# block 1

block_1/util_map.png
Drawn at 1 px/micron. 21 x 21 tiles, from dark blue (low) to red (high), 0 to 100% covered.
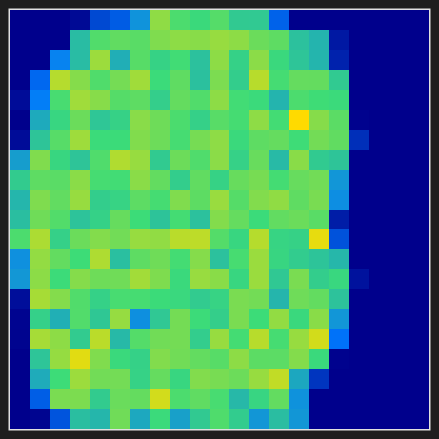

File: src/rtl/register_file_pkg.sv
// Shared types and default sizing for the register file and its clear sequencer.
package register_file_pkg;

  typedef enum logic {
    ST_CLEARING = 1'b0,
    ST_IDLE     = 1'b1
  } clear_state_e;

  localparam int DEFAULT_DATA_WIDTH    = 32;
  localparam int DEFAULT_ADDR_WIDTH    = 5;
  localparam int DEFAULT_ZERO_REGISTER = 1;

endpackage

File: src/rtl/register_file_clear_ctrl.sv
// Clear sequencer: walks clear_index over every entry after reset or a clear request,
// then holds IDLE with ready high until the next clear.
module register_file_clear_ctrl
  import register_file_pkg::*;
#(
  parameter int ADDR_WIDTH = DEFAULT_ADDR_WIDTH
)(
  input  logic                  clock,
  input  logic                  reset_n,
  input  logic                  clear_request,
  output logic [ADDR_WIDTH-1:0] clear_index,
  output logic                  ready
);

  localparam logic [ADDR_WIDTH-1:0] LAST_INDEX = {ADDR_WIDTH{1'b1}};
  localparam logic [ADDR_WIDTH-1:0] INDEX_ONE  = {{(ADDR_WIDTH-1){1'b0}}, 1'b1};

  clear_state_e          state_r;
  logic [ADDR_WIDTH-1:0] clear_index_r;
  logic                  ready_r;

  // Sequencer state, sweep index and registered ready flag.
  always_ff @(posedge clock or negedge reset_n) begin
    if (!reset_n) begin
      state_r       <= ST_CLEARING;
      clear_index_r <= {ADDR_WIDTH{1'b0}};
      ready_r       <= 1'b0;
    end else begin
      case (state_r)
        ST_CLEARING: begin
          // Requests during a sweep are ignored; the sweep always runs to completion.
          if (clear_index_r == LAST_INDEX) begin
            state_r       <= ST_IDLE;
            clear_index_r <= {ADDR_WIDTH{1'b0}};
            ready_r       <= 1'b1;
          end else begin
            clear_index_r <= clear_index_r + INDEX_ONE;
          end
        end
        ST_IDLE: begin
          if (clear_request) begin
            state_r       <= ST_CLEARING;
            clear_index_r <= {ADDR_WIDTH{1'b0}};
            ready_r       <= 1'b0;
          end else begin
            ready_r       <= 1'b1;
          end
        end
        default: begin
          state_r       <= ST_CLEARING;
          clear_index_r <= {ADDR_WIDTH{1'b0}};
          ready_r       <= 1'b0;
        end
      endcase
    end
  end

  assign clear_index = clear_index_r;
  assign ready       = ready_r;

endmodule

File: src/rtl/register_file.sv
// Two-read / two-write register file that zeroes itself after reset or clear_request.
// Define REGISTER_FILE_BYPASS_EN to forward same-cycle write data to matching reads.
module register_file
  import register_file_pkg::*;
#(
  parameter int DATA_WIDTH    = DEFAULT_DATA_WIDTH,
  parameter int ADDR_WIDTH    = DEFAULT_ADDR_WIDTH,
  parameter int ZERO_REGISTER = DEFAULT_ZERO_REGISTER
)(
  input  logic                  clock,
  input  logic                  reset_n,
  input  logic                  write_enabled_a,
  input  logic                  write_enabled_b,
  input  logic [ADDR_WIDTH-1:0] register_destiny_a,
  input  logic [ADDR_WIDTH-1:0] register_destiny_b,
  input  logic [DATA_WIDTH-1:0] write_data_a,
  input  logic [DATA_WIDTH-1:0] write_data_b,
  input  logic [ADDR_WIDTH-1:0] register_source1,
  input  logic [ADDR_WIDTH-1:0] register_source2,
  output logic [DATA_WIDTH-1:0] register_base_out1,
  output logic [DATA_WIDTH-1:0] register_base_out2,
  input  logic                  clear_request,
  output logic                  ready
);

  localparam int                    DEPTH     = 2 ** ADDR_WIDTH;
  localparam bit                    ZERO_EN   = (ZERO_REGISTER != 0);
  localparam logic [ADDR_WIDTH-1:0] ADDR_ZERO = {ADDR_WIDTH{1'b0}};

  logic                  ready_s;
  logic [ADDR_WIDTH-1:0] clear_index_s;
  logic                  write_a_s;
  logic                  write_b_s;
  logic [DATA_WIDTH-1:0] mem_r [DEPTH];
  logic [DATA_WIDTH-1:0] read1_s;
  logic [DATA_WIDTH-1:0] read2_s;

  register_file_clear_ctrl #(
    .ADDR_WIDTH (ADDR_WIDTH)
  ) u_clear_ctrl (
    .clock         (clock),
    .reset_n       (reset_n),
    .clear_request (clear_request),
    .clear_index   (clear_index_s),
    .ready         (ready_s)
  );

  // A write commits only in IDLE, not in the cycle that requests a clear, and never to a hardwired r0.
  assign write_a_s = ready_s && !clear_request && write_enabled_a &&
                     !(ZERO_EN && (register_destiny_a == ADDR_ZERO));
  assign write_b_s = ready_s && !clear_request && write_enabled_b &&
                     !(ZERO_EN && (register_destiny_b == ADDR_ZERO));

  // Storage update: sweep zeroes while clearing, otherwise port writes with B issued last so it wins.
  always_ff @(posedge clock) begin
    if (!ready_s) begin
      mem_r[clear_index_s] <= {DATA_WIDTH{1'b0}};
    end else begin
      if (write_a_s) begin
        mem_r[register_destiny_a] <= write_data_a;
      end
      if (write_b_s) begin
        mem_r[register_destiny_b] <= write_data_b;
      end
    end
  end

  function automatic logic [DATA_WIDTH-1:0] read_entry(input logic [ADDR_WIDTH-1:0] addr);
    logic [DATA_WIDTH-1:0] value;
    if (!ready_s || (ZERO_EN && (addr == ADDR_ZERO))) begin
      value = {DATA_WIDTH{1'b0}};
`ifdef REGISTER_FILE_BYPASS_EN
    end else if (write_b_s && (register_destiny_b == addr)) begin
      value = write_data_b;
    end else if (write_a_s && (register_destiny_a == addr)) begin
      value = write_data_a;
`endif
    end else begin
      value = mem_r[addr];
    end
    return value;
  endfunction

  // Zero-latency read ports.
  always_comb begin
    read1_s = {DATA_WIDTH{1'b0}};
    read2_s = {DATA_WIDTH{1'b0}};
    read1_s = read_entry(register_source1);
    read2_s = read_entry(register_source2);
  end

  assign register_base_out1 = read1_s;
  assign register_base_out2 = read2_s;
  assign ready              = ready_s;

endmodule

File: config.mk
export PLATFORM = sky130hd
export DESIGN_NAME = register_file
export DESIGN_NICKNAME = d
export VERILOG_FILES = /design/src/rtl/register_file_pkg.sv /design/src/rtl/register_file_clear_ctrl.sv /design/src/rtl/register_file.sv
export SDC_FILE = /design/constraint.sdc
export NUM_CORES = 2
export LEC_CHECK = 0
export ABC_CLOCK_PERIOD_IN_PS = 4600
export CORE_MARGIN = 2
export CORE_UTILIZATION = 35
export DETAILED_ROUTE_END_ITERATION = 16
export PLACE_DENSITY = 0.53
export SYNTH_ARGS = -nofsm -noshare
export SYNTH_HDL_FRONTEND = slang
export SYNTH_SLANG_ARGS = --single-unit
File: constraint.sdc
create_clock -name clock -period 4.6 [get_ports clock]
set_clock_uncertainty 0.2 [all_clocks]
set_input_delay 0.69 -clock clock [delete_from_list [all_inputs] [get_ports clock]]
set_output_delay 0.69 -clock clock [all_outputs]
set_load 0.005 [all_outputs]
# block 2

### src/rtl/prog_loader_pkg.sv
// Shared types for the program loader: FSM encoding and word geometry.
package loader_pkg;

    typedef enum logic [1:0] {
        IDLE  = 2'd0,
        RECV  = 2'd1,
        WRITE = 2'd2,
        DONE  = 2'd3
    } loader_state_t;

    localparam int BYTES_PER_WORD = 4;
    localparam logic [1:0] LAST_LANE = 2'(BYTES_PER_WORD - 1);

endpackage

### src/rtl/prog_loader_byte_packer.sv
// Little-endian byte packer: each accepted byte lands in the next lane of a 32-bit word.
module byte_packer
    import loader_pkg::*;
(
    input  logic        clk,
    input  logic        rst,
    input  logic        clear,
    input  logic [7:0]  in_byte,
    input  logic        in_fire,
    output logic [31:0] word,
    output logic        word_full
);

    logic [1:0]  idx_q, idx_d;
    logic [31:0] word_q, word_d;

    // Next lane index and assembly contents.
    always_comb begin
        idx_d  = idx_q;
        word_d = word_q;
        if (clear) begin
            idx_d  = 2'd0;
            word_d = 32'd0;
        end else if (in_fire) begin
            case (idx_q)
                2'd0:    word_d[7:0]   = in_byte;
                2'd1:    word_d[15:8]  = in_byte;
                2'd2:    word_d[23:16] = in_byte;
                2'd3:    word_d[31:24] = in_byte;
                default: word_d        = word_q;
            endcase
            idx_d = idx_q + 2'd1;
        end else begin
            idx_d  = idx_q;
            word_d = word_q;
        end
    end

    // Lane index and assembly register.
    always_ff @(posedge clk) begin
        if (rst) begin
            idx_q  <= 2'd0;
            word_q <= 32'd0;
        end else begin
            idx_q  <= idx_d;
            word_q <= word_d;
        end
    end

    assign word      = word_q;
    assign word_full = in_fire && (idx_q == LAST_LANE);

endmodule

### src/rtl/prog_loader.sv
// Program loader: packs UART bytes into words, writes them to instruction memory,
// and holds the core in reset until the requested number of words is written.
module prog_loader
    import loader_pkg::*;
#(
    parameter int unsigned WIDTH     = 7,
    parameter logic [31:0] BASE_ADDR = 32'h0000_0000
) (
    input  logic             clk,
    input  logic             rst,
    input  logic             start,
    input  logic [WIDTH-1:0] num_words,
    input  logic [7:0]       rx_data,
    input  logic             rx_valid,
    output logic             rx_ready,
    output logic             mem_we,
    output logic [31:0]      mem_addr,
    output logic [31:0]      mem_wdata,
    output logic [WIDTH-1:0] words_loaded,
    output logic             busy,
    output logic             core_hold,
    output logic             done
);

    loader_state_t    state_q, state_d;
    logic [WIDTH-1:0] n_q, n_d;
    logic [WIDTH-1:0] words_loaded_q, words_loaded_d;
    logic             done_q, done_d;
    logic             core_hold_q, core_hold_d;
    logic [WIDTH-1:0] words_inc;
    logic             start_ok;
    logic             fire;
    logic             word_full;
    logic [31:0]      word;

    assign start_ok  = start && ((state_q == IDLE) || (state_q == DONE));
    assign fire      = rx_valid && (state_q == RECV);
    assign words_inc = words_loaded_q + WIDTH'(1);

    byte_packer u_packer (
        .clk       (clk),
        .rst       (rst),
        .clear     (start_ok),
        .in_byte   (rx_data),
        .in_fire   (fire),
        .word      (word),
        .word_full (word_full)
    );

    // Load sequencing; done/core_hold trail the DONE state by one cycle.
    always_comb begin
        state_d        = state_q;
        n_d            = n_q;
        words_loaded_d = words_loaded_q;
        done_d         = (state_q == DONE);
        core_hold_d    = (state_q != DONE);
        case (state_q)
            IDLE, DONE: begin
                if (start) begin
                    words_loaded_d = '0;
                    if (num_words != '0) begin
                        n_d     = num_words;
                        state_d = RECV;
                    end else begin
                        state_d = DONE;
                    end
                end else begin
                    state_d = state_q;
                end
            end
            RECV: begin
                if (word_full) begin
                    state_d = WRITE;
                end else begin
                    state_d = RECV;
                end
            end
            WRITE: begin
                words_loaded_d = words_inc;
                if (words_inc == n_q) begin
                    state_d = DONE;
                end else begin
                    state_d = RECV;
                end
            end
            default: state_d = IDLE;
        endcase
    end

    // State and status registers.
    always_ff @(posedge clk) begin
        if (rst) begin
            state_q        <= IDLE;
            n_q            <= '0;
            words_loaded_q <= '0;
            done_q         <= 1'b0;
            core_hold_q    <= 1'b1;
        end else begin
            state_q        <= state_d;
            n_q            <= n_d;
            words_loaded_q <= words_loaded_d;
            done_q         <= done_d;
            core_hold_q    <= core_hold_d;
        end
    end

    assign rx_ready     = (state_q == RECV);
    assign mem_we       = (state_q == WRITE);
    assign busy         = (state_q == RECV) || (state_q == WRITE);
    assign mem_addr     = BASE_ADDR + 32'({words_loaded_q, 2'b00});
    assign mem_wdata    = word;
    assign words_loaded = words_loaded_q;
    assign done         = done_q;
    assign core_hold    = core_hold_q;

endmodule

### config.mk
export PLATFORM = sky130hd
export DESIGN_NAME = prog_loader
export DESIGN_NICKNAME = d
export VERILOG_FILES = /design/src/rtl/prog_loader_pkg.sv /design/src/rtl/prog_loader_byte_packer.sv /design/src/rtl/prog_loader.sv
export SDC_FILE = /design/constraint.sdc
export NUM_CORES = 1
export LEC_CHECK = 0
export ABC_CLOCK_PERIOD_IN_PS = 2100
export CAP_MARGIN = 20
export CORE_ASPECT_RATIO = 0.75
export CORE_MARGIN = 3
export CORE_UTILIZATION = 35
export DETAILED_ROUTE_END_ITERATION = 8
export HOLD_SLACK_MARGIN = 0.03
export PLACE_DENSITY = 0.66
export RECOVER_POWER = 100
export SYNTH_ARGS = -nofsm -noshare
export SYNTH_HDL_FRONTEND = slang
export SYNTH_SLANG_ARGS = --single-unit
### constraint.sdc
create_clock -name clk -period 2.1 [get_ports clk]
set_input_delay 0.63 -clock clk [delete_from_list [all_inputs] [get_ports clk]]
set_output_delay 0.63 -clock clk [all_outputs]
set_load 0.05 [all_outputs]
# block 3

==> src/rtl/branch_controller_if.sv <==
// Execute-stage branch/flag signals and the redirect/flush/counter results
// exchanged between the execute pipeline and the branch controller.
interface branch_controller_if #(
  parameter int PC_WIDTH  = 32,
  parameter int CNT_WIDTH = 16
);
  logic                 BranchE;
  logic [1:0]           InstrSelE;
  logic                 FlagWriteE;
  logic [3:0]           ALUFlagsE;
  logic                 StallE;
  logic [PC_WIDTH-1:0]  BranchTargetE;
  logic                 CntClr;

  logic [3:0]           Flags;
  logic                 RedirectValid;
  logic [PC_WIDTH-1:0]  RedirectPC;
  logic                 FlushD;
  logic                 FlushE;
  logic                 CondErr;
  logic [CNT_WIDTH-1:0] BranchCnt;
  logic [CNT_WIDTH-1:0] TakenCnt;
  logic [1:0]           DbgState;

  // Redirect handshake: fetch has no ready; RedirectValid is a one-cycle
  // strobe and fetch must load RedirectPC in exactly that cycle. The execute
  // stage offers BranchE/FlagWriteE every cycle; they take effect only when
  // the controller is idle and StallE is low.
  modport slave (
    input  BranchE, InstrSelE, FlagWriteE, ALUFlagsE, StallE, BranchTargetE, CntClr,
    output Flags, RedirectValid, RedirectPC, FlushD, FlushE, CondErr,
           BranchCnt, TakenCnt, DbgState
  );

  modport master (
    output BranchE, InstrSelE, FlagWriteE, ALUFlagsE, StallE, BranchTargetE, CntClr,
    input  Flags, RedirectValid, RedirectPC, FlushD, FlushE, CondErr,
           BranchCnt, TakenCnt, DbgState
  );
endinterface

==> src/rtl/branch_controller.sv <==
// Resolves execute-stage branches against the architectural flags, issues a
// one-cycle fetch redirect with a two-cycle pipeline flush, and counts branches.
module branch_controller #(
  parameter int PC_WIDTH  = 32,
  parameter int CNT_WIDTH = 16
) (
  input  logic              clk,
  input  logic              rst,
  branch_controller_if.slave bus
);

  localparam logic [1:0] ST_IDLE     = 2'd0;
  localparam logic [1:0] ST_REDIRECT = 2'd1;
  localparam logic [1:0] ST_DRAIN    = 2'd2;

  localparam logic [1:0] SEL_EQ  = 2'b00;
  localparam logic [1:0] SEL_RSV = 2'b01;
  localparam logic [1:0] SEL_GT  = 2'b10;
  localparam logic [1:0] SEL_AL  = 2'b11;

  logic [1:0]           state_q, state_d;
  logic [3:0]           flags_q, flags_d;
  logic [PC_WIDTH-1:0]  redirect_pc_q, redirect_pc_d;
  logic                 cond_err_q, cond_err_d;
  logic [CNT_WIDTH-1:0] branch_cnt_q, branch_cnt_d;
  logic [CNT_WIDTH-1:0] taken_cnt_q, taken_cnt_d;

  logic accepted;
  logic cond_true;
  logic branch_acc;
  logic taken;

  logic flag_n, flag_z, flag_v;
  assign flag_n = flags_q[3];
  assign flag_z = flags_q[2];
  assign flag_v = flags_q[0];

  assign accepted   = (state_q == ST_IDLE) && !bus.StallE;
  assign branch_acc = accepted && bus.BranchE;
  assign taken      = branch_acc && cond_true;

  // Condition is evaluated on the registered flags, so a flag write in the
  // same cycle as the branch does not influence it.
  always_comb begin
    cond_true = 1'b0;
    case (bus.InstrSelE)
      SEL_EQ:  cond_true = flag_z;
      SEL_GT:  cond_true = !flag_z && (flag_n == flag_v);
      SEL_AL:  cond_true = 1'b1;
      SEL_RSV: cond_true = 1'b0;
      default: cond_true = 1'b0;
    endcase
  end

  always_comb begin
    state_d = ST_IDLE;
    case (state_q)
      ST_IDLE:     state_d = taken ? ST_REDIRECT : ST_IDLE;
      ST_REDIRECT: state_d = ST_DRAIN;
      ST_DRAIN:    state_d = ST_IDLE;
      default:     state_d = ST_IDLE;
    endcase
  end

  always_comb begin
    flags_d       = flags_q;
    redirect_pc_d = redirect_pc_q;
    cond_err_d    = cond_err_q;
    if (accepted && bus.FlagWriteE) begin
      flags_d = bus.ALUFlagsE;
    end
    if (taken) begin
      redirect_pc_d = bus.BranchTargetE;
    end
    if (branch_acc && (bus.InstrSelE == SEL_RSV)) begin
      cond_err_d = 1'b1;
    end
  end

  // Saturating counters; a clear overrides any same-cycle increment.
  always_comb begin
    branch_cnt_d = branch_cnt_q;
    taken_cnt_d  = taken_cnt_q;
    if (bus.CntClr) begin
      branch_cnt_d = '0;
      taken_cnt_d  = '0;
    end else begin
      if (branch_acc && (branch_cnt_q != '1)) begin
        branch_cnt_d = branch_cnt_q + CNT_WIDTH'(1);
      end
      if (taken && (taken_cnt_q != '1)) begin
        taken_cnt_d = taken_cnt_q + CNT_WIDTH'(1);
      end
    end
  end

  always_ff @(posedge clk) begin
    if (rst) begin
      state_q       <= ST_IDLE;
      flags_q       <= 4'b0000;
      redirect_pc_q <= '0;
      cond_err_q    <= 1'b0;
      branch_cnt_q  <= '0;
      taken_cnt_q   <= '0;
    end else begin
      state_q       <= state_d;
      flags_q       <= flags_d;
      redirect_pc_q <= redirect_pc_d;
      cond_err_q    <= cond_err_d;
      branch_cnt_q  <= branch_cnt_d;
      taken_cnt_q   <= taken_cnt_d;
    end
  end

  assign bus.Flags         = flags_q;
  assign bus.RedirectValid = (state_q == ST_REDIRECT);
  assign bus.RedirectPC    = redirect_pc_q;
  assign bus.FlushD        = (state_q == ST_REDIRECT);
  assign bus.FlushE        = (state_q == ST_REDIRECT) || (state_q == ST_DRAIN);
  assign bus.CondErr       = cond_err_q;
  assign bus.BranchCnt     = branch_cnt_q;
  assign bus.TakenCnt      = taken_cnt_q;
  assign bus.DbgState      = state_q;

endmodule

==> src/flat_wrapper.sv <==
// flat-port wrapper written by rule: the top's interface ports become plain ports
module branch_controller_flat 
#(
  parameter int PC_WIDTH  = 32,
  parameter int CNT_WIDTH = 16
)
  (clk, rst, bus_BranchE, bus_InstrSelE, bus_FlagWriteE, bus_ALUFlagsE, bus_StallE, bus_BranchTargetE, bus_CntClr, bus_Flags, bus_RedirectValid, bus_RedirectPC, bus_FlushD, bus_FlushE, bus_CondErr, bus_BranchCnt, bus_TakenCnt, bus_DbgState);
  branch_controller_if #(.PC_WIDTH(PC_WIDTH), .CNT_WIDTH(CNT_WIDTH)) bus_i ();
  input  logic clk;
  input  logic rst;
  input wire logic [$bits(bus_i.BranchE)-1:0] bus_BranchE;
  input wire logic [$bits(bus_i.InstrSelE)-1:0] bus_InstrSelE;
  input wire logic [$bits(bus_i.FlagWriteE)-1:0] bus_FlagWriteE;
  input wire logic [$bits(bus_i.ALUFlagsE)-1:0] bus_ALUFlagsE;
  input wire logic [$bits(bus_i.StallE)-1:0] bus_StallE;
  input wire logic [$bits(bus_i.BranchTargetE)-1:0] bus_BranchTargetE;
  input wire logic [$bits(bus_i.CntClr)-1:0] bus_CntClr;
  output wire logic [$bits(bus_i.Flags)-1:0] bus_Flags;
  output wire logic [$bits(bus_i.RedirectValid)-1:0] bus_RedirectValid;
  output wire logic [$bits(bus_i.RedirectPC)-1:0] bus_RedirectPC;
  output wire logic [$bits(bus_i.FlushD)-1:0] bus_FlushD;
  output wire logic [$bits(bus_i.FlushE)-1:0] bus_FlushE;
  output wire logic [$bits(bus_i.CondErr)-1:0] bus_CondErr;
  output wire logic [$bits(bus_i.BranchCnt)-1:0] bus_BranchCnt;
  output wire logic [$bits(bus_i.TakenCnt)-1:0] bus_TakenCnt;
  output wire logic [$bits(bus_i.DbgState)-1:0] bus_DbgState;
  assign bus_i.BranchE = bus_BranchE;
  assign bus_i.InstrSelE = bus_InstrSelE;
  assign bus_i.FlagWriteE = bus_FlagWriteE;
  assign bus_i.ALUFlagsE = bus_ALUFlagsE;
  assign bus_i.StallE = bus_StallE;
  assign bus_i.BranchTargetE = bus_BranchTargetE;
  assign bus_i.CntClr = bus_CntClr;
  assign bus_Flags = bus_i.Flags;
  assign bus_RedirectValid = bus_i.RedirectValid;
  assign bus_RedirectPC = bus_i.RedirectPC;
  assign bus_FlushD = bus_i.FlushD;
  assign bus_FlushE = bus_i.FlushE;
  assign bus_CondErr = bus_i.CondErr;
  assign bus_BranchCnt = bus_i.BranchCnt;
  assign bus_TakenCnt = bus_i.TakenCnt;
  assign bus_DbgState = bus_i.DbgState;
  branch_controller #(.PC_WIDTH(PC_WIDTH), .CNT_WIDTH(CNT_WIDTH)) u_core (.clk(clk), .rst(rst), .bus(bus_i));
endmodule
==> config.mk <==
export PLATFORM = sky130hd
export DESIGN_NAME = branch_controller_flat
export DESIGN_NICKNAME = d
export VERILOG_FILES = /design/src/rtl/branch_controller_if.sv /design/src/rtl/branch_controller.sv /design/src/flat_wrapper.sv
export SDC_FILE = /design/constraint.sdc
export NUM_CORES = 1
export LEC_CHECK = 0
export ABC_AREA = 1
export CAP_MARGIN = 15
export CORE_MARGIN = 3
export CORE_UTILIZATION = 49
export DETAILED_ROUTE_END_ITERATION = 10
export HOLD_SLACK_MARGIN = 0.02
export PLACE_DENSITY = 0.86
export SLEW_MARGIN = 20
export SYNTH_ARGS = -nofsm -noshare
export SYNTH_HDL_FRONTEND = slang
export SYNTH_SLANG_ARGS = --single-unit
==> constraint.sdc <==
create_clock -name clk -period 2.6 [get_ports clk]
set_input_delay 0.52 -clock clk [delete_from_list [all_inputs] [get_ports clk]]
set_output_delay 0.52 -clock clk [all_outputs]
set_load 0.005 [all_outputs]
# block 4

--- config.mk ---
export PLATFORM = sky130hd
export DESIGN_NAME = vram_arbiter
export DESIGN_NICKNAME = d
export VERILOG_FILES = /design/src/rtl/vram_arbiter.sv
export SDC_FILE = /design/constraint.sdc
export NUM_CORES = 1
export LEC_CHECK = 0
export CAP_MARGIN = 30
export CORE_UTILIZATION = 30
export DETAILED_ROUTE_END_ITERATION = 10
export HOLD_SLACK_MARGIN = 0.05
export PLACE_DENSITY = 0.64
export SETUP_SLACK_MARGIN = 0.15
export SYNTH_ARGS = -nofsm -noshare
export SYNTH_HDL_FRONTEND = slang
export SYNTH_SLANG_ARGS = --single-unit
--- constraint.sdc ---
create_clock -name Clk -period 6.15 [get_ports Clk]
set_input_delay 1.23 -clock Clk [delete_from_list [all_inputs] [get_ports Clk]]
set_output_delay 1.23 -clock Clk [all_outputs]
set_load 0.05 [all_outputs]
--- src/rtl/vram_arbiter.sv ---
// Arbitrates the single-port text VRAM between the Avalon-MM slave path and the
// renderer glyph-fetch path, with renderer priority bounded by a starvation counter.
module vram_arbiter #(
  parameter int unsigned DEPTH      = 2400,
  parameter int unsigned AW         = 12,
  parameter int unsigned STARVE_MAX = 4
) (
  input  logic          Clk,
  input  logic          Reset,
  input  logic          AVL_CS,
  input  logic          AVL_READ,
  input  logic          AVL_WRITE,
  input  logic [3:0]    AVL_BYTE_EN,
  input  logic [AW-1:0] AVL_ADDR,
  input  logic [31:0]   AVL_WRITEDATA,
  output logic [31:0]   AVL_READDATA,
  output logic          AVL_WAITREQUEST,
  input  logic          rd_req,
  input  logic [AW-1:0] rd_addr,
  output logic          rd_gnt,
  output logic          rd_valid,
  output logic [31:0]   rd_data,
  output logic [AW-1:0] ram_addr,
  output logic          ram_we,
  output logic [3:0]    ram_be,
  output logic [31:0]   ram_wdata,
  input  logic [31:0]   ram_rdata
);

  localparam int unsigned SW = $clog2(STARVE_MAX + 1);
  localparam logic [SW-1:0] STARVE_TOP = SW'(STARVE_MAX);
  localparam logic [AW-1:0] DEPTH_A    = AW'(DEPTH);

  localparam logic [0:0] IDLE      = 1'b0;
  localparam logic [0:0] AVL_RDATA = 1'b1;

  logic [0:0]    state, state_nxt;
  logic [SW-1:0] starve_cnt, starve_nxt;
  logic          avl_req, avl_gnt, avl_wr_gnt, avl_rd_gnt, rd_win;
  logic [AW-1:0] addr_q;
  logic [3:0]    be_q;
  logic [31:0]   wdata_q, readdata_q, avl_rdata_c;
  logic          avl_oor_q, rd_pend_q, rd_oor_q;

  always_ff @(posedge Clk or posedge Reset) begin
    if (Reset) state <= IDLE;
    else       state <= state_nxt;
  end

  // Arbitration, starvation counting and next state; requests are masked in reset.
  always_comb begin
    state_nxt  = state;
    starve_nxt = starve_cnt;
    avl_req    = ~Reset & AVL_CS & (AVL_READ | AVL_WRITE) & (state == IDLE);
    avl_gnt    = avl_req & (~rd_req | (starve_cnt == STARVE_TOP));
    avl_wr_gnt = avl_gnt & AVL_WRITE;
    avl_rd_gnt = avl_gnt & ~AVL_WRITE;
    rd_win     = ~Reset & rd_req & ~avl_gnt;
    if (!avl_req || avl_gnt)          starve_nxt = '0;
    else if (starve_cnt != STARVE_TOP) starve_nxt = starve_cnt + SW'(1);
    case (state)
      IDLE:      if (avl_rd_gnt) state_nxt = AVL_RDATA;
      AVL_RDATA: state_nxt = IDLE;
      default:   state_nxt = IDLE;
    endcase
  end

  always_ff @(posedge Clk or posedge Reset) begin
    if (Reset) begin
      starve_cnt <= '0;
      addr_q     <= '0;
      be_q       <= '0;
      wdata_q    <= '0;
      readdata_q <= '0;
      avl_oor_q  <= 1'b0;
      rd_pend_q  <= 1'b0;
      rd_oor_q   <= 1'b0;
    end else begin
      starve_cnt <= starve_nxt;
      addr_q     <= ram_addr;
      if (avl_wr_gnt) begin
        be_q    <= AVL_BYTE_EN;
        wdata_q <= AVL_WRITEDATA;
      end
      avl_oor_q <= avl_rd_gnt & (AVL_ADDR >= DEPTH_A);
      rd_pend_q <= rd_win;
      rd_oor_q  <= rd_addr >= DEPTH_A;
      if (state == AVL_RDATA) readdata_q <= avl_rdata_c;
    end
  end

  // RAM port is driven in the grant cycle; address holds when nothing is granted.
  always_comb begin
    ram_addr  = avl_gnt ? AVL_ADDR : (rd_win ? rd_addr : addr_q);
    ram_we    = avl_wr_gnt & (AVL_ADDR < DEPTH_A);
    ram_be    = avl_wr_gnt ? AVL_BYTE_EN : be_q;
    ram_wdata = avl_wr_gnt ? AVL_WRITEDATA : wdata_q;
  end

  always_comb begin
    avl_rdata_c     = avl_oor_q ? 32'h0 : ram_rdata;
    AVL_READDATA    = (state == AVL_RDATA) ? avl_rdata_c : readdata_q;
    AVL_WAITREQUEST = Reset | (avl_req & ~avl_wr_gnt);
    rd_gnt          = rd_win;
    rd_valid        = rd_pend_q;
    rd_data         = (rd_pend_q && !rd_oor_q) ? ram_rdata : 32'h0;
  end

endmodule


==> gallery <==
Placed standard cells.
shot_01.png
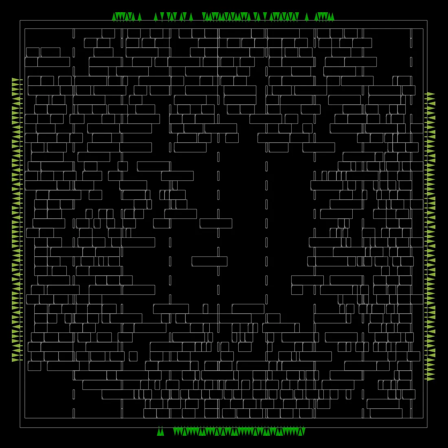
shot_02.png
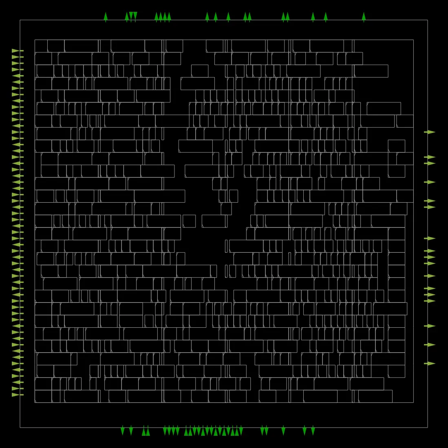
shot_03.png
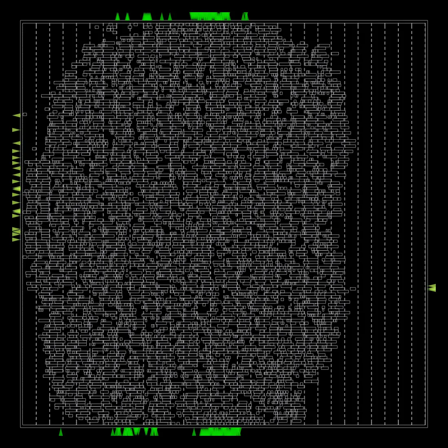
shot_04.png
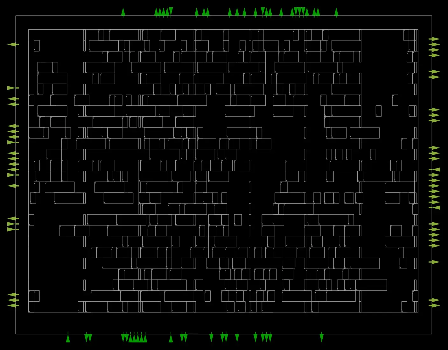
- block 2 = shot_04.png
- block 4 = shot_01.png
- block 3 = shot_02.png
- block 1 = shot_03.png
Of these, fewest cells: shot_04.png
Of these, most cells: shot_03.png

block_1/m1.png
Drawn at 1.5 px/micron. Supply wires on this layer in grey.
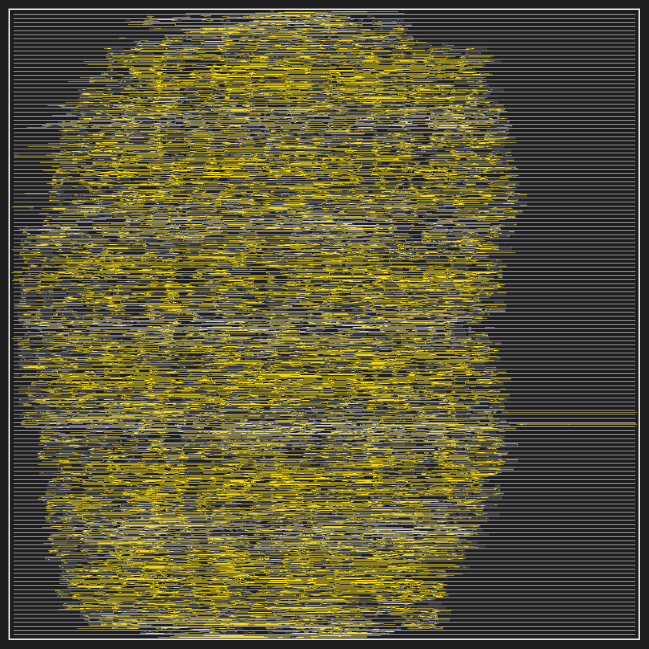
- main direction: horizontal
- longest straight run: 98.4 microns
final wirelength: 262000 microns
routed vias: 46069

About block_1/util_map.png:
- fullest tile: 75%
- emptiest ninth of the die: bottom right
- mean over tiles: 38%

==> qor.txt, block 1 <==
status -> finished, final reports clean
Log Warnings -> 28
Mapped Area -> 60300 sq um
RSZ-0062 raised after global routing -> no
top cells by area -> edfxtp_1, mux2_2, mux4_2
Psw -> 7.82 mW
Hold Fails Final Rpt -> 0
yosys stat area -> 60300 sq um
cell breakdown of the critical path -> clkdlybuf4s50_1 > and4b_2 > buf_4 > buf_4 > a22o_1 > a31oi_1 > nand4_1 > clkdlybuf4s50_1
die width -> 419 microns
drt drc -> 0
P_seq -> 11.4 mW
total gr overflow -> 0
Worst Hold End -> u_clear_ctrl.clear_index[1]$_DFFE_PN0P_
sequential share of power -> 44.2%
initial drt markers -> 6736
Synth top cells by count -> edfxtp_1, nand2_1, o21ai_0
Total GRT Usage -> 29.4%
hold wc startpoint -> u_clear_ctrl.clear_index[1]$_DFFE_PN0P_
Post-DP HPWL -> 155000 microns
row count -> 152
CP endpoint kind -> primary output
power density over the cells -> 373 nW/um^2
sequential area share after synthesis -> 51.3%
share of flip-flops with an asynchronous set or reset -> 0.679%
[block 1: worst reg2reg max path: cells and delay by family (launching register included)]
| family | cells | cell delay [ps] |
|---|---|---|
| buf+inv | 2 | 570 |
| flops | 1 | 550 |
| simple gates | 2 | 680 |
| compound gates | 2 | 1310 |
[block 1: flip-flops by register name, indices dropped and copies added (netlist names)]
name / flops
u_clear_ctrl.state_r: 1
u_clear_ctrl.ready: 1
u_clear_ctrl.clear_index: 5
mem_r: 1024
[block 1: routing by layer]
layer	part of all wire [%]	vias up	track usage (%)
met5	0.039	-	0
met4	6.2	16	16.7
met3	11	714	5.86
met2	45	3199	45.8
met1	38	23295	38.0
li1	-	18845	-
[block 1: final cells by class]
cell class                      instances  area, sq um
Fill cell                           15963       102000
Sequential cell                      1031        30900
Multi-Input combinational cell       3272        27400
Timing Repair Buffer                  437         4590
Clock buffer                          141         2930
Tap cell                             2310         2890
Clock inverter                         60          504
Inverter                               41          154
Antenna cell                            9         22.5
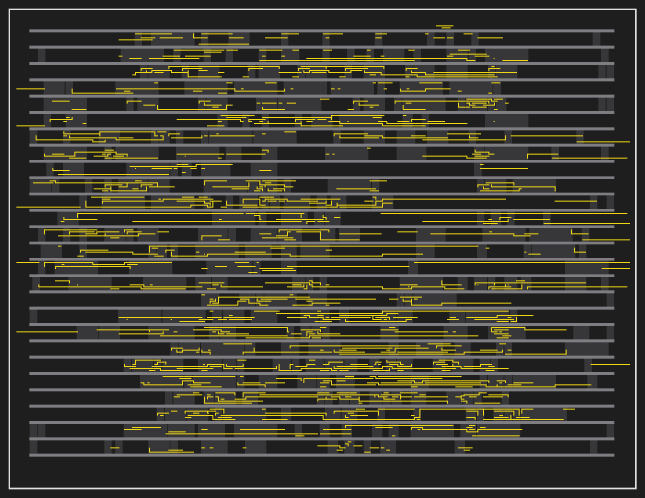
block_2/m1.png
Drawn at 6 px/micron. Supply wires on this layer in grey.
- nets with wire on the layer: 325
- longest straight run: 54.7 microns
- wire length on this layer: 3190 microns
final wirelength: 6030 microns
routed vias: 2054
met1 Resource Use GR: 20.7%

block_2/sizing.png
Drawn at 4 px/micron.
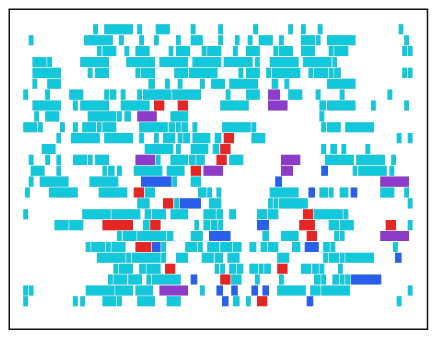
- x3 and x4: red (cells 19)
- x6 and larger: purple (cells 10)
- x2: blue (cells 19)
- x1 and smaller: cyan (cells 312)
worst setup margin: 106 ps
Area Growth Syn to Fin: 23.3%
design area: 3120 sq um
Non-CTS buffers: 87

==> qor.txt, block 2 <==
hold wc startpoint -> u_packer.word[26]$_SDFFE_PP0P_
Multi-input comb cells -> 205
total gr overflow -> 0
Pleak -> 1.43 nW
XOR Share, Synth -> 3.12%
status -> finished, final reports clean
power density over the cells -> 928 nW/um^2
worst relative slew slack -> 48.5%
detailed-routed wire length on met2 -> 2490 microns
syn_area_per_cell -> 8.78 sq um
fmax -> 501 MHz
Cells after Synth -> 288
# nets final -> 386
EDFF count, synth -> 0
Clock Buffer Count -> 5
WHS -> 458 ps
later-pin clock latency in the skew report -> 300 ps
Max Cap Viol -> 0
Hold Buf Count CTS -> 0
fraction of layout cells with a size suffix above 1 -> 13.3%
Hold Fails Final Rpt -> 0
# port buffers -> 69
DR WL/cell -> 13.2 microns
## block 2: cell families (layout without fill, tap and decap cells)
group                      count (synthesis)  in the layout
and+or+nand+nor                           93             93
buffers and inverters                     55            103
DFF                                       52             52
AOI/OAI and AO/OA                         38             38
muxes                                     32             32
xor gates and xnor gates                   9              9
adders and majority gates                  8              8
other                                      1             25
## block 2: stage by stage
step	util [%]	std cells	total power, mW	TNS (ps)
6_report	45.2	458	2.90	0
5_1_grt	45.2	458	3.08	0
4_1_cts	48.4	458	3.09	0
3_5_place_dp	47.1	450	2.50	-2190
3_3_place_gp	47.1	450	2.49	-1660
2_1_floorplan	-	312	2.05	0
## block 2: metal layers
| layer | vias up | track usage (%) |
|---|---|---|
| met4 | 0 | 3.85 |
| met2 | 66 | 23.2 |
| met3 | 2 | 3.48 |
| met5 | - | 0 |
| met1 | 936 | 20.7 |
| li1 | 1050 | - |
## block 2: critical path, delay by kind of cell
kind	cells	cell delay, ps
compound gates	2	280
mux	1	60
simple gates	2	700
buf+inv	2	580
## block 2: registers in the layout, indices dropped and copies added, names as in the netlist
signal and cells:
state_q 2, core_hold 1, words_loaded 7, u_packer.idx_q 2, u_packer.word 32, n_q 7, done 1
block_4/util_map.png
Drawn at 3 px/micron. 12 x 12 tiles, from dark blue (low) to red (high), 0 to 100% covered.
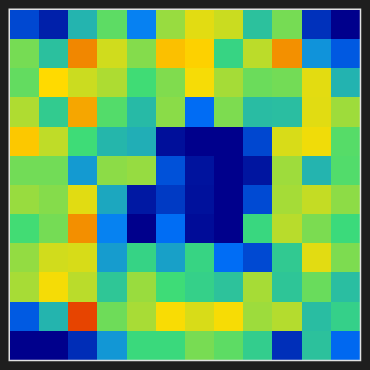
- mean over tiles: 47%
- fullest tile: 92%
- tiles over 75% full: 6.2%
- emptiest ninth of the die: middle

==> qor.txt, block 4 <==
Pleak -> 2.85 nW
EDFF count, synth -> 0
status -> finished, final reports clean
hold wc startpoint -> starve_cnt[0]$_DFFE_PP0P_
Max clock buf depth -> 2
CP max FO -> 37
yosys warns -> 0
TritonCTS clock tree -> yes
placer congestion estimate -> 0.691
met1 Resource Use GR -> 17.8%
sequential area share after synthesis -> 55.2%
design area -> 6570 sq um
routed vias -> 3138
pin count of the biggest net entering global routing -> 62
power density over the cells -> 351 nW/um^2
top cells by area -> dfrtp_1, mux2_4, mux2_2
Synth top cells by count -> dfrtp_1, inv_1, and2_1, nand2_1
Clock Power Share -> 23.6%
# clock sinks -> 87
-- block 4: cells in the final DEF (no fill, tap or decap) --
cell               n
clkdlybuf4s50_1  213
dfrtp_1           86
inv_1             36
and2_1            32
nand2_1           32
mux2_4            29
mux2_2            29
o22ai_1           27
clkbuf_16          9
o21ai_0            6
nor2b_1            4
nor2_1             4
mux2i_1            3
clkinvlp_4         3
buf_4              3
nand2b_1           2
a21oi_1            2
ha_1               2
buf_16             2
nor3b_4            1
a21bo_2            1
nand3_4            1
o211ai_4           1
a21o_1             1
a211o_1            1
nor4b_1            1
a21boi_0           1
clkinv_2           1
o31a_1             1
o211ai_1           1
xnor2_1            1
bufinv_16          1
inv_6              1
clkinv_4           1
clkbuf_1           1
dfrtp_2            1
-- block 4: layout make-up --
cell class                      count  area, sq um  share of cell area (%)
Clock inverter                      6         70.1                    1.07
Inverter                           37          140                    2.13
Timing Repair Buffer              218         2210                    33.7
Multi-Input combinational cell    183         1520                    23.2
Clock buffer                       10          229                    3.49
Sequential cell                    87         2180                    33.2
Tap cell                          172          215                    3.28
-- block 4: routing by layer --
layer	up-vias	part of all wire, %
met5	-	0
met4	0	1.4
met1	1489	41
li1	1503	-
met3	11	10
met2	135	48
block_3/sizing.png
Drawn at 4 px/micron.
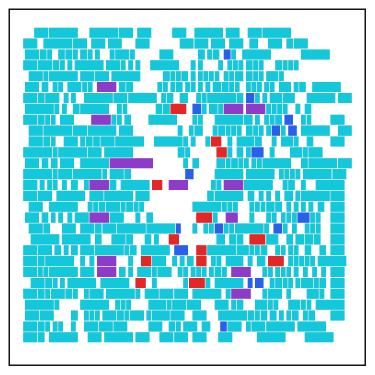
- x2: blue (cells 16)
- x6 and larger: purple (cells 14)
- x3 and x4: red (cells 13)
- x1 and smaller: cyan (cells 567)

==> qor.txt, block 3 <==
vias in the first global route -> 3305
syn_area_per_cell -> 6.87 sq um
cycle use final -> 78.2%
Setup Buffers After CTS -> 0
row count -> 29
routed vias -> 3472
die height -> 88.6 microns
Largest register FFs -> 32
most frequent cells in the layout -> nand2_1, clkdlybuf4s50_1, nor2_1, dfxtp_1, o21ai_0
worst relative slew slack -> 74.6%
ys flops -> 71
critical path type -> reg2out
status -> finished, final reports clean
CP max FO -> 3
cells on worst reg2reg path -> 7
hold crit path type -> reg2reg
share of flip-flops with an asynchronous set or reset -> 0%
# diodes -> 0
CP Launch Type -> flop
# clock sinks -> 71
==> block 3: layout make-up <==
class	instances	area (sq um)	area share, %
Clock buffer	12	165	3.46
Clock inverter	4	51.3	1.07
Inverter	34	129	2.70
Multi-Input combinational cell	365	1690	35.4
Sequential cell	71	1420	29.7
Tap cell	77	96.3	2.02
Timing Repair Buffer	124	1220	25.6
==> block 3: worst max-delay path, stage by stage (launching register included) <==
cell	delay (ps)
dfxtp_1	370
inv_1	60
ha_1	270
clkdlybuf4s50_1	490
==> block 3: power by group <==
part	switching (mW)	leakage (nW)	internal, mW
Sequential	0.0222	0.577	1.12
Combinational	0.119	1.02	0.159
Clock	0.419	0.109	0.524
Total	0.561	1.70	1.81
==> block 3: per-layer routing <==
layer | vias to the layer above | track usage [%] | part of all wire, %
li1 | 1788 | - | -
met1 | 1540 | 25.5 | 40
met2 | 127 | 40.6 | 48
met3 | 17 | 9.87 | 10
met4 | 0 | 8.93 | 1.8
met5 | - | 0 | 0
==> block 3: stage by stage <==
step	cell area, sq um	setup WS, ps	hold WS (ps)	std cells
floorplan	3350	1040	440	487
detailed placement	4560	411	468	671
global placement	4560	480	436	671
finish	4780	567	473	687
global route	4780	502	508	687
CTS	4780	538	482	687

# block 5

`src/rtl/gba_gfx_pkg.sv`:
```
// Shared geometry defaults and buffer-index helpers for the graphics scan driver.
package gba_gfx_pkg;

  localparam int unsigned GBA_H_ACTIVE = 240;
  localparam int unsigned GBA_H_TOTAL  = 308;
  localparam int unsigned GBA_V_ACTIVE = 160;
  localparam int unsigned GBA_V_TOTAL  = 228;
  localparam int unsigned GBA_DOT_DIV  = 4;
  localparam int unsigned GBA_ROW_W    = 8;
  localparam int unsigned GBA_ADDR_W   = 17;
  localparam int unsigned GBA_NUM_BUFS = 2;

  // Wide enough for the largest supported rotation (3 buffers).
  localparam int unsigned BUF_IDX_W = 2;
  typedef logic [BUF_IDX_W-1:0] buf_idx_t;

  function automatic buf_idx_t next_buf(input buf_idx_t cur, input int unsigned num_bufs);
    if ((32'(cur) + 32'd1) >= num_bufs) return '0;
    return cur + buf_idx_t'(1);
  endfunction

endpackage

```
`src/rtl/gfx_scan_driver_if.sv`:
```
// Scan-driver bus: pipeline/display controls in, timing, address and buffer indices out.
interface gfx_scan_driver_if
  import gba_gfx_pkg::*;
#(
  parameter int unsigned H_TOTAL  = GBA_H_TOTAL,
  parameter int unsigned ROW_W    = GBA_ROW_W,
  parameter int unsigned ADDR_W   = GBA_ADDR_W,
  parameter int unsigned NUM_BUFS = GBA_NUM_BUFS
);
  localparam int unsigned HCNT_W = $clog2(H_TOTAL);
  localparam int unsigned BUF_W  = $clog2(NUM_BUFS);

  logic              en;
  logic [ROW_W-1:0]  vcount_cmp;
  logic              rd_frame_done;
  logic              wen;
  logic [ADDR_W-1:0] graphics_addr;
  logic [ROW_W-1:0]  vcount;
  logic [HCNT_W-1:0] hcount;
  logic              hblank;
  logic              vblank;
  logic              vcount_match;
  logic [BUF_W-1:0]  write_buf;
  logic [BUF_W-1:0]  read_buf;
  logic              swap;
  logic              frame_drop;

  modport master (
    input  en, vcount_cmp, rd_frame_done,
    output wen, graphics_addr, vcount, hcount, hblank, vblank, vcount_match,
           write_buf, read_buf, swap, frame_drop
  );

  modport slave (
    output en, vcount_cmp, rd_frame_done,
    input  wen, graphics_addr, vcount, hcount, hblank, vblank, vcount_match,
           write_buf, read_buf, swap, frame_drop
  );
endinterface

```
`src/rtl/scan_counter.sv`:
```
// Wrapping up-counter 0..MAX with synchronous clear; last flags the terminal count.
module scan_counter #(
  parameter int unsigned WIDTH = 8,
  parameter int unsigned MAX   = 255
) (
  input  logic             clk,
  input  logic             rst_b,
  input  logic             en,
  input  logic             clear,
  output logic             last,
  output logic [WIDTH-1:0] q
);

  assign last = (q == WIDTH'(MAX));

  always_ff @(posedge clk or negedge rst_b) begin
    if (!rst_b)     q <= '0;
    else if (clear) q <= '0;
    else if (en)    q <= last ? '0 : q + WIDTH'(1);
  end

endmodule

```
`src/rtl/gfx_scan_driver.sv`:
```
// Scan timing and N-way frame-buffer rotation for the graphics pipeline.
module gfx_scan_driver
  import gba_gfx_pkg::*;
#(
  parameter int unsigned H_ACTIVE = GBA_H_ACTIVE,
  parameter int unsigned H_TOTAL  = GBA_H_TOTAL,
  parameter int unsigned V_ACTIVE = GBA_V_ACTIVE,
  parameter int unsigned V_TOTAL  = GBA_V_TOTAL,
  parameter int unsigned DOT_DIV  = GBA_DOT_DIV,
  parameter int unsigned ROW_W    = GBA_ROW_W,
  parameter int unsigned ADDR_W   = GBA_ADDR_W,
  parameter int unsigned NUM_BUFS = GBA_NUM_BUFS
) (
  input  logic              clk,
  input  logic              rst_b,
  gfx_scan_driver_if.master bus
);

  localparam int unsigned HCNT_W = $clog2(H_TOTAL);
  localparam int unsigned DOT_W  = (DOT_DIV > 1) ? $clog2(DOT_DIV) : 1;
  localparam int unsigned BUF_W  = $clog2(NUM_BUFS);
  localparam int unsigned PIXELS = H_ACTIVE * V_ACTIVE;

  logic [DOT_W-1:0]  dot;
  logic [HCNT_W-1:0] hcount;
  logic [ROW_W-1:0]  vcount;
  logic [ADDR_W-1:0] addr;
  logic              dot_last, h_last, v_last, addr_last;
  logic              step, wen, hblank, vblank, frame_end;
  logic              rd_ready, swap, frame_drop;
  buf_idx_t          write_idx, read_idx;

  scan_counter #(.WIDTH(DOT_W), .MAX(DOT_DIV - 1)) u_dot (
    .clk(clk), .rst_b(rst_b), .en(bus.en), .clear(1'b0), .last(dot_last), .q(dot)
  );

  scan_counter #(.WIDTH(HCNT_W), .MAX(H_TOTAL - 1)) u_hcount (
    .clk(clk), .rst_b(rst_b), .en(step), .clear(1'b0), .last(h_last), .q(hcount)
  );

  scan_counter #(.WIDTH(ROW_W), .MAX(V_TOTAL - 1)) u_vcount (
    .clk(clk), .rst_b(rst_b), .en(step & h_last), .clear(1'b0), .last(v_last), .q(vcount)
  );

  // Address walks linearly with each strobe, so row*H_ACTIVE+col needs no multiplier.
  scan_counter #(.WIDTH(ADDR_W), .MAX(PIXELS - 1)) u_addr (
    .clk(clk), .rst_b(rst_b), .en(wen), .clear(frame_end), .last(addr_last), .q(addr)
  );

  assign step      = bus.en & dot_last;
  assign hblank    = (hcount >= HCNT_W'(H_ACTIVE));
  assign vblank    = (vcount >= ROW_W'(V_ACTIVE));
  assign wen       = step & ~hblank & ~vblank;
  assign frame_end = step & h_last & v_last;

  // A read completion landing on the frame-end cycle still counts as ready.
  always_ff @(posedge clk or negedge rst_b) begin
    if (!rst_b) begin
      write_idx  <= '0;
      read_idx   <= buf_idx_t'(NUM_BUFS - 1);
      rd_ready   <= 1'b1;
      swap       <= 1'b0;
      frame_drop <= 1'b0;
    end else begin
      swap       <= 1'b0;
      frame_drop <= 1'b0;
      if (frame_end) begin
        if (rd_ready | bus.rd_frame_done) begin
          read_idx  <= write_idx;
          write_idx <= next_buf(write_idx, NUM_BUFS);
          rd_ready  <= 1'b0;
          swap      <= 1'b1;
        end else begin
          frame_drop <= 1'b1;
        end
      end else if (bus.rd_frame_done) begin
        rd_ready <= 1'b1;
      end
    end
  end

  assign bus.wen           = wen;
  assign bus.graphics_addr = addr;
  assign bus.hcount        = hcount;
  assign bus.vcount        = vcount;
  assign bus.hblank        = hblank;
  assign bus.vblank        = vblank;
  assign bus.vcount_match  = (vcount == bus.vcount_cmp);
  assign bus.write_buf     = BUF_W'(write_idx);
  assign bus.read_buf      = BUF_W'(read_idx);
  assign bus.swap          = swap;
  assign bus.frame_drop    = frame_drop;

  logic unused_ok;
  assign unused_ok = &{1'b0, dot, addr_last};

endmodule

```
`src/flat_wrapper.sv`:
```
// flat-port wrapper written by rule: the top's interface ports become plain ports
module gfx_scan_driver_flat import gba_gfx_pkg::*;
#(
  parameter int unsigned H_ACTIVE = GBA_H_ACTIVE,
  parameter int unsigned H_TOTAL  = GBA_H_TOTAL,
  parameter int unsigned V_ACTIVE = GBA_V_ACTIVE,
  parameter int unsigned V_TOTAL  = GBA_V_TOTAL,
  parameter int unsigned DOT_DIV  = GBA_DOT_DIV,
  parameter int unsigned ROW_W    = GBA_ROW_W,
  parameter int unsigned ADDR_W   = GBA_ADDR_W,
  parameter int unsigned NUM_BUFS = GBA_NUM_BUFS
)
  (clk, rst_b, bus_en, bus_vcount_cmp, bus_rd_frame_done, bus_wen, bus_graphics_addr, bus_vcount, bus_hcount, bus_hblank, bus_vblank, bus_vcount_match, bus_write_buf, bus_read_buf, bus_swap, bus_frame_drop);
  gfx_scan_driver_if #(.H_TOTAL(H_TOTAL), .ROW_W(ROW_W), .ADDR_W(ADDR_W), .NUM_BUFS(NUM_BUFS)) bus_i ();
  input  logic clk;
  input  logic rst_b;
  input wire logic [$bits(bus_i.en)-1:0] bus_en;
  input wire logic [$bits(bus_i.vcount_cmp)-1:0] bus_vcount_cmp;
  input wire logic [$bits(bus_i.rd_frame_done)-1:0] bus_rd_frame_done;
  output wire logic [$bits(bus_i.wen)-1:0] bus_wen;
  output wire logic [$bits(bus_i.graphics_addr)-1:0] bus_graphics_addr;
  output wire logic [$bits(bus_i.vcount)-1:0] bus_vcount;
  output wire logic [$bits(bus_i.hcount)-1:0] bus_hcount;
  output wire logic [$bits(bus_i.hblank)-1:0] bus_hblank;
  output wire logic [$bits(bus_i.vblank)-1:0] bus_vblank;
  output wire logic [$bits(bus_i.vcount_match)-1:0] bus_vcount_match;
  output wire logic [$bits(bus_i.write_buf)-1:0] bus_write_buf;
  output wire logic [$bits(bus_i.read_buf)-1:0] bus_read_buf;
  output wire logic [$bits(bus_i.swap)-1:0] bus_swap;
  output wire logic [$bits(bus_i.frame_drop)-1:0] bus_frame_drop;
  assign bus_i.en = bus_en;
  assign bus_i.vcount_cmp = bus_vcount_cmp;
  assign bus_i.rd_frame_done = bus_rd_frame_done;
  assign bus_wen = bus_i.wen;
  assign bus_graphics_addr = bus_i.graphics_addr;
  assign bus_vcount = bus_i.vcount;
  assign bus_hcount = bus_i.hcount;
  assign bus_hblank = bus_i.hblank;
  assign bus_vblank = bus_i.vblank;
  assign bus_vcount_match = bus_i.vcount_match;
  assign bus_write_buf = bus_i.write_buf;
  assign bus_read_buf = bus_i.read_buf;
  assign bus_swap = bus_i.swap;
  assign bus_frame_drop = bus_i.frame_drop;
  gfx_scan_driver #(.H_ACTIVE(H_ACTIVE), .H_TOTAL(H_TOTAL), .V_ACTIVE(V_ACTIVE), .V_TOTAL(V_TOTAL), .DOT_DIV(DOT_DIV), .ROW_W(ROW_W), .ADDR_W(ADDR_W), .NUM_BUFS(NUM_BUFS)) u_core (.clk(clk), .rst_b(rst_b), .bus(bus_i));
endmodule
```
`config.mk`:
```
export PLATFORM = sky130hd
export DESIGN_NAME = gfx_scan_driver_flat
export DESIGN_NICKNAME = d
export VERILOG_FILES = /design/src/rtl/gba_gfx_pkg.sv /design/src/rtl/gfx_scan_driver_if.sv /design/src/rtl/scan_counter.sv /design/src/rtl/gfx_scan_driver.sv /design/src/flat_wrapper.sv
export SDC_FILE = /design/constraint.sdc
export NUM_CORES = 1
export LEC_CHECK = 0
export CELL_PAD_IN_SITES_DETAIL_PLACEMENT = 1
export CELL_PAD_IN_SITES_GLOBAL_PLACEMENT = 1
export CORE_UTILIZATION = 42
export CTS_CLUSTER_DIAMETER = 200
export CTS_CLUSTER_SIZE = 10
export DETAILED_ROUTE_END_ITERATION = 8
export PLACE_DENSITY = 0.95
export SLEW_MARGIN = 25
export SYNTH_ARGS = -nofsm -noshare
export SYNTH_HDL_FRONTEND = slang
export SYNTH_HIERARCHICAL = 1
export SYNTH_SLANG_ARGS = --single-unit
```
`constraint.sdc`:
```
create_clock -name clk -period 4.3 [get_ports clk]
set_input_delay 1.075 -clock clk [delete_from_list [all_inputs] [get_ports clk]]
set_output_delay 1.075 -clock clk [all_outputs]
set_load 0.05 [all_outputs]
```
# block 6

## config.mk

```make
export PLATFORM = sky130hd
export DESIGN_NAME = iob_rr_arb
export DESIGN_NICKNAME = d
export VERILOG_FILES = /design/src/rtl/iob_rr_arb_pkg.sv /design/src/rtl/iob_rr_arb_rr_pick.sv /design/src/rtl/iob_rr_arb.sv
export SDC_FILE = /design/constraint.sdc
export NUM_CORES = 1
export LEC_CHECK = 0
export CORE_AREA = 10 10 98 100
export DETAILED_ROUTE_END_ITERATION = 12
export DIE_AREA = 0 0 108 110
export PLACE_DENSITY = 0.83
export SLEW_MARGIN = 15
export SYNTH_ARGS = -nofsm -noshare
export SYNTH_HDL_FRONTEND = slang
export SYNTH_SLANG_ARGS = --single-unit
```

## constraint.sdc

```tcl
create_clock -name clk -period 3.5 [get_ports clk]
set_input_delay 0.525 -clock clk [delete_from_list [all_inputs] [get_ports clk]]
set_output_delay 0.525 -clock clk [all_outputs]
set_load 0.03 [all_outputs]
```

## src/rtl/iob_rr_arb_pkg.sv

```systemverilog
// Shared iob field widths, arbiter state encoding and grant-index width helper.
package iob_rr_arb_pkg;

  localparam int ADR_W = 32;
  localparam int WEN_W = 4;
  localparam int DAT_W = 32;

  typedef enum logic {
    ST_IDLE = 1'b0,
    ST_BUSY = 1'b1
  } arb_state_t;

  function automatic int idw_of(input int n);
    return (n <= 2) ? 1 : $clog2(n);
  endfunction

endpackage

```

## src/rtl/iob_rr_arb_rr_pick.sv

```systemverilog
// Combinational round-robin pick: first set request at or after i_ptr, wrapping at NREQ-1.
module iob_rr_arb_rr_pick #(
  parameter int NREQ = 2,
  parameter int IDW  = 1
) (
  input  logic [NREQ-1:0] i_req,
  input  logic [IDW-1:0]  i_ptr,
  output logic [IDW-1:0]  o_win,
  output logic            o_any
);

  logic [IDW:0] w_cand;

  // Walk the offsets from farthest to nearest so the nearest hit is assigned last.
  always_comb begin
    o_win  = '0;
    o_any  = 1'b0;
    w_cand = '0;
    for (int k = NREQ - 1; k >= 0; k--) begin
      w_cand = {1'b0, i_ptr} + (IDW+1)'(k);
      if (w_cand >= (IDW+1)'(NREQ)) w_cand = w_cand - (IDW+1)'(NREQ);
      if (i_req[w_cand[IDW-1:0]]) begin
        o_win = w_cand[IDW-1:0];
        o_any = 1'b1;
      end
    end
  end

endmodule

```

## src/rtl/iob_rr_arb.sv

```systemverilog
// Round-robin arbiter sharing one iob slave between NREQ iob masters, one transaction in flight.
module iob_rr_arb
  import iob_rr_arb_pkg::*;
#(
  parameter int NREQ = 2,
  parameter int IDW  = idw_of(NREQ)
) (
  input  logic                  clk,
  input  logic                  rst_n,
  input  logic [NREQ-1:0]       s_ibval,
  output logic [NREQ-1:0]       s_ibrdy,
  input  logic [NREQ*ADR_W-1:0] s_ibadr,
  input  logic [NREQ*WEN_W-1:0] s_ibwen,
  input  logic [NREQ*DAT_W-1:0] s_ibwdat,
  output logic [DAT_W-1:0]      s_ibrdat,
  output logic                  m_ibval,
  input  logic                  m_ibrdy,
  output logic [ADR_W-1:0]      m_ibadr,
  output logic [WEN_W-1:0]      m_ibwen,
  output logic [DAT_W-1:0]      m_ibwdat,
  input  logic [DAT_W-1:0]      m_ibrdat,
  output logic [IDW-1:0]        gnt_id
);

  arb_state_t     r_state, w_state_next;
  logic [IDW-1:0] r_gnt_id, w_gnt_id_next;
  logic [IDW-1:0] r_ptr, w_ptr_next;
  logic [IDW-1:0] w_win;
  logic           w_any;
  logic           w_busy;

  iob_rr_arb_rr_pick #(
    .NREQ (NREQ),
    .IDW  (IDW)
  ) u_pick (
    .i_req (s_ibval),
    .i_ptr (r_ptr),
    .o_win (w_win),
    .o_any (w_any)
  );

  always_comb begin
    w_state_next  = r_state;
    w_gnt_id_next = r_gnt_id;
    w_ptr_next    = r_ptr;
    case (r_state)
      ST_IDLE: begin
        if (w_any) begin
          w_state_next  = ST_BUSY;
          w_gnt_id_next = w_win;
        end
      end
      ST_BUSY: begin
        if (m_ibrdy) begin
          w_state_next = ST_IDLE;
          // Explicit wrap so non-power-of-two NREQ never lands on an unused index.
          w_ptr_next   = (r_gnt_id == IDW'(NREQ - 1)) ? '0 : r_gnt_id + IDW'(1);
        end
      end
      default: w_state_next = ST_IDLE;
    endcase
  end

  always_ff @(posedge clk or negedge rst_n) begin
    if (!rst_n) begin
      r_state  <= ST_IDLE;
      r_gnt_id <= '0;
      r_ptr    <= '0;
    end else begin
      r_state  <= w_state_next;
      r_gnt_id <= w_gnt_id_next;
      r_ptr    <= w_ptr_next;
    end
  end

  assign w_busy   = (r_state == ST_BUSY);
  assign m_ibval  = w_busy;
  assign s_ibrdat = m_ibrdat;
  assign gnt_id   = r_gnt_id;

  // Per-master select feeds an AND-OR chain; the last stage is the muxed field.
  for (genvar gi = 0; gi < NREQ; gi++) begin : g_mst
    logic             w_sel;
    logic [ADR_W-1:0] w_adr_acc;
    logic [WEN_W-1:0] w_wen_acc;
    logic [DAT_W-1:0] w_wdat_acc;
    logic [ADR_W-1:0] w_adr_m;
    logic [WEN_W-1:0] w_wen_m;
    logic [DAT_W-1:0] w_wdat_m;

    assign w_sel       = (r_gnt_id == IDW'(gi));
    assign s_ibrdy[gi] = w_busy & m_ibrdy & w_sel;
    assign w_adr_m     = w_sel ? s_ibadr[ADR_W*gi +: ADR_W]  : '0;
    assign w_wen_m     = w_sel ? s_ibwen[WEN_W*gi +: WEN_W]  : '0;
    assign w_wdat_m    = w_sel ? s_ibwdat[DAT_W*gi +: DAT_W] : '0;

    if (gi == 0) begin : g_first
      assign w_adr_acc  = w_adr_m;
      assign w_wen_acc  = w_wen_m;
      assign w_wdat_acc = w_wdat_m;
    end else begin : g_next
      assign w_adr_acc  = g_mst[gi-1].w_adr_acc  | w_adr_m;
      assign w_wen_acc  = g_mst[gi-1].w_wen_acc  | w_wen_m;
      assign w_wdat_acc = g_mst[gi-1].w_wdat_acc | w_wdat_m;
    end
  end

  assign m_ibadr  = g_mst[NREQ-1].w_adr_acc;
  assign m_ibwen  = g_mst[NREQ-1].w_wen_acc;
  assign m_ibwdat = g_mst[NREQ-1].w_wdat_acc;

endmodule

```

# block 7

==> src/rtl/imm_gen_pipe.sv <==
// Pipelined RV32I/RV64I immediate generator: combinational decode of the I/S/B/U/J formats
// feeding a main register plus a one-deep skid register behind a valid/ready handshake.
module imm_gen_pipe #(
    parameter int XLEN = 32,
    parameter int ILEN = 32
) (
    input  logic            i_clk,
    input  logic            i_rst,
    input  logic [ILEN-1:0] i_Instruction,
    input  logic            i_Valid,
    output logic            o_Ready,
    output logic [XLEN-1:0] o_ExtendedImmediate,
    output logic [2:0]      o_ImmType,
    output logic            o_Illegal,
    output logic [ILEN-1:0] o_Instruction,
    output logic            o_Valid,
    input  logic            i_Ready,
    input  logic            i_Flush
);

    typedef enum logic [2:0] {
        IMM_NONE = 3'd0,
        IMM_I    = 3'd1,
        IMM_S    = 3'd2,
        IMM_B    = 3'd3,
        IMM_U    = 3'd4,
        IMM_J    = 3'd5
    } imm_type_e;

    typedef struct packed {
        logic [XLEN-1:0] imm;
        imm_type_e       typ;
        logic            illegal;
        logic [ILEN-1:0] instr;
        logic            valid;
    } beat_t;

    logic [ILEN-1:0] ins;
    logic [31:0]     imm32;
    beat_t           dec_beat;
    beat_t           m_q, m_d;
    beat_t           s_q, s_d;
    logic            accept;
    logic            m_fire;

    assign ins = i_Instruction;

    // Every format is first built as a 32-bit value whose bit 31 is ins[31]; the signed
    // size cast then replicates that bit up to XLEN, which covers RV64 U-type as well.
    always_comb begin
        // NOTE: every variable written here gets a default first, so no path can infer a latch.
        dec_beat       = '0;
        imm32          = '0;
        dec_beat.instr = ins;
        dec_beat.valid = 1'b1;
        case (ins[6:0])
            7'b0010011, 7'b0000011, 7'b1100111: begin
                dec_beat.typ = IMM_I;
                imm32        = {{20{ins[31]}}, ins[31:20]};
            end
            7'b0100011: begin
                dec_beat.typ = IMM_S;
                imm32        = {{20{ins[31]}}, ins[31:25], ins[11:7]};
            end
            7'b1100011: begin
                dec_beat.typ = IMM_B;
                imm32        = {{19{ins[31]}}, ins[31], ins[7], ins[30:25], ins[11:8], 1'b0};
            end
            7'b0110111, 7'b0010111: begin
                dec_beat.typ = IMM_U;
                imm32        = {ins[31:12], 12'b0};
            end
            7'b1101111: begin
                dec_beat.typ = IMM_J;
                imm32        = {{11{ins[31]}}, ins[31], ins[19:12], ins[20], ins[30:21], 1'b0};
            end
            default: begin
                dec_beat.typ     = IMM_NONE;
                dec_beat.illegal = 1'b1;
            end
        endcase
        dec_beat.imm = XLEN'($signed(imm32));
    end

    // o_Ready depends only on the skid register, never combinationally on i_Ready.
    assign o_Ready = ~s_q.valid;
    assign accept  = i_Valid & o_Ready;
    assign m_fire  = m_q.valid & i_Ready;

    always_comb begin
        m_d = m_q;
        s_d = s_q;
        if (i_Flush) begin
            m_d.valid = 1'b0;
            s_d.valid = 1'b0;
        end else if (!m_q.valid || m_fire) begin
            if (s_q.valid) begin
                m_d = s_q;
                if (accept) begin
                    s_d = dec_beat;
                end else begin
                    s_d.valid = 1'b0;
                end
            end else if (accept) begin
                m_d = dec_beat;
            end else begin
                m_d.valid = 1'b0;
            end
        end else if (accept) begin
            s_d = dec_beat;
        end
    end

    // NOTE: both registers are small flop banks, so resetting their data fields is cheap and
    // guarantees all-zero outputs straight out of reset.
    always_ff @(posedge i_clk or posedge i_rst) begin
        if (i_rst) begin
            m_q <= '0;
            s_q <= '0;
        end else begin
            // NOTE: non-blocking updates so both registers sample the same pre-edge state.
            m_q <= m_d;
            s_q <= s_d;
        end
    end

    assign o_ExtendedImmediate = m_q.imm;
    assign o_ImmType           = m_q.typ;
    assign o_Illegal           = m_q.illegal;
    assign o_Instruction       = m_q.instr;
    assign o_Valid             = m_q.valid;

endmodule

==> config.mk <==
export PLATFORM = sky130hd
export DESIGN_NAME = imm_gen_pipe
export DESIGN_NICKNAME = d
export VERILOG_FILES = /design/src/rtl/imm_gen_pipe.sv
export SDC_FILE = /design/constraint.sdc
export NUM_CORES = 1
export LEC_CHECK = 0
export ABC_AREA = 1
export CAP_MARGIN = 5
export CORE_MARGIN = 1
export CORE_UTILIZATION = 55
export CTS_CLUSTER_SIZE = 14
export DETAILED_ROUTE_END_ITERATION = 6
export PLACE_DENSITY = 0.81
export SKIP_CTS_REPAIR_TIMING = 1
export SYNTH_ARGS = -nofsm -noshare
export SYNTH_HDL_FRONTEND = slang
export SYNTH_SLANG_ARGS = --single-unit
export TNS_END_PERCENT = 1
==> constraint.sdc <==
create_clock -name i_clk -period 6.5 [get_ports i_clk]
set_input_delay 0.65 -clock i_clk [delete_from_list [all_inputs] [get_ports i_clk]]
set_output_delay 0.65 -clock i_clk [all_outputs]
set_load 0.03 [all_outputs]
# block 8

[config.mk]
export PLATFORM = sky130hd
export DESIGN_NAME = calc_core_n
export DESIGN_NICKNAME = d
export VERILOG_FILES = /design/src/rtl/calc_pkg.sv /design/src/rtl/bin2bcd_seq.sv /design/src/rtl/calc_core_n.sv
export SDC_FILE = /design/constraint.sdc
export NUM_CORES = 1
export LEC_CHECK = 0
export ABC_AREA = 1
export CORE_ASPECT_RATIO = 0.75
export CORE_MARGIN = 2
export CORE_UTILIZATION = 40
export DETAILED_ROUTE_END_ITERATION = 8
export MAX_ROUTING_LAYER = met4
export SYNTH_ARGS = -nofsm -noshare
export SYNTH_HDL_FRONTEND = slang
export SYNTH_SLANG_ARGS = --single-unit
[constraint.sdc]
create_clock -name clk_in -period 4.1 [get_ports clk_in]
set_input_delay 0.41 -clock clk_in [delete_from_list [all_inputs] [get_ports clk_in]]
set_output_delay 0.41 -clock clk_in [all_outputs]
set_load 0.03 [all_outputs]
[src/rtl/calc_pkg.sv]
// calc_pkg: operation/state enums and width helpers shared by calc_core_n
// and its result converter.
package calc_pkg;

    typedef enum logic [1:0] {
        OP_ADD,
        OP_SUB,
        OP_MUL,
        OP_DIV
    } op_e;

    typedef enum logic [1:0] {
        SHOW_OPS,
        COMPUTE,
        CONVERT,
        SHOW_RES
    } state_e;

    // 10^k, used for the binary shadow updates on digit increments.
    function automatic longint unsigned pow10(input int unsigned k);
        longint unsigned r;
        r = 1;
        for (int unsigned i = 0; i < k; i++) begin
            r = r * 10;
        end
        return r;
    endfunction

    // Binary width of one operand of the given digit count.
    function automatic int unsigned calc_ow(input int unsigned digits);
        return int'($clog2(pow10(digits)));
    endfunction

    // Binary width of a result spanning twice the operand digits.
    function automatic int unsigned calc_rw(input int unsigned digits);
        return int'($clog2(pow10(2 * digits)));
    endfunction

endpackage

[src/rtl/bin2bcd_seq.sv]
// bin2bcd_seq: sequential double-dabble, one bit per cycle. The result
// register holds its value until a later conversion completes.
module bin2bcd_seq
    import calc_pkg::*;
#(
    parameter int unsigned RW = 14,
    parameter int unsigned ND = 4
) (
    input  logic              clk_i,
    input  logic              rst_i,
    input  logic              start_i,
    input  logic [RW-1:0]     bin_i,
    output logic              busy_o,
    output logic              done_o,
    output logic [4*ND-1:0]   bcd_o
);

    localparam int unsigned CW = $clog2(RW + 1);

    logic [RW-1:0]   bin_q;
    logic [4*ND-1:0] work_q;
    logic [4*ND-1:0] res_q;
    logic [CW-1:0]   cnt_q;
    logic            busy_q;
    logic            done_q;
    // The MS bit of the adjusted word is always shifted out, so it is not kept.
    logic [4*ND-2:0] work_adj;

    // Add-3 correction on every nibble of 5 or more before the shift.
    always_comb begin
        work_adj = work_q[4*ND-2:0];
        for (int unsigned i = 0; i < ND - 1; i++) begin
            if (work_q[4*i +: 4] >= 4'd5) begin
                work_adj[4*i +: 4] = work_q[4*i +: 4] + 4'd3;
            end
        end
        if (work_q[4*(ND-1) +: 4] >= 4'd5) begin
            work_adj[4*(ND-1) +: 3] = work_q[4*(ND-1) +: 3] + 3'd3;
        end
    end

    // Load on start, then shift one binary bit into the BCD word per cycle.
    always_ff @(posedge clk_i) begin
        if (rst_i) begin
            bin_q  <= '0;
            work_q <= '0;
            res_q  <= '0;
            cnt_q  <= '0;
            busy_q <= 1'b0;
            done_q <= 1'b0;
        end else begin
            done_q <= 1'b0;
            if (start_i) begin
                bin_q  <= bin_i;
                work_q <= '0;
                cnt_q  <= CW'(RW);
                busy_q <= 1'b1;
            end else if (busy_q) begin
                work_q <= {work_adj, bin_q[RW-1]};
                bin_q  <= {bin_q[RW-2:0], 1'b0};
                cnt_q  <= cnt_q - CW'(1);
                if (cnt_q == CW'(1)) begin
                    res_q  <= {work_adj, bin_q[RW-1]};
                    busy_q <= 1'b0;
                    done_q <= 1'b1;
                end
            end
        end
    end

    assign busy_o = busy_q;
    assign done_o = done_q;
    assign bcd_o  = res_q;

endmodule

[src/rtl/calc_core_n.sv]
// calc_core_n: two-operand BCD calculator core with per-digit operand entry,
// add/sub (single cycle), iterative mul/div and sequential BCD formatting.
// Build option CALC_SIGNED_EN: subtraction reports a negative magnitude via
// disp_neg; without it A<B clamps to 0 and disp_neg stays 0.
module calc_core_n
    import calc_pkg::*;
#(
    parameter int unsigned DIGITS = 2
) (
    input  logic                  clk_in,
    input  logic                  rst,
    input  logic [2*DIGITS-1:0]   B1,
    input  logic [3:0]            B2,
    input  logic                  push,
    output logic [8*DIGITS-1:0]   disp_bcd,
    output logic                  disp_neg,
    output logic                  disp_err,
    output logic                  busy,
    output logic                  done
);

    localparam int unsigned OW = calc_ow(DIGITS);
    localparam int unsigned RW = calc_rw(DIGITS);
    localparam int unsigned CW = $clog2(OW + 1);

    state_e                state_q;
    op_e                   op_q;
    op_e                   new_op;
    logic [2*DIGITS-1:0]   b1_prev_q;
    logic [3:0]            b2_prev_q;
    logic                  push_prev_q;
    logic [2*DIGITS-1:0]   b1_rise;
    logic [3:0]            b2_rise;
    logic                  push_rise;

    logic [4*DIGITS-1:0]   a_bcd_q, a_bcd_d, b_bcd_q, b_bcd_d;
    logic [OW-1:0]         a_bin_q, a_bin_d, b_bin_q, b_bin_d;

    logic [CW-1:0]         cnt_q;
    logic [RW-1:0]         acc_q, mcand_q;
    logic [OW-1:0]         opb_q, quo_q, rem_q;
    logic                  neg_q, divz_q, divz;

    logic [8*DIGITS-1:0]   disp_q;
    logic                  disp_neg_q, disp_err_q, busy_q, done_q;

    logic [RW-1:0]         a_ext, b_ext, sum, sub_mag, mul_acc_nx, res_val;
    logic                  sub_neg;
    logic [OW:0]           div_try;
    logic                  div_ge;
    logic [OW-1:0]         div_sub, rem_nx, quo_nx;

    logic                  conv_start, conv_busy, conv_done;
    logic [8*DIGITS-1:0]   conv_bcd;

    assign b1_rise   = B1 & ~b1_prev_q;
    assign b2_rise   = B2 & ~b2_prev_q;
    assign push_rise = push & ~push_prev_q;

    // Digit increments for every rising B1 bit; BCD and binary shadow move together.
    always_comb begin
        a_bcd_d = a_bcd_q;
        b_bcd_d = b_bcd_q;
        a_bin_d = a_bin_q;
        b_bin_d = b_bin_q;
        for (int unsigned i = 0; i < DIGITS; i++) begin
            if (b1_rise[i]) begin
                if (a_bcd_q[4*(DIGITS-1-i) +: 4] == 4'd9) begin
                    a_bcd_d[4*(DIGITS-1-i) +: 4] = 4'd0;
                    a_bin_d = a_bin_d - OW'(9 * pow10(DIGITS - 1 - i));
                end else begin
                    a_bcd_d[4*(DIGITS-1-i) +: 4] = a_bcd_q[4*(DIGITS-1-i) +: 4] + 4'd1;
                    a_bin_d = a_bin_d + OW'(pow10(DIGITS - 1 - i));
                end
            end
            if (b1_rise[DIGITS+i]) begin
                if (b_bcd_q[4*(DIGITS-1-i) +: 4] == 4'd9) begin
                    b_bcd_d[4*(DIGITS-1-i) +: 4] = 4'd0;
                    b_bin_d = b_bin_d - OW'(9 * pow10(DIGITS - 1 - i));
                end else begin
                    b_bcd_d[4*(DIGITS-1-i) +: 4] = b_bcd_q[4*(DIGITS-1-i) +: 4] + 4'd1;
                    b_bin_d = b_bin_d + OW'(pow10(DIGITS - 1 - i));
                end
            end
        end
    end

    // Operation select with add > sub > mul > div priority.
    always_comb begin
        if (b2_rise[0])      new_op = OP_ADD;
        else if (b2_rise[1]) new_op = OP_SUB;
        else if (b2_rise[2]) new_op = OP_MUL;
        else                 new_op = OP_DIV;
    end

    assign divz = (new_op == OP_DIV) && (b_bin_q == '0);

    // Arithmetic datapath: single-cycle add/sub plus one mul/div iteration step.
    always_comb begin
        a_ext      = RW'(a_bin_q);
        b_ext      = RW'(b_bin_q);
        sum        = a_ext + b_ext;
`ifdef CALC_SIGNED_EN
        sub_neg    = (a_ext < b_ext);
        sub_mag    = sub_neg ? (b_ext - a_ext) : (a_ext - b_ext);
`else
        sub_neg    = 1'b0;
        sub_mag    = (a_ext < b_ext) ? '0 : (a_ext - b_ext);
`endif
        mul_acc_nx = acc_q + (opb_q[0] ? mcand_q : '0);
        div_try    = {rem_q, quo_q[OW-1]};
        div_ge     = (div_try >= {1'b0, opb_q});
        div_sub    = div_try[OW-1:0] - opb_q;
        rem_nx     = div_ge ? div_sub : div_try[OW-1:0];
        quo_nx     = {quo_q[OW-2:0], div_ge};
        case (op_q)
            OP_ADD:  res_val = sum;
            OP_SUB:  res_val = sub_mag;
            OP_MUL:  res_val = mul_acc_nx;
            default: res_val = RW'(quo_nx);
        endcase
    end

    // The converter is started on the final COMPUTE cycle with the combinational result.
    assign conv_start = (state_q == COMPUTE) && (cnt_q == CW'(1)) && !conv_busy;

    bin2bcd_seq #(
        .RW (RW),
        .ND (2 * DIGITS)
    ) u_conv (
        .clk_i   (clk_in),
        .rst_i   (rst),
        .start_i (conv_start),
        .bin_i   (res_val),
        .busy_o  (conv_busy),
        .done_o  (conv_done),
        .bcd_o   (conv_bcd)
    );

    // Control FSM with edge tracking, operand registers and registered display outputs.
    always_ff @(posedge clk_in) begin
        if (rst) begin
            state_q     <= SHOW_OPS;
            op_q        <= OP_ADD;
            b1_prev_q   <= '0;
            b2_prev_q   <= '0;
            push_prev_q <= 1'b0;
            a_bcd_q     <= '0;
            b_bcd_q     <= '0;
            a_bin_q     <= '0;
            b_bin_q     <= '0;
            cnt_q       <= '0;
            acc_q       <= '0;
            mcand_q     <= '0;
            opb_q       <= '0;
            quo_q       <= '0;
            rem_q       <= '0;
            neg_q       <= 1'b0;
            divz_q      <= 1'b0;
            disp_q      <= '0;
            disp_neg_q  <= 1'b0;
            disp_err_q  <= 1'b0;
            busy_q      <= 1'b0;
            done_q      <= 1'b0;
        end else begin
            b1_prev_q   <= B1;
            b2_prev_q   <= B2;
            push_prev_q <= push;
            done_q      <= 1'b0;
            case (state_q)
                SHOW_OPS, SHOW_RES: begin
                    // busy_q still high here only in the done cycle; edges are ignored then.
                    busy_q <= 1'b0;
                    if (!busy_q) begin
                        if (|b1_rise) begin
                            a_bcd_q    <= a_bcd_d;
                            b_bcd_q    <= b_bcd_d;
                            a_bin_q    <= a_bin_d;
                            b_bin_q    <= b_bin_d;
                            disp_q     <= {a_bcd_d, b_bcd_d};
                            disp_neg_q <= 1'b0;
                            disp_err_q <= 1'b0;
                            state_q    <= SHOW_OPS;
                        end else if (|b2_rise) begin
                            op_q    <= new_op;
                            cnt_q   <= (new_op == OP_MUL || new_op == OP_DIV) ? CW'(OW) : CW'(1);
                            acc_q   <= '0;
                            mcand_q <= a_ext;
                            opb_q   <= b_bin_q;
                            quo_q   <= a_bin_q;
                            rem_q   <= '0;
                            neg_q   <= 1'b0;
                            divz_q  <= divz;
                            busy_q  <= 1'b1;
                            state_q <= divz ? CONVERT : COMPUTE;
                        end else if (push_rise && state_q == SHOW_RES) begin
                            disp_q     <= {a_bcd_q, b_bcd_q};
                            disp_neg_q <= 1'b0;
                            disp_err_q <= 1'b0;
                            state_q    <= SHOW_OPS;
                        end
                    end
                end
                COMPUTE: begin
                    busy_q  <= 1'b1;
                    cnt_q   <= cnt_q - CW'(1);
                    acc_q   <= mul_acc_nx;
                    mcand_q <= {mcand_q[RW-2:0], 1'b0};
                    if (op_q == OP_MUL) begin
                        opb_q <= {1'b0, opb_q[OW-1:1]};
                    end
                    quo_q   <= quo_nx;
                    rem_q   <= rem_nx;
                    if (cnt_q == CW'(1)) begin
                        neg_q   <= (op_q == OP_SUB) && sub_neg;
                        state_q <= CONVERT;
                    end
                end
                CONVERT: begin
                    busy_q <= 1'b1;
                    // Divide by zero passes through here for one cycle without converting.
                    if (divz_q || conv_done) begin
                        disp_q     <= divz_q ? '0 : conv_bcd;
                        disp_neg_q <= neg_q & ~divz_q;
                        disp_err_q <= divz_q;
                        done_q     <= 1'b1;
                        state_q    <= SHOW_RES;
                    end
                end
                default: begin
                    state_q <= SHOW_OPS;
                end
            endcase
        end
    end

    assign disp_bcd = disp_q;
    assign disp_neg = disp_neg_q;
    assign disp_err = disp_err_q;
    assign busy     = busy_q;
    assign done     = done_q;

endmodule

block_6/util_map.png
Drawn at 3 px/micron. 11 x 11 tiles, from dark blue (low) to red (high), 0 to 100% covered.
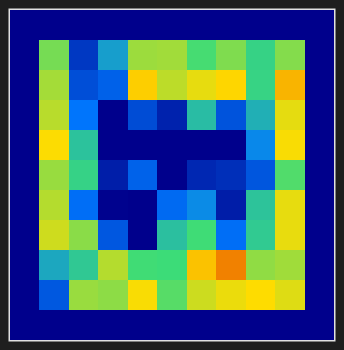
- fullest tile: 85%
- emptiest ninth of the die: middle
- nearly empty tiles: 41%
Final Core Density: 45.6%
Placeable Area: 7650 sq um
fp util: 20.2%

==> qor.txt, block 6 <==
Hold Buf Count CTS -> 0
met2 track demand over resource -> 22.3%
reg2reg setup slack -> 2230 ps
status -> finished, final reports clean
max incr delay on CP -> 670 ps
CP Launch Type -> flop
Setup Buffers After CTS -> 0
clk slew on worst S/H paths -> 30 ps
Log Warnings -> 26
top sig layer -> met4
Post-DP HPWL -> 6920 microns
final setup TNS -> 0 ps
placer congestion estimate -> 0.820
cell count in the Yosys report -> 120
Cells after Synth -> 120
later-pin clock latency in the skew report -> 220 ps
vias in the first global route -> 1800
CP endpoint kind -> primary output
syn_area_per_cell -> 12.9 sq um
global-route wire length before repair -> 10400 microns
routed vias -> 1576
setup slack after placement -> 1010 ps
WHS -> 490 ps
DR WL met3 -> 810 microns
TritonCTS clock tree -> yes
## block 6: through the flow
stage                     cell area [sq um]  cells
after global placement                 3440    397
after floorplan                        1540    120
final                                  3490    401
after CTS                              3490    401
after global routing                   3490    401
after detailed placement               3440    397
## block 6: sequential cells by signal (all words and copies together), names as in the netlist
signal	cells
m_ibval	1
r_ptr	1
gnt_id	1
## block 6: power breakdown
part           leakage [nW]  switching (mW)  internal, mW
sequential           0.0340          0.0384        0.0443
clock                0.0228          0.0236        0.0777
combinational          1.44           0.533         0.669
## block 6: kinds of logic (layout without fill, tap and decap cells)
logic type / Yosys count / in the layout / synth area share, %
buffers and inverters: 40 / 219 / 25.1
and+or+nand+nor: 6 / 6 / 2.27
AOI/OAI and AO/OA: 3 / 3 / 1.62
muxes: 68 / 68 / 66.2
DFF: 3 / 3 / 4.87
## block 6: synth_stat cells (all sizes together)
master and instances:
mux2 68, buf 40, dfrtp 3, nand2 2
nor2b 2, a21o 1, a2bb2oi 1, and3 1
and3b 1, o31a 1
## block 6: layout make-up
cell class | count | area [sq um]
fillers | 708 | 4160
repair buffers | 215 | 2160
multi-input cells | 77 | 1080
well taps | 102 | 128
flip-flops and latches | 3 | 78.8
clock buffers | 4 | 45.0
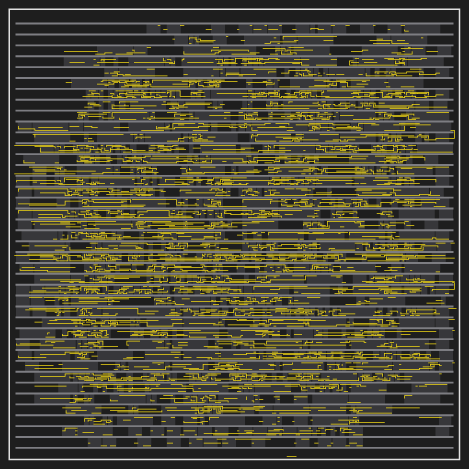
block_7/m1.png
Drawn at 4 px/micron. Supply wires on this layer in grey.
- share of all routed wire: 43%
- main direction: horizontal
- longest straight run: 30.4 microns

==> qor.txt, block 7 <==
status -> complete, but fails checks
failing checks -> DRC
Final Instance Count excl. Fillers -> 1105
Max clock buf depth -> 2
fmax -> 302 MHz
most used cell, CP -> buf_4
Slew Viols, Final -> 0
CP top delay family -> buffers and inverters
vias in the first global route -> 5507
Area Growth Syn to Fin -> 22.9%
pin count of the biggest net entering global routing -> 82
drt drc -> 7
Tot Pwr -> 2.41 mW
Cells after Synth -> 870
chip area -> 12600 sq um
reg2reg start -> s_q[0]$_DFFE_PP0P_
antenna violations before repair -> 0
CP max FO -> 81
clk slew on worst S/H paths -> 50 ps
Crit-path slowest cell -> clkdlybuf4s50_1
design area -> 8210 sq um
[block 7: power by group through the flow]
stage	logic (mW)	registers, mW	clock network, mW
floorplan	0.204	1.16	0
global placement	0.479	1.07	0
detailed placement	0.489	1.07	0
CTS	0.495	1.06	0.863
global route	0.539	1.07	0.908
finish	0.493	1.06	0.859
[block 7: logic make-up (layout without fill, tap and decap cells)]
family	count (synthesis)	count (layout)	share of synthesized area [%]
AOI/OAI and AO/OA	139	139	11.0
DFF	138	138	51.7
buffers and inverters	141	233	9.37
and+or+nand+nor	452	452	27.9
[block 7: Yosys cell counts (5+ instances only)]
cell type / instances
inv_1: 84
nor2_4: 5
nor2_1: 31
nand3_1: 70
buf_4: 7
clkbuf_1: 15
nand2_1: 332
nand2_2: 5
a21oi_1: 31
buf_6: 6
o21ai_0: 55
dfrtp_1: 138
inv_2: 5
buf_2: 20
o21ai_1: 25
o22ai_1: 25
[block 7: routing by layer]
| metal | share of wire [%] | vias up |
|---|---|---|
| met2 | 49 | 226 |
| met4 | 1.6 | 0 |
| met1 | 43 | 2827 |
| met3 | 5.7 | 28 |
| met5 | 0 | - |
| li1 | - | 2901 |
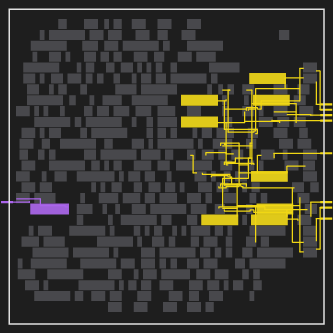
block_5/port_trees.png
Drawn at 4 px/micron.
- `bus_vcount`: yellow (bits 8; direction output; end cells 8; buffers 8; wire 513 microns)
- `bus_read_buf`: purple (bits 1; direction output; end cells 1; buffers 1; wire 19.5 microns)

==> qor.txt, block 5 <==
Clock Buffer Count -> 7
Sw Share -> 26.5%
Dominant flop cell -> dfrtp_1
sequential area share after synthesis -> 43.1%
combinational power -> 93.7 uW
ys flops -> 42
global-route wire length before repair -> 11100 microns
drt drc -> 0
met1 Resource Use GR -> 27.7%
share of flip-flops with an asynchronous set or reset -> 100%
Worst Hold End -> u_core/u_dot/q[1]$_DFFE_PN0P_
CP endpoint kind -> primary output
status -> finished, final reports clean
Slew Viols, Final -> 0
Cell Type Count -> 65
max incr delay on CP -> 800 ps
Cells after Synth -> 243
Layout non-clock buf frac -> 17.7%
hold wc startpoint -> u_core/u_dot/q[1]$_DFFE_PN0P_
pin count of the biggest net entering global routing -> 43
number of buffers and inverters on the critical path -> 2
Final Instance Count excl. Fillers -> 375
area leader, netlist -> dfrtp_1
## block 5: sequential cells by signal (all words and copies together), names as in the netlist
| signal | count |
|---|---|
| u_core/u_addr/q | 17 |
| u_core/u_hcount/q | 9 |
| u_core/u_vcount/q | 8 |
| u_core/u_dot/q | 2 |
| u_core/write_idx | 2 |
| u_core/bus.frame_drop | 1 |
| u_core/bus.swap | 1 |
| u_core/rd_ready | 1 |
| u_core/read_idx | 1 |
## block 5: cell usage in the layout, fill, tap and decap left out, types with 7 or more instances in the layout
cell type        instances
nand4_1                  9
inv_1                    8
nand3_1                  9
nand2_1                 13
clkdlybuf4s50_1         51
xor2_1                   8
o21ai_0                  7
dfrtp_1                 40
a21oi_1                 14
nor2_1                  24
xnor2_1                 15
## block 5: logic make-up (layout without fill, tap and decap cells)
| group | count (synthesis) | count (layout) | synth area share (%) |
|---|---|---|---|
| simple gates | 103 | 103 | 25.0 |
| compound gates | 44 | 44 | 12.8 |
| flops | 42 | 42 | 43.1 |
| xor+xnor | 23 | 23 | 8.24 |
| buf+inv | 18 | 74 | 4.76 |
| fa+ha+maj | 6 | 6 | 3.07 |
| mux | 6 | 6 | 2.86 |
| other cells | 1 | 5 | 0.153 |
block_8/sizing.png
Drawn at 2 px/micron.
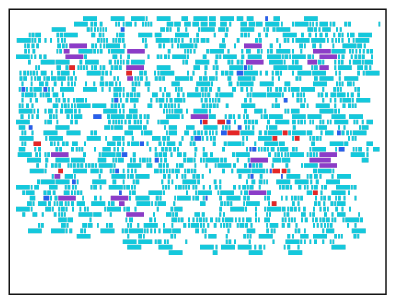
- x2: blue (cells 31)
- x1 and smaller: cyan (cells 1450)
- x3 and x4: red (cells 14)
- x6 and larger: purple (cells 24)

block_8/m1.png
Drawn at 3 px/micron. Supply wires on this layer in grey.
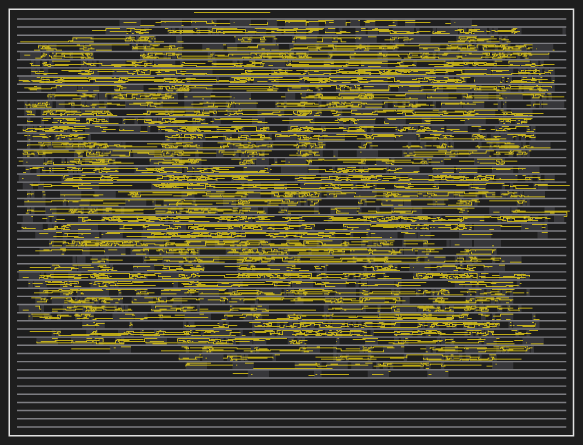
- wire length on this layer: 14800 microns
- share of all routed wire: 55%
routed vias: 9414
final wirelength: 26800 microns
met1 Resource Use GR: 31.9%

==> qor.txt, block 8 <==
hold path depth -> 2
detailed-routed wire length on met2 -> 10500 microns
drt drc -> 0
# nets final -> 1588
status -> finished, final reports clean
Dominant flop cell -> dfxtp_1
cell count in the Yosys report -> 1502
VDD IR max -> 0.000519 V
GR peak layer -> met1
TAP cells -> 338
root buffer cell -> clkbuf_16
Hold Buf Count CTS -> 0
total gr overflow -> 0
Routed Antenna Nets -> 0
Dominant comb cell -> simple AND/OR/NAND/NOR gates
antenna violations before repair -> 0
met1 wire length -> 14800 microns
block 8: Yosys cell counts (6+ instances only):
cell type,number,area (sq um)
ha_1,63,788
xor2_1,24,210
o21ai_0,109,546
fa_1,8,160
a211oi_1,8,60.1
nor3_1,18,90.1
nand2_1,327,1230
o211ai_1,12,90.1
o21ai_1,8,40.0
clkbuf_1,33,124
o22ai_1,28,175
inv_1,248,931
nand3_1,64,320
a31oi_1,20,125
o21a_1,6,45.0
dfxtp_1,167,3340
a21oi_1,146,731
buf_2,10,50.1
or2_2,6,37.5
xnor2_1,7,61.3
nand4_1,18,113
nor2_1,117,439
block 8: worst max-delay path, stage by stage (launching register included):
cell,delay (ps)
dfxtp_1,350
inv_1,70
nor4_1,680
inv_1,120
ha_1,370
nand2_1,100
a21oi_1,160
xor2_1,160
nand2_1,70
o21a_1,120
inv_1,50
ha_1,240
nand2_1,70
inv_1,50
nand4_1,80
nand2_1,60
inv_1,60
nand2_1,50
nand2_1,70
nand3_1,70
nand2_1,60
nand3_1,60
nand2_1,70
inv_1,30

# block 9

block_9/m1.png
Drawn at 1.5 px/micron. Supply wires on this layer in grey.
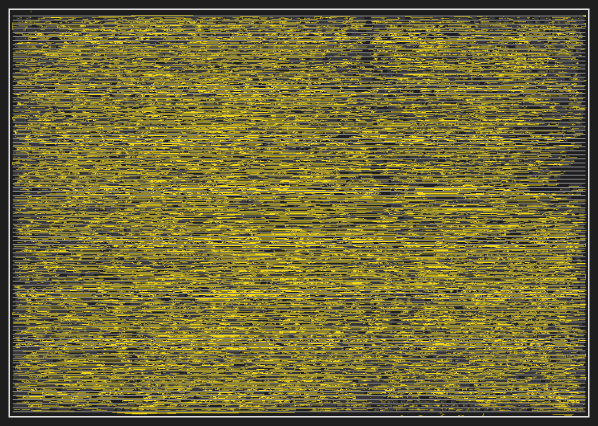

`src/rtl/gauss_conv_engine.sv`:
```
// -----------------------------------------------------------------------------
// gauss_conv_engine
//
// Purpose:
//   Convolves one KSIZE x KSIZE pixel window with a runtime-programmable
//   coefficient bank. Each window takes KSIZE cycles, one kernel row per cycle.
//   The result is normalised by SHIFT and saturated to OUT_WIDTH. It is then
//   emitted as a single output event with valid/ready backpressure.
//
//   The coefficients are double-buffered. Writes go to a shadow bank. A commit
//   request copies the shadow bank into the active bank on the next cycle in
//   which the engine is idle. A window that is already in flight therefore
//   always finishes with the coefficients it started with.
//
// Ports:
//   clk                  clock
//   rst_n                asynchronous active-low reset
//   in_window_value      flattened window; pixel (r,c) at (r*KSIZE+c)*DATA_WIDTH
//   in_window_valid      window present
//   in_window_addr       window centre address, carried to the output
//   window_req           engine can accept a window this cycle
//   out_event_value      normalised, saturated convolution result
//   out_event_valid      result valid (held until ready_for_new_event)
//   out_event_addr       address of the window that produced the result
//   ready_for_new_event  downstream ready
//   coef_wr_en           shadow coefficient write strobe
//   coef_wr_idx          coefficient index r*KSIZE+c (out-of-range ignored)
//   coef_wr_data         coefficient value
//   coef_commit          request shadow -> active copy
//   coef_pending         a commit is requested but not yet applied
// -----------------------------------------------------------------------------
module gauss_conv_engine #(
    parameter int KSIZE      = 7,
    parameter int DATA_WIDTH = 4,
    parameter int COEF_WIDTH = 10,
    parameter int SHIFT      = 8,
    parameter int OUT_WIDTH  = DATA_WIDTH + 12,
    parameter int ACC_WIDTH  = DATA_WIDTH + COEF_WIDTH + $clog2(KSIZE*KSIZE),
    parameter int IDX_WIDTH  = $clog2(KSIZE*KSIZE)
) (
    input  logic                                clk,
    input  logic                                rst_n,
    input  logic [KSIZE*KSIZE*DATA_WIDTH-1:0]   in_window_value,
    input  logic                                in_window_valid,
    input  logic [15:0]                         in_window_addr,
    output logic                                window_req,
    output logic [OUT_WIDTH-1:0]                out_event_value,
    output logic                                out_event_valid,
    output logic [15:0]                         out_event_addr,
    input  logic                                ready_for_new_event,
    input  logic                                coef_wr_en,
    input  logic [IDX_WIDTH-1:0]                coef_wr_idx,
    input  logic [COEF_WIDTH-1:0]               coef_wr_data,
    input  logic                                coef_commit,
    output logic                                coef_pending
);

    localparam int NPIX   = KSIZE * KSIZE;
    localparam int CENTRE = (NPIX - 1) / 2;
    localparam int ROW_W  = $clog2(KSIZE);
    localparam int PROD_W = DATA_WIDTH + COEF_WIDTH;

    // Unity gain in the fixed-point format implied by SHIFT
    localparam logic [COEF_WIDTH-1:0] IDENT_COEF = COEF_WIDTH'(1 << SHIFT);

    localparam logic [1:0] S_IDLE = 2'd0;
    localparam logic [1:0] S_ROW  = 2'd1;
    localparam logic [1:0] S_OUT  = 2'd2;

    // -------------------------------------------------------------------------
    // State
    // -------------------------------------------------------------------------
    logic [1:0]                     r_state;
    logic [ROW_W-1:0]               r_row;
    logic [ACC_WIDTH-1:0]           r_acc;
    logic [NPIX*DATA_WIDTH-1:0]     r_window;
    logic [15:0]                    r_addr;
    logic [OUT_WIDTH-1:0]           r_out_value;
    logic                           r_out_valid;
    logic [15:0]                    r_out_addr;
    logic                           r_pending;

    // -------------------------------------------------------------------------
    // Control decode
    // -------------------------------------------------------------------------
    logic w_window_req;
    logic w_accept;
    logic w_do_copy;
    logic w_last_row;

    // Only registered state feeds window_req, so no input reaches it
    // combinationally.
    assign w_window_req = (r_state == S_IDLE) && !r_pending;
    assign w_accept     = in_window_valid && w_window_req;
    // A pending commit blocks window_req. The copy therefore never coincides
    // with an accept.
    assign w_do_copy    = (r_state == S_IDLE) && r_pending;
    assign w_last_row   = (r_row == ROW_W'(KSIZE - 1));

    // -------------------------------------------------------------------------
    // Coefficient banks (shadow + active), both reset to the identity kernel
    // -------------------------------------------------------------------------
    logic [COEF_WIDTH-1:0] w_active [NPIX];

    genvar gi, gj;
    generate
        for (gi = 0; gi < NPIX; gi++) begin : g_bank
            localparam logic [COEF_WIDTH-1:0] RST_VAL =
                (gi == CENTRE) ? IDENT_COEF : '0;

            logic [COEF_WIDTH-1:0] r_shadow_coef;
            logic [COEF_WIDTH-1:0] r_active_coef;

            // The copy reads the shadow value from before this edge. A write
            // made in the commit cycle has already landed one edge earlier.
            always_ff @(posedge clk or negedge rst_n) begin
                if (!rst_n) begin
                    r_shadow_coef <= RST_VAL;
                    r_active_coef <= RST_VAL;
                end else begin
                    // No element matches an index >= NPIX, so such writes are
                    // dropped.
                    if (coef_wr_en && (coef_wr_idx == IDX_WIDTH'(gi))) begin
                        r_shadow_coef <= coef_wr_data;
                    end
                    if (w_do_copy) begin
                        r_active_coef <= r_shadow_coef;
                    end
                end
            end

            assign w_active[gi] = r_active_coef;
        end
    endgenerate

    // -------------------------------------------------------------------------
    // Row datapath: select the current kernel row, KSIZE multipliers, then sum
    // -------------------------------------------------------------------------
    logic [DATA_WIDTH-1:0] w_pix      [NPIX];
    logic [COEF_WIDTH-1:0] w_row_coef [KSIZE][KSIZE];
    logic [DATA_WIDTH-1:0] w_row_pix  [KSIZE][KSIZE];
    logic [PROD_W-1:0]     w_prod     [KSIZE];
    logic [ACC_WIDTH-1:0]  w_partial  [KSIZE+1];
    logic [ACC_WIDTH-1:0]  w_acc_next;
    logic [ACC_WIDTH-1:0]  w_shifted;
    logic [OUT_WIDTH-1:0]  w_sat_value;

    generate
        for (gi = 0; gi < NPIX; gi++) begin : g_pix
            assign w_pix[gi] = r_window[gi*DATA_WIDTH +: DATA_WIDTH];
        end

        for (gi = 0; gi < KSIZE; gi++) begin : g_row
            for (gj = 0; gj < KSIZE; gj++) begin : g_col
                assign w_row_coef[gi][gj] = w_active[gi*KSIZE + gj];
                assign w_row_pix[gi][gj]  = w_pix[gi*KSIZE + gj];
            end
        end

        assign w_partial[0] = '0;
        for (gi = 0; gi < KSIZE; gi++) begin : g_mac
            assign w_prod[gi] = PROD_W'(w_row_coef[r_row][gi]) *
                                PROD_W'(w_row_pix[r_row][gi]);
            assign w_partial[gi+1] = w_partial[gi] + ACC_WIDTH'(w_prod[gi]);
        end
    endgenerate

    assign w_acc_next = r_acc + w_partial[KSIZE];
    assign w_shifted  = w_acc_next >> SHIFT;

    // The accumulator cannot overflow. Clamping happens only when the
    // normalised value does not fit in OUT_WIDTH.
    generate
        if (ACC_WIDTH > OUT_WIDTH) begin : g_sat
            assign w_sat_value = (|w_shifted[ACC_WIDTH-1:OUT_WIDTH]) ?
                                 {OUT_WIDTH{1'b1}} : w_shifted[OUT_WIDTH-1:0];
        end else begin : g_nosat
            assign w_sat_value = OUT_WIDTH'(w_shifted);
        end
    endgenerate

    // -------------------------------------------------------------------------
    // Control FSM and output registers
    // -------------------------------------------------------------------------
    always_ff @(posedge clk or negedge rst_n) begin
        if (!rst_n) begin
            r_state     <= S_IDLE;
            r_row       <= '0;
            r_acc       <= '0;
            r_window    <= '0;
            r_addr      <= '0;
            r_out_value <= '0;
            r_out_valid <= 1'b0;
            r_out_addr  <= '0;
        end else begin
            case (r_state)
                S_IDLE: begin
                    if (w_accept) begin
                        r_window <= in_window_value;
                        r_addr   <= in_window_addr;
                        r_acc    <= '0;
                        r_row    <= '0;
                        r_state  <= S_ROW;
                    end
                end
                S_ROW: begin
                    if (w_last_row) begin
                        r_out_value <= w_sat_value;
                        r_out_addr  <= r_addr;
                        r_out_valid <= 1'b1;
                        r_state     <= S_OUT;
                    end else begin
                        r_acc <= w_acc_next;
                        r_row <= r_row + ROW_W'(1);
                    end
                end
                S_OUT: begin
                    // value/addr stay put after the handshake. Only valid
                    // qualifies them.
                    if (ready_for_new_event) begin
                        r_out_valid <= 1'b0;
                        r_state     <= S_IDLE;
                    end
                end
                default: begin
                    r_state <= S_IDLE;
                end
            endcase
        end
    end

    // A commit in the copy cycle is a fresh request and keeps pending set.
    always_ff @(posedge clk or negedge rst_n) begin
        if (!rst_n) begin
            r_pending <= 1'b0;
        end else if (coef_commit) begin
            r_pending <= 1'b1;
        end else if (w_do_copy) begin
            r_pending <= 1'b0;
        end
    end

    assign window_req      = w_window_req;
    assign out_event_value = r_out_value;
    assign out_event_valid = r_out_valid;
    assign out_event_addr  = r_out_addr;
    assign coef_pending    = r_pending;

endmodule

```
`config.mk`:
```
export PLATFORM = sky130hd
export DESIGN_NAME = gauss_conv_engine
export DESIGN_NICKNAME = d
export VERILOG_FILES = /design/src/rtl/gauss_conv_engine.sv
export SDC_FILE = /design/constraint.sdc
export NUM_CORES = 2
export LEC_CHECK = 0
export ABC_AREA = 1
export CAP_MARGIN = 5
export CORE_ASPECT_RATIO = 0.7
export CORE_MARGIN = 1.5
export CORE_UTILIZATION = 60
export CTS_CLUSTER_DIAMETER = 50
export DETAILED_ROUTE_END_ITERATION = 8
export GPL_TIMING_DRIVEN = 0
export PLACE_DENSITY_LB_ADDON = 0.08
export SYNTH_ARGS = -nofsm -noshare
export SYNTH_HDL_FRONTEND = slang
export SYNTH_SLANG_ARGS = --single-unit
```
`constraint.sdc`:
```
create_clock -name clk -period 11.2 [get_ports clk]
set_input_delay 2.24 -clock clk [delete_from_list [all_inputs] [get_ports clk]]
set_output_delay 2.24 -clock clk [all_outputs]
set_load 0.02 [all_outputs]
```
# block 10

[src/rtl/dmem_arbiter.sv]
// dmem_arbiter
// Shares one data_memory instance between the core memory stage (port 0) and a
// debug/loader requester (port 1). A request is registered in IDLE, the memory
// strobes are driven for exactly one cycle in ACCESS, and a one-cycle
// acknowledge is returned in RESP. Misaligned requests skip ACCESS and complete
// with an error and no strobe.
//
// Ports:
//   clk, rst_n                          clock, asynchronous active-low reset
//   pX_req/we/addr/wdata  (in)          requester X command, held until pX_ack
//   pX_ack/err/rdata      (out)         registered response, granted port only
//   core_stall            (out)         p0_req & ~p0_ack (combinational)
//   mem_read/mem_write    (out)         registered one-cycle memory strobes
//   mem_addr/mem_wdata    (out)         registered memory address / store data
//   mem_rdata             (in)          combinational read data from memory
//
// Build option:
//   DMEM_ARB_RR_EN  defined -> round-robin on simultaneous requests
//                   undefined -> fixed priority, port 0 always wins
module dmem_arbiter #(
    parameter int ADDR_W = 64,
    parameter int DATA_W = 64
) (
    input  logic              clk,
    input  logic              rst_n,
    input  logic              p0_req,
    input  logic              p0_we,
    input  logic [ADDR_W-1:0] p0_addr,
    input  logic [DATA_W-1:0] p0_wdata,
    output logic              p0_ack,
    output logic              p0_err,
    output logic [DATA_W-1:0] p0_rdata,
    input  logic              p1_req,
    input  logic              p1_we,
    input  logic [ADDR_W-1:0] p1_addr,
    input  logic [DATA_W-1:0] p1_wdata,
    output logic              p1_ack,
    output logic              p1_err,
    output logic [DATA_W-1:0] p1_rdata,
    output logic              core_stall,
    output logic              mem_read,
    output logic              mem_write,
    output logic [ADDR_W-1:0] mem_addr,
    output logic [DATA_W-1:0] mem_wdata,
    input  logic [DATA_W-1:0] mem_rdata
);

    typedef enum logic [1:0] {
        IDLE   = 2'd0,
        ACCESS = 2'd1,
        RESP   = 2'd2
    } state_t;

    state_t            state_q, state_d;
    logic              gnt_q, gnt_d;
    logic              we_q, we_d;
    logic              mem_read_q, mem_read_d;
    logic              mem_write_q, mem_write_d;
    logic [ADDR_W-1:0] mem_addr_q, mem_addr_d;
    logic [DATA_W-1:0] mem_wdata_q, mem_wdata_d;
    logic              p0_ack_q, p0_ack_d;
    logic              p0_err_q, p0_err_d;
    logic [DATA_W-1:0] p0_rdata_q, p0_rdata_d;
    logic              p1_ack_q, p1_ack_d;
    logic              p1_err_q, p1_err_d;
    logic [DATA_W-1:0] p1_rdata_q, p1_rdata_d;
`ifdef DMEM_ARB_RR_EN
    logic              last_q, last_d;
`endif

    logic              pick_s;
    logic              sel_we_s;
    logic [ADDR_W-1:0] sel_addr_s;
    logic [DATA_W-1:0] sel_wdata_s;
    logic [DATA_W-1:0] resp_data_s;

    // Winner selection among the currently raised requests.
    always_comb begin
`ifdef DMEM_ARB_RR_EN
        // last_q resets to 1 so that port 0 is favoured first.
        if (p0_req && p1_req) begin
            pick_s = ~last_q;
        end else if (p0_req) begin
            pick_s = 1'b0;
        end else begin
            pick_s = 1'b1;
        end
`else
        if (p0_req) begin
            pick_s = 1'b0;
        end else begin
            pick_s = 1'b1;
        end
`endif
    end

    // Mux the winning request's fields.
    always_comb begin
        if (pick_s) begin
            sel_we_s    = p1_we;
            sel_addr_s  = p1_addr;
            sel_wdata_s = p1_wdata;
        end else begin
            sel_we_s    = p0_we;
            sel_addr_s  = p0_addr;
            sel_wdata_s = p0_wdata;
        end
    end

    // Stores complete with zero response data; loads return the memory word.
    always_comb begin
        if (we_q) begin
            resp_data_s = {DATA_W{1'b0}};
        end else begin
            resp_data_s = mem_rdata;
        end
    end

    // Next-state and next-output computation; strobes and responses are pulses.
    always_comb begin
        state_d     = state_q;
        gnt_d       = gnt_q;
        we_d        = we_q;
        mem_addr_d  = mem_addr_q;
        mem_wdata_d = mem_wdata_q;
        mem_read_d  = 1'b0;
        mem_write_d = 1'b0;
        p0_ack_d    = 1'b0;
        p0_err_d    = 1'b0;
        p0_rdata_d  = {DATA_W{1'b0}};
        p1_ack_d    = 1'b0;
        p1_err_d    = 1'b0;
        p1_rdata_d  = {DATA_W{1'b0}};
`ifdef DMEM_ARB_RR_EN
        last_d      = last_q;
`endif
        case (state_q)
            IDLE: begin
                if (p0_req || p1_req) begin
                    gnt_d = pick_s;
`ifdef DMEM_ARB_RR_EN
                    last_d = pick_s;
`endif
                    if (sel_addr_s[2:0] == 3'b000) begin
                        we_d        = sel_we_s;
                        mem_addr_d  = sel_addr_s;
                        mem_wdata_d = sel_wdata_s;
                        mem_read_d  = ~sel_we_s;
                        mem_write_d = sel_we_s;
                        state_d     = ACCESS;
                    end else begin
                        // Misaligned: answer with an error, memory untouched.
                        if (pick_s) begin
                            p1_ack_d = 1'b1;
                            p1_err_d = 1'b1;
                        end else begin
                            p0_ack_d = 1'b1;
                            p0_err_d = 1'b1;
                        end
                        state_d = RESP;
                    end
                end else begin
                    state_d = IDLE;
                end
            end
            ACCESS: begin
                if (gnt_q) begin
                    p1_ack_d   = 1'b1;
                    p1_rdata_d = resp_data_s;
                end else begin
                    p0_ack_d   = 1'b1;
                    p0_rdata_d = resp_data_s;
                end
                state_d = RESP;
            end
            RESP: begin
                state_d = IDLE;
            end
            default: begin
                state_d = IDLE;
            end
        endcase
    end

    // State and registered outputs.
    always_ff @(posedge clk or negedge rst_n) begin
        if (!rst_n) begin
            state_q     <= IDLE;
            gnt_q       <= 1'b0;
            we_q        <= 1'b0;
            mem_read_q  <= 1'b0;
            mem_write_q <= 1'b0;
            mem_addr_q  <= {ADDR_W{1'b0}};
            mem_wdata_q <= {DATA_W{1'b0}};
            p0_ack_q    <= 1'b0;
            p0_err_q    <= 1'b0;
            p0_rdata_q  <= {DATA_W{1'b0}};
            p1_ack_q    <= 1'b0;
            p1_err_q    <= 1'b0;
            p1_rdata_q  <= {DATA_W{1'b0}};
`ifdef DMEM_ARB_RR_EN
            last_q      <= 1'b1;
`endif
        end else begin
            state_q     <= state_d;
            gnt_q       <= gnt_d;
            we_q        <= we_d;
            mem_read_q  <= mem_read_d;
            mem_write_q <= mem_write_d;
            mem_addr_q  <= mem_addr_d;
            mem_wdata_q <= mem_wdata_d;
            p0_ack_q    <= p0_ack_d;
            p0_err_q    <= p0_err_d;
            p0_rdata_q  <= p0_rdata_d;
            p1_ack_q    <= p1_ack_d;
            p1_err_q    <= p1_err_d;
            p1_rdata_q  <= p1_rdata_d;
`ifdef DMEM_ARB_RR_EN
            last_q      <= last_d;
`endif
        end
    end

    assign p0_ack     = p0_ack_q;
    assign p0_err     = p0_err_q;
    assign p0_rdata   = p0_rdata_q;
    assign p1_ack     = p1_ack_q;
    assign p1_err     = p1_err_q;
    assign p1_rdata   = p1_rdata_q;
    assign mem_read   = mem_read_q;
    assign mem_write  = mem_write_q;
    assign mem_addr   = mem_addr_q;
    assign mem_wdata  = mem_wdata_q;
    assign core_stall = p0_req & ~p0_ack_q;

endmodule

[config.mk]
export PLATFORM = sky130hd
export DESIGN_NAME = dmem_arbiter
export DESIGN_NICKNAME = d
export VERILOG_FILES = /design/src/rtl/dmem_arbiter.sv
export SDC_FILE = /design/constraint.sdc
export NUM_CORES = 1
export LEC_CHECK = 0
export CAP_MARGIN = 20
export CORE_AREA = 2 2 231 233
export DETAILED_ROUTE_END_ITERATION = 7
export DIE_AREA = 0 0 233 235
export SLEW_MARGIN = 20
export SYNTH_ARGS = -nofsm -noshare
export SYNTH_HDL_FRONTEND = slang
export SYNTH_SLANG_ARGS = --single-unit
[constraint.sdc]
create_clock -name clk -period 1.4 [get_ports clk]
set_input_delay 0.21 -clock clk [delete_from_list [all_inputs] [get_ports clk]]
set_output_delay 0.21 -clock clk [all_outputs]
set_load 0.03 [all_outputs]
# block 11

## config.mk

```make
export PLATFORM = sky130hd
export DESIGN_NAME = mux_rr_arbiter
export DESIGN_NICKNAME = d
export VERILOG_FILES = /design/src/rtl/mux_rr_arbiter.sv
export SDC_FILE = /design/constraint.sdc
export NUM_CORES = 1
export LEC_CHECK = 0
export CORE_MARGIN = 2
export CORE_UTILIZATION = 55
export DETAILED_ROUTE_END_ITERATION = 7
export DONT_BUFFER_PORTS = 1
export GPL_TIMING_DRIVEN = 0
export HOLD_SLACK_MARGIN = 0.1
export MAX_ROUTING_LAYER = met4
export PLACE_DENSITY_LB_ADDON = 0.08
export SLEW_MARGIN = 25
export SYNTH_ARGS = -nofsm -noshare
export SYNTH_HDL_FRONTEND = slang
export SYNTH_SLANG_ARGS = --single-unit
```

## constraint.sdc

```tcl
create_clock -name clk -period 5.7 [get_ports clk]
set_clock_uncertainty 0.15 [all_clocks]
set_input_delay 0.57 -clock clk [delete_from_list [all_inputs] [get_ports clk]]
set_output_delay 0.57 -clock clk [all_outputs]
set_load 0.005 [all_outputs]
```

## src/rtl/mux_rr_arbiter.sv

```systemverilog
// mux_rr_arbiter: 16-source round-robin arbiter that also drives the select of
// a shared 16:1 datapath mux. Each grant lasts at most HOLD_CYCLES cycles and
// can end early on release_i or when the granted source drops its request.
// Every grant is followed by exactly one GUARD cycle with no grant. While a
// grant is active, the selected data bit is registered on every edge.
//
// Port note: the early-release input is called release_i because "release"
// is a reserved word in SystemVerilog.

module mux_rr_arbiter #(
  parameter int HOLD_CYCLES = 4   // maximum grant length in cycles, 1..16
) (
  input  logic        clk,
  input  logic        rst_n,
  input  logic [15:0] req,
  input  logic [15:0] data_in,
  input  logic        release_i,
  output logic [3:0]  sel,
  output logic [15:0] gnt,
  output logic        gnt_valid,
  output logic        data_out,
  output logic        dout_valid
);

  // State encoding (kept as plain constants so older tools can read them).
  localparam logic [1:0] ST_IDLE  = 2'd0;
  localparam logic [1:0] ST_GRANT = 2'd1;
  localparam logic [1:0] ST_GUARD = 2'd2;

  // The last hold-counter value a grant may reach before it is forced to end.
  localparam logic [4:0] HOLD_LAST = 5'(HOLD_CYCLES - 1);

  // Round-robin pick. The scan starts at ptr+1 and wraps back to ptr itself,
  // so the previous winner has the lowest priority. A sole requester is
  // nevertheless granted again, because ptr is still part of the scan.
  // Result: {hit, index}. Scanning from the far end down lets the nearest
  // candidate overwrite all others, so no early exit is needed.
  function automatic logic [4:0] rr_pick(input logic [15:0] r, input logic [3:0] p);
    logic [4:0] res;
    logic [3:0] cand;
    res = 5'd0;
    for (int k = 16; k >= 1; k--) begin
      cand = p + 4'(k);
      res  = r[cand] ? {1'b1, cand} : res;
    end
    return res;
  endfunction

  logic [1:0]  state_q, state_d;
  logic [3:0]  sel_q, sel_d;
  logic [15:0] gnt_q, gnt_d;
  logic        gnt_valid_q, gnt_valid_d;
  logic [3:0]  ptr_q, ptr_d;
  logic [4:0]  hold_q, hold_d;
  logic        data_out_q, data_out_d;
  logic        dout_valid_q, dout_valid_d;

  logic [4:0]  pick_s;
  logic        pick_hit_s;
  logic [3:0]  pick_idx_s;
  logic        grant_end_s;

  // The arbitration result and the grant-termination condition.
  always_comb begin
    pick_s      = rr_pick(req, ptr_q);
    pick_hit_s  = pick_s[4];
    pick_idx_s  = pick_s[3:0];
    grant_end_s = release_i | ~req[sel_q] | (hold_q == HOLD_LAST);
  end

  // Next-state logic: walks IDLE -> GRANT -> GUARD -> (GRANT | IDLE).
  always_comb begin
    state_d      = state_q;
    sel_d        = sel_q;
    gnt_d        = gnt_q;
    gnt_valid_d  = gnt_valid_q;
    ptr_d        = ptr_q;
    hold_d       = hold_q;
    data_out_d   = data_out_q;
    dout_valid_d = 1'b0;

    case (state_q)
      ST_IDLE, ST_GUARD: begin
        // release_i is ignored here. Only the request vector matters.
        if (pick_hit_s) begin
          state_d     = ST_GRANT;
          sel_d       = pick_idx_s;
          gnt_d       = 16'd1 << pick_idx_s;
          gnt_valid_d = 1'b1;
          ptr_d       = pick_idx_s;
          hold_d      = 5'd0;
        end else begin
          state_d     = ST_IDLE;
          gnt_d       = 16'd0;
          gnt_valid_d = 1'b0;
        end
      end

      ST_GRANT: begin
        // Each edge of an active grant captures the selected data bit.
        data_out_d   = data_in[sel_q];
        dout_valid_d = 1'b1;
        if (grant_end_s) begin
          // sel keeps its last value through GUARD.
          state_d     = ST_GUARD;
          gnt_d       = 16'd0;
          gnt_valid_d = 1'b0;
        end else begin
          hold_d = hold_q + 5'd1;
        end
      end

      default: begin
        // Unreachable encoding: fall back to a quiet IDLE.
        state_d     = ST_IDLE;
        gnt_d       = 16'd0;
        gnt_valid_d = 1'b0;
        hold_d      = 5'd0;
      end
    endcase
  end

  // State and output registers. Reset is asynchronous and also aborts an
  // in-flight grant, with no GUARD cycle.
  always_ff @(posedge clk or negedge rst_n) begin
    if (!rst_n) begin
      state_q      <= ST_IDLE;
      sel_q        <= 4'd0;
      gnt_q        <= 16'd0;
      gnt_valid_q  <= 1'b0;
      ptr_q        <= 4'd15;
      hold_q       <= 5'd0;
      data_out_q   <= 1'b0;
      dout_valid_q <= 1'b0;
    end else begin
      state_q      <= state_d;
      sel_q        <= sel_d;
      gnt_q        <= gnt_d;
      gnt_valid_q  <= gnt_valid_d;
      ptr_q        <= ptr_d;
      hold_q       <= hold_d;
      data_out_q   <= data_out_d;
      dout_valid_q <= dout_valid_d;
    end
  end

  assign sel        = sel_q;
  assign gnt        = gnt_q;
  assign gnt_valid  = gnt_valid_q;
  assign data_out   = data_out_q;
  assign dout_valid = dout_valid_q;

endmodule

```

block_9/util_map.png
Drawn at 1 px/micron. 39 x 27 tiles, from dark blue (low) to red (high), 0 to 100% covered.
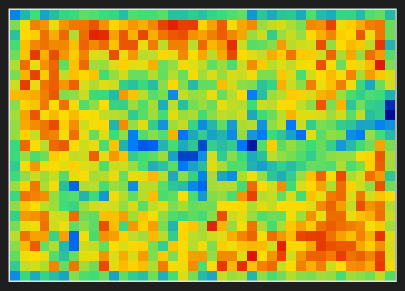
- emptiest ninth of the die: middle
- tiles over 75% full: 34%
- mean over tiles: 66%
- fullest tile: 98%

Notes on block_9/m1.png above:
- share of all routed wire: 37%
- nets with wire on the layer: 7810
- longest straight run: 128 microns
- wire length on this layer: 93.6 mm

==> qor.txt, block 9 <==
status -> complete, but fails checks
failing checks -> DRC, capacitance limit, slew limit
Max Cap Viol -> 3
cell count in the Yosys report -> 7361
chip area -> 104000 sq um
reg2reg start -> r_row[1]$_DFFE_PN0P_
antenna violations before repair -> 24
routed vias -> 56504
Cells after Synth -> 7361
CP max FO -> 10
fp util -> 60.9%
drt drc -> 3
clk_skew -> 60.7 ps
Post-DP HPWL -> 191000 microns
GR peak layer -> met2
count leader, synth -> nand2_1
total CTS buffers -> 131
Synth top cells by count -> nand2_1, dfrtp_1, o21ai_0
DR WL/cell -> 27.6 microns
yosys stat area -> 61400 sq um
detailed-routed wire length on met2 -> 99600 microns
critical path type -> reg2reg
Slew Viols, Final -> 24
Worst Hold End -> g_bank[21].r_active_coef[9]$_DFFE_PN0P_
area leader, netlist -> dfrtp_1
## block 9: tightest hold or removal path, cell delays in order, from the launching register on
cell     delay (ps)
dfrtp_1         340
nand2_1          60
nand2_1          60
## block 9: logic make-up after synthesis
kind of cell    share of synthesized area [%]
flops                                    50.8
buf+inv                                  6.26
xor+xnor                               0.0571
compound gates                           9.01
simple gates                             23.7
fa+ha+maj                                10.2
other cells                           0.00611
## block 9: flip-flops by register name, summed over array words and instances, names as in the netlist
signal,flops
r_row,3
g_bank.r_active_coef,490
g_bank.r_shadow_coef,490
out_event_addr,16
coef_pending,1
r_state,2
r_window,196
r_addr,16
out_event_value,12
r_acc,20
out_event_valid,1
## block 9: metrics by stage
stage	utilization [%]	hold slack, ps	cells	instance area [sq um]
2_1_floorplan	-	437	7364	61400
3_3_place_gp	65.2	448	8964	65700
3_5_place_dp	65.5	453	8972	65900
4_1_cts	69.9	455	9208	70400
5_1_grt	69.9	480	9209	70500
6_report	70.0	453	9220	70500
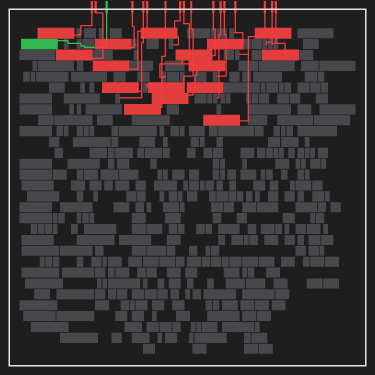
block_11/port_trees.png
Drawn at 4 px/micron.
- `gnt_valid`: green (bits 1; direction output; end cells 1; buffers 0; wire 23.2 microns)
- `gnt`: red (bits 16; direction output; end cells 16; buffers 0; wire 323 microns)
# port buffers: 0
# IOs: 58

block_11/placed.png
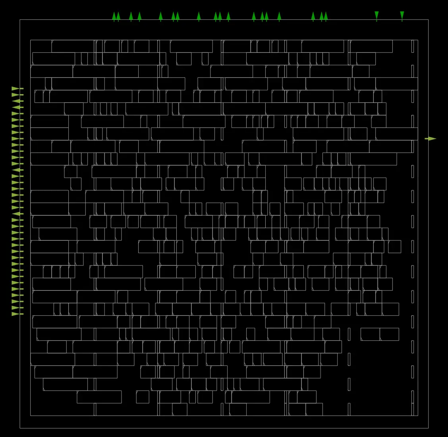
Final Instance Count excl. Fillers: 508
Filler cells: 588
flip-flops: 34
TAP cells: 96
row count: 30

==> qor.txt, block 11 <==
root buffer cell -> clkbuf_8
hold wc startpoint -> gnt[8]$_DFFE_PN0P_
CP endpoint kind -> flop
Setup Buffers After CTS -> 0
Area Growth Syn to Fin -> 7.28%
placer congestion estimate -> 0.940
Worst Tran Pin Value -> 733 ps
FF-to-FF End -> gnt[7]$_DFFE_PN0P_
CP max FO -> 10
routed vias -> 3672
reg2reg start -> ptr_q[0]$_DFFE_PN1P_
critical path type -> reg2reg
Placeable Area -> 6870 sq um
global-route wire length before repair -> 18200 microns
CTS resizes -> 1
status -> finished, final reports clean
syn_area_per_cell -> 9.78 sq um
EDFF count, synth -> 0
DR WL/cell -> 22.8 microns
worst relative slew slack -> 50.4%
CP top delay family -> buffers and inverters
Hold Buf Count CTS -> 2
area fraction in mux cells -> 32.3%
Final setup viols -> 0
number of buffers and inverters on the critical path -> 6
Basic Gates by Area -> 15.2%
later-pin clock latency in the skew report -> 290 ps
==> block 11: layer usage <==
metal / GRT usage, % / up-vias
met3: 7.09 / 25
met2: 45.1 / 238
li1: - / 1633
met1: 44.8 / 1776
met4: 9.23 / 0
met5: - / -
==> block 11: area by class of cell <==
type	count	area, sq um
timing repair buffer	2	30.0
inverter	8	30.0
fill	588	2630
clock inverter	3	40.0
sequential	34	856
clock buffer	5	68.8
tap	96	120
multi-input combinational	336	2980
buffer	24	114
==> block 11: sequential cells by signal, indices dropped and copies added, names as in the netlist <==
signal      cells
dout_valid      1
hold_q          5
sel             4
ptr_q           4
gnt_valid       1
gnt            16
data_out        1
state_q         2
block_10/port_trees.png
Drawn at 1.5 px/micron.
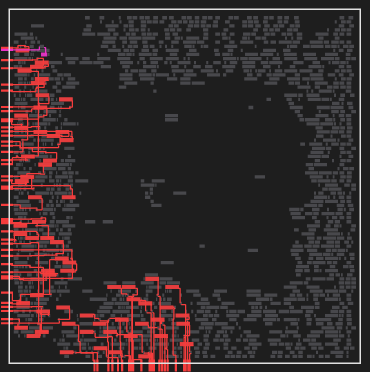
- `p0_rdata`: red (bits 64; direction output; end cells 64; buffers 64; wire 2260 microns)
- `p0_we`: magenta (bits 1; direction input; end cells 1; buffers 1; wire 27.3 microns)

block_10/m1.png
Drawn at 2 px/micron. Supply wires on this layer in grey.
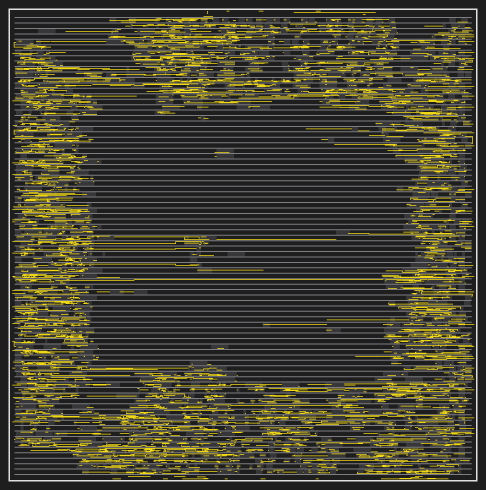
- share of all routed wire: 37%
- nets with wire on the layer: 1565

==> qor.txt, block 10 <==
status -> complete, but fails checks
failing checks -> setup timing
dominant kind of cell by area -> registers
worst setup margin -> -288 ps
drt drc -> 0
met2 track demand over resource -> 24.6%
max incr delay on CP -> 540 ps
Synth Area in Compound Gates -> 0.493%
cycle use final -> 121%
critical path type -> in2reg
Cell Type Count -> 25
chip area -> 54800 sq um
placement-stage cell area -> 18000 sq um
Cells after Synth -> 786
Final setup viols -> 260
block 10: synth_stat cells (all sizes together):
cell type  number
dfrtp         266
mux2          253
nor2          133
nand2b         64
clkbuf         32
buf            18
and2            4
o21ai           3
inv             2
o31ai           2
nand3b          1
nor2b           1
nor3            1
nor4            1
nor4b           1
o221ai          1
o32ai           1
or2             1
or3             1
block 10: worst max path at each step:
stage               depth (start not counted)                        end  slack, ps                 start
floorplan                                   6   mem_addr[10]$_DFFE_PN0P_       -150            p1_addr[0]
CTS                                         6   mem_addr[16]$_DFFE_PN0P_       -420  state_q[0]$_DFF_PN0_
detailed placement                          6  mem_wdata[17]$_DFFE_PN0P_       -990            p0_addr[2]
global placement                            6  mem_wdata[45]$_DFFE_PN0P_      -1000            p0_addr[2]
finish                                      7  mem_wdata[55]$_DFFE_PN0P_       -290            p0_addr[1]
global route                                6   mem_addr[47]$_DFFE_PN0P_       -360  state_q[0]$_DFF_PN0_
block 10: timing repair:
action | CTS | global route
cloned | 8 | 12
resized | 1348 | 72
pin swaps | 1 | 3
setup endpoints to repair | 448 | 267
setup buffers | 9 | 11
hold buffers | 2 | 0
endpoints found under the hold margin | 241 | 0


==> screenshots <==
Placed standard cells.
(a)
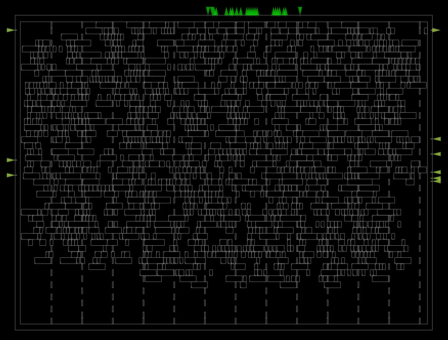
(b)
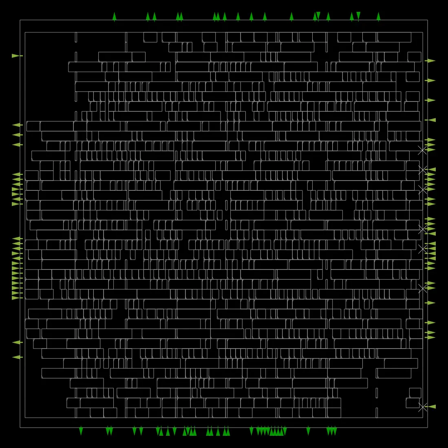
(c)
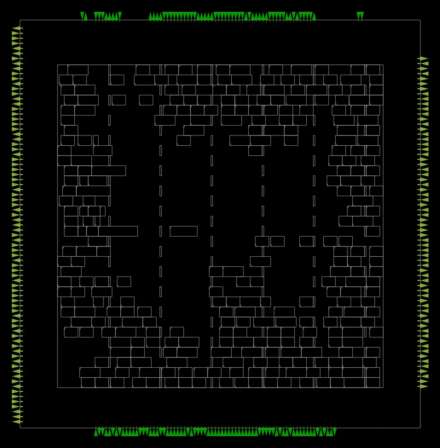
(d)
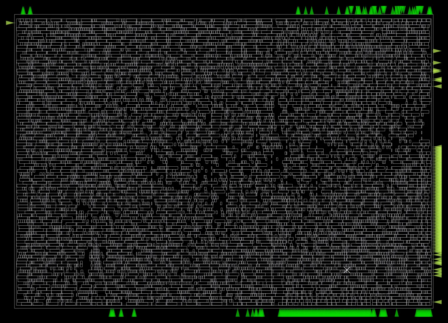
(e)
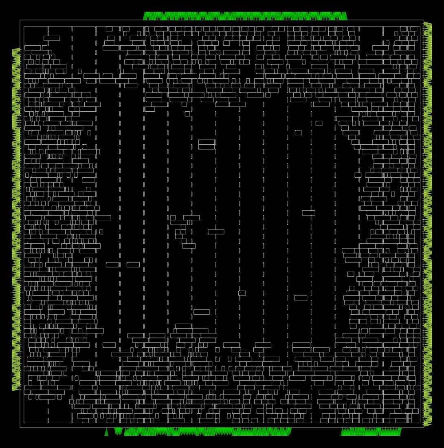
(f)
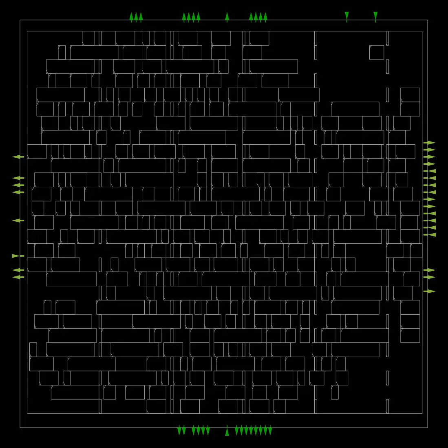
Of these, most cells: (d)
Of these, most sequential cells: (d)
- block 8 = (a)
- block 6 = (c)
- block 5 = (f)
- block 10 = (e)
- block 7 = (b)
- block 9 = (d)


==> gallery <==
Met1 routing.
image #1
Drawn at 6 px/micron. Supply wires on this layer in grey.
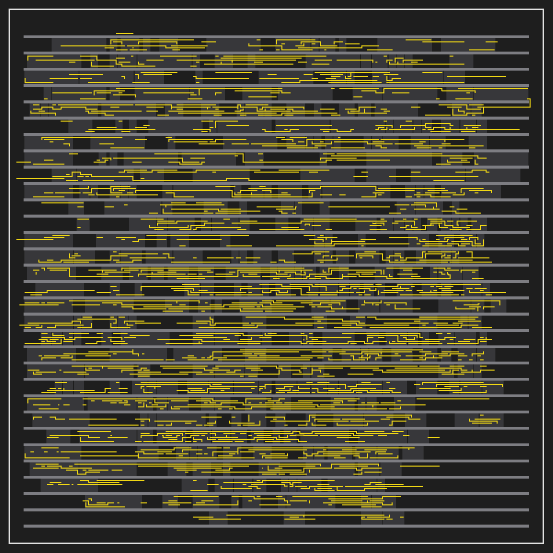
image #2
Drawn at 8 px/micron. Supply wires on this layer in grey.
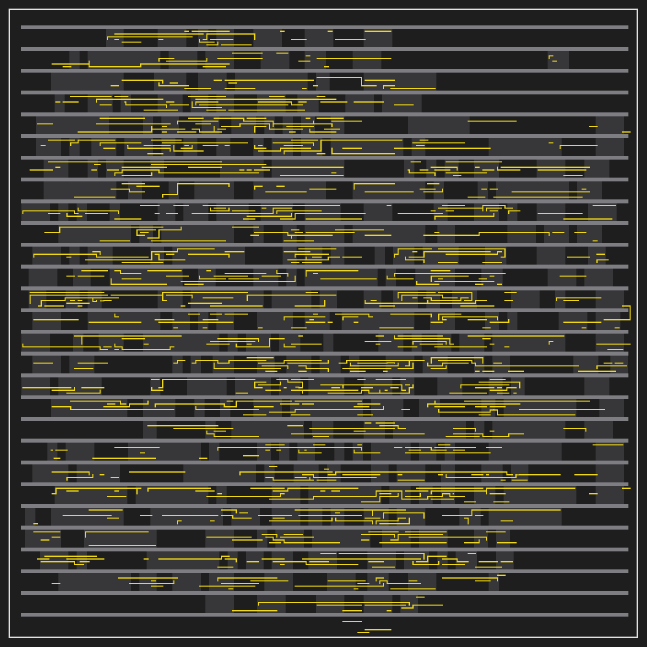
image #3
Drawn at 4 px/micron. Supply wires on this layer in grey.
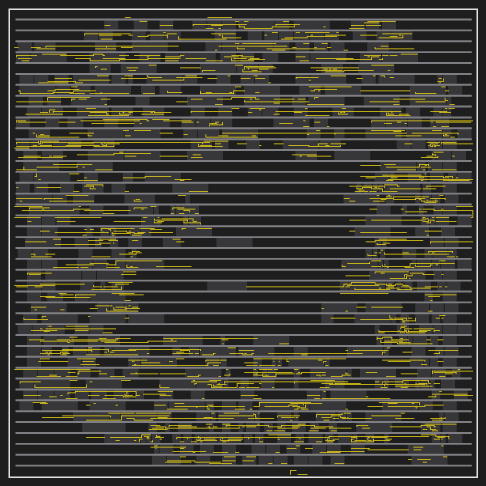
image #4
Drawn at 6 px/micron. Supply wires on this layer in grey.
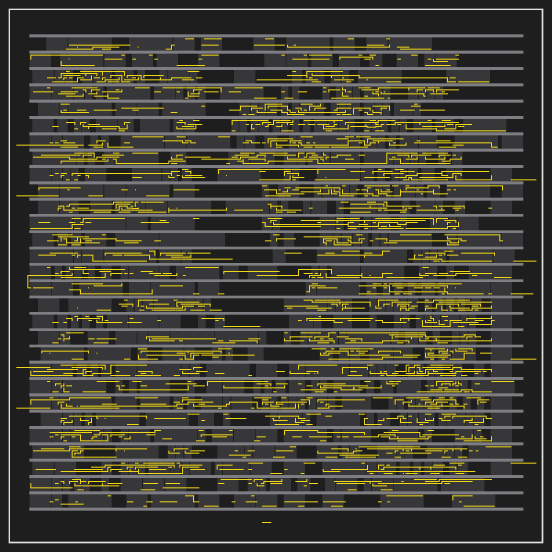
image #5
Drawn at 4 px/micron. Supply wires on this layer in grey.
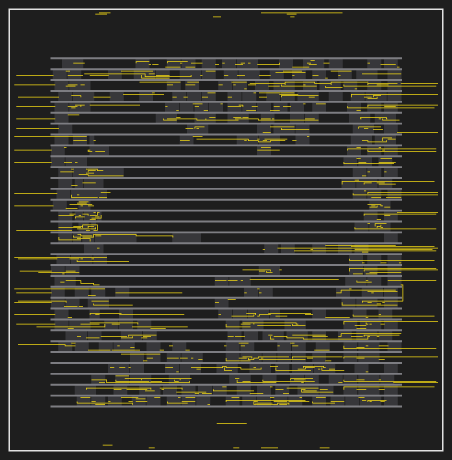
- image #2 = block 5
- image #5 = block 6
- image #3 = block 4
- image #4 = block 3
- image #1 = block 11
The one with the smallest die is image #2.

No activity file was given, so power comes from the tool's default toggle rates.
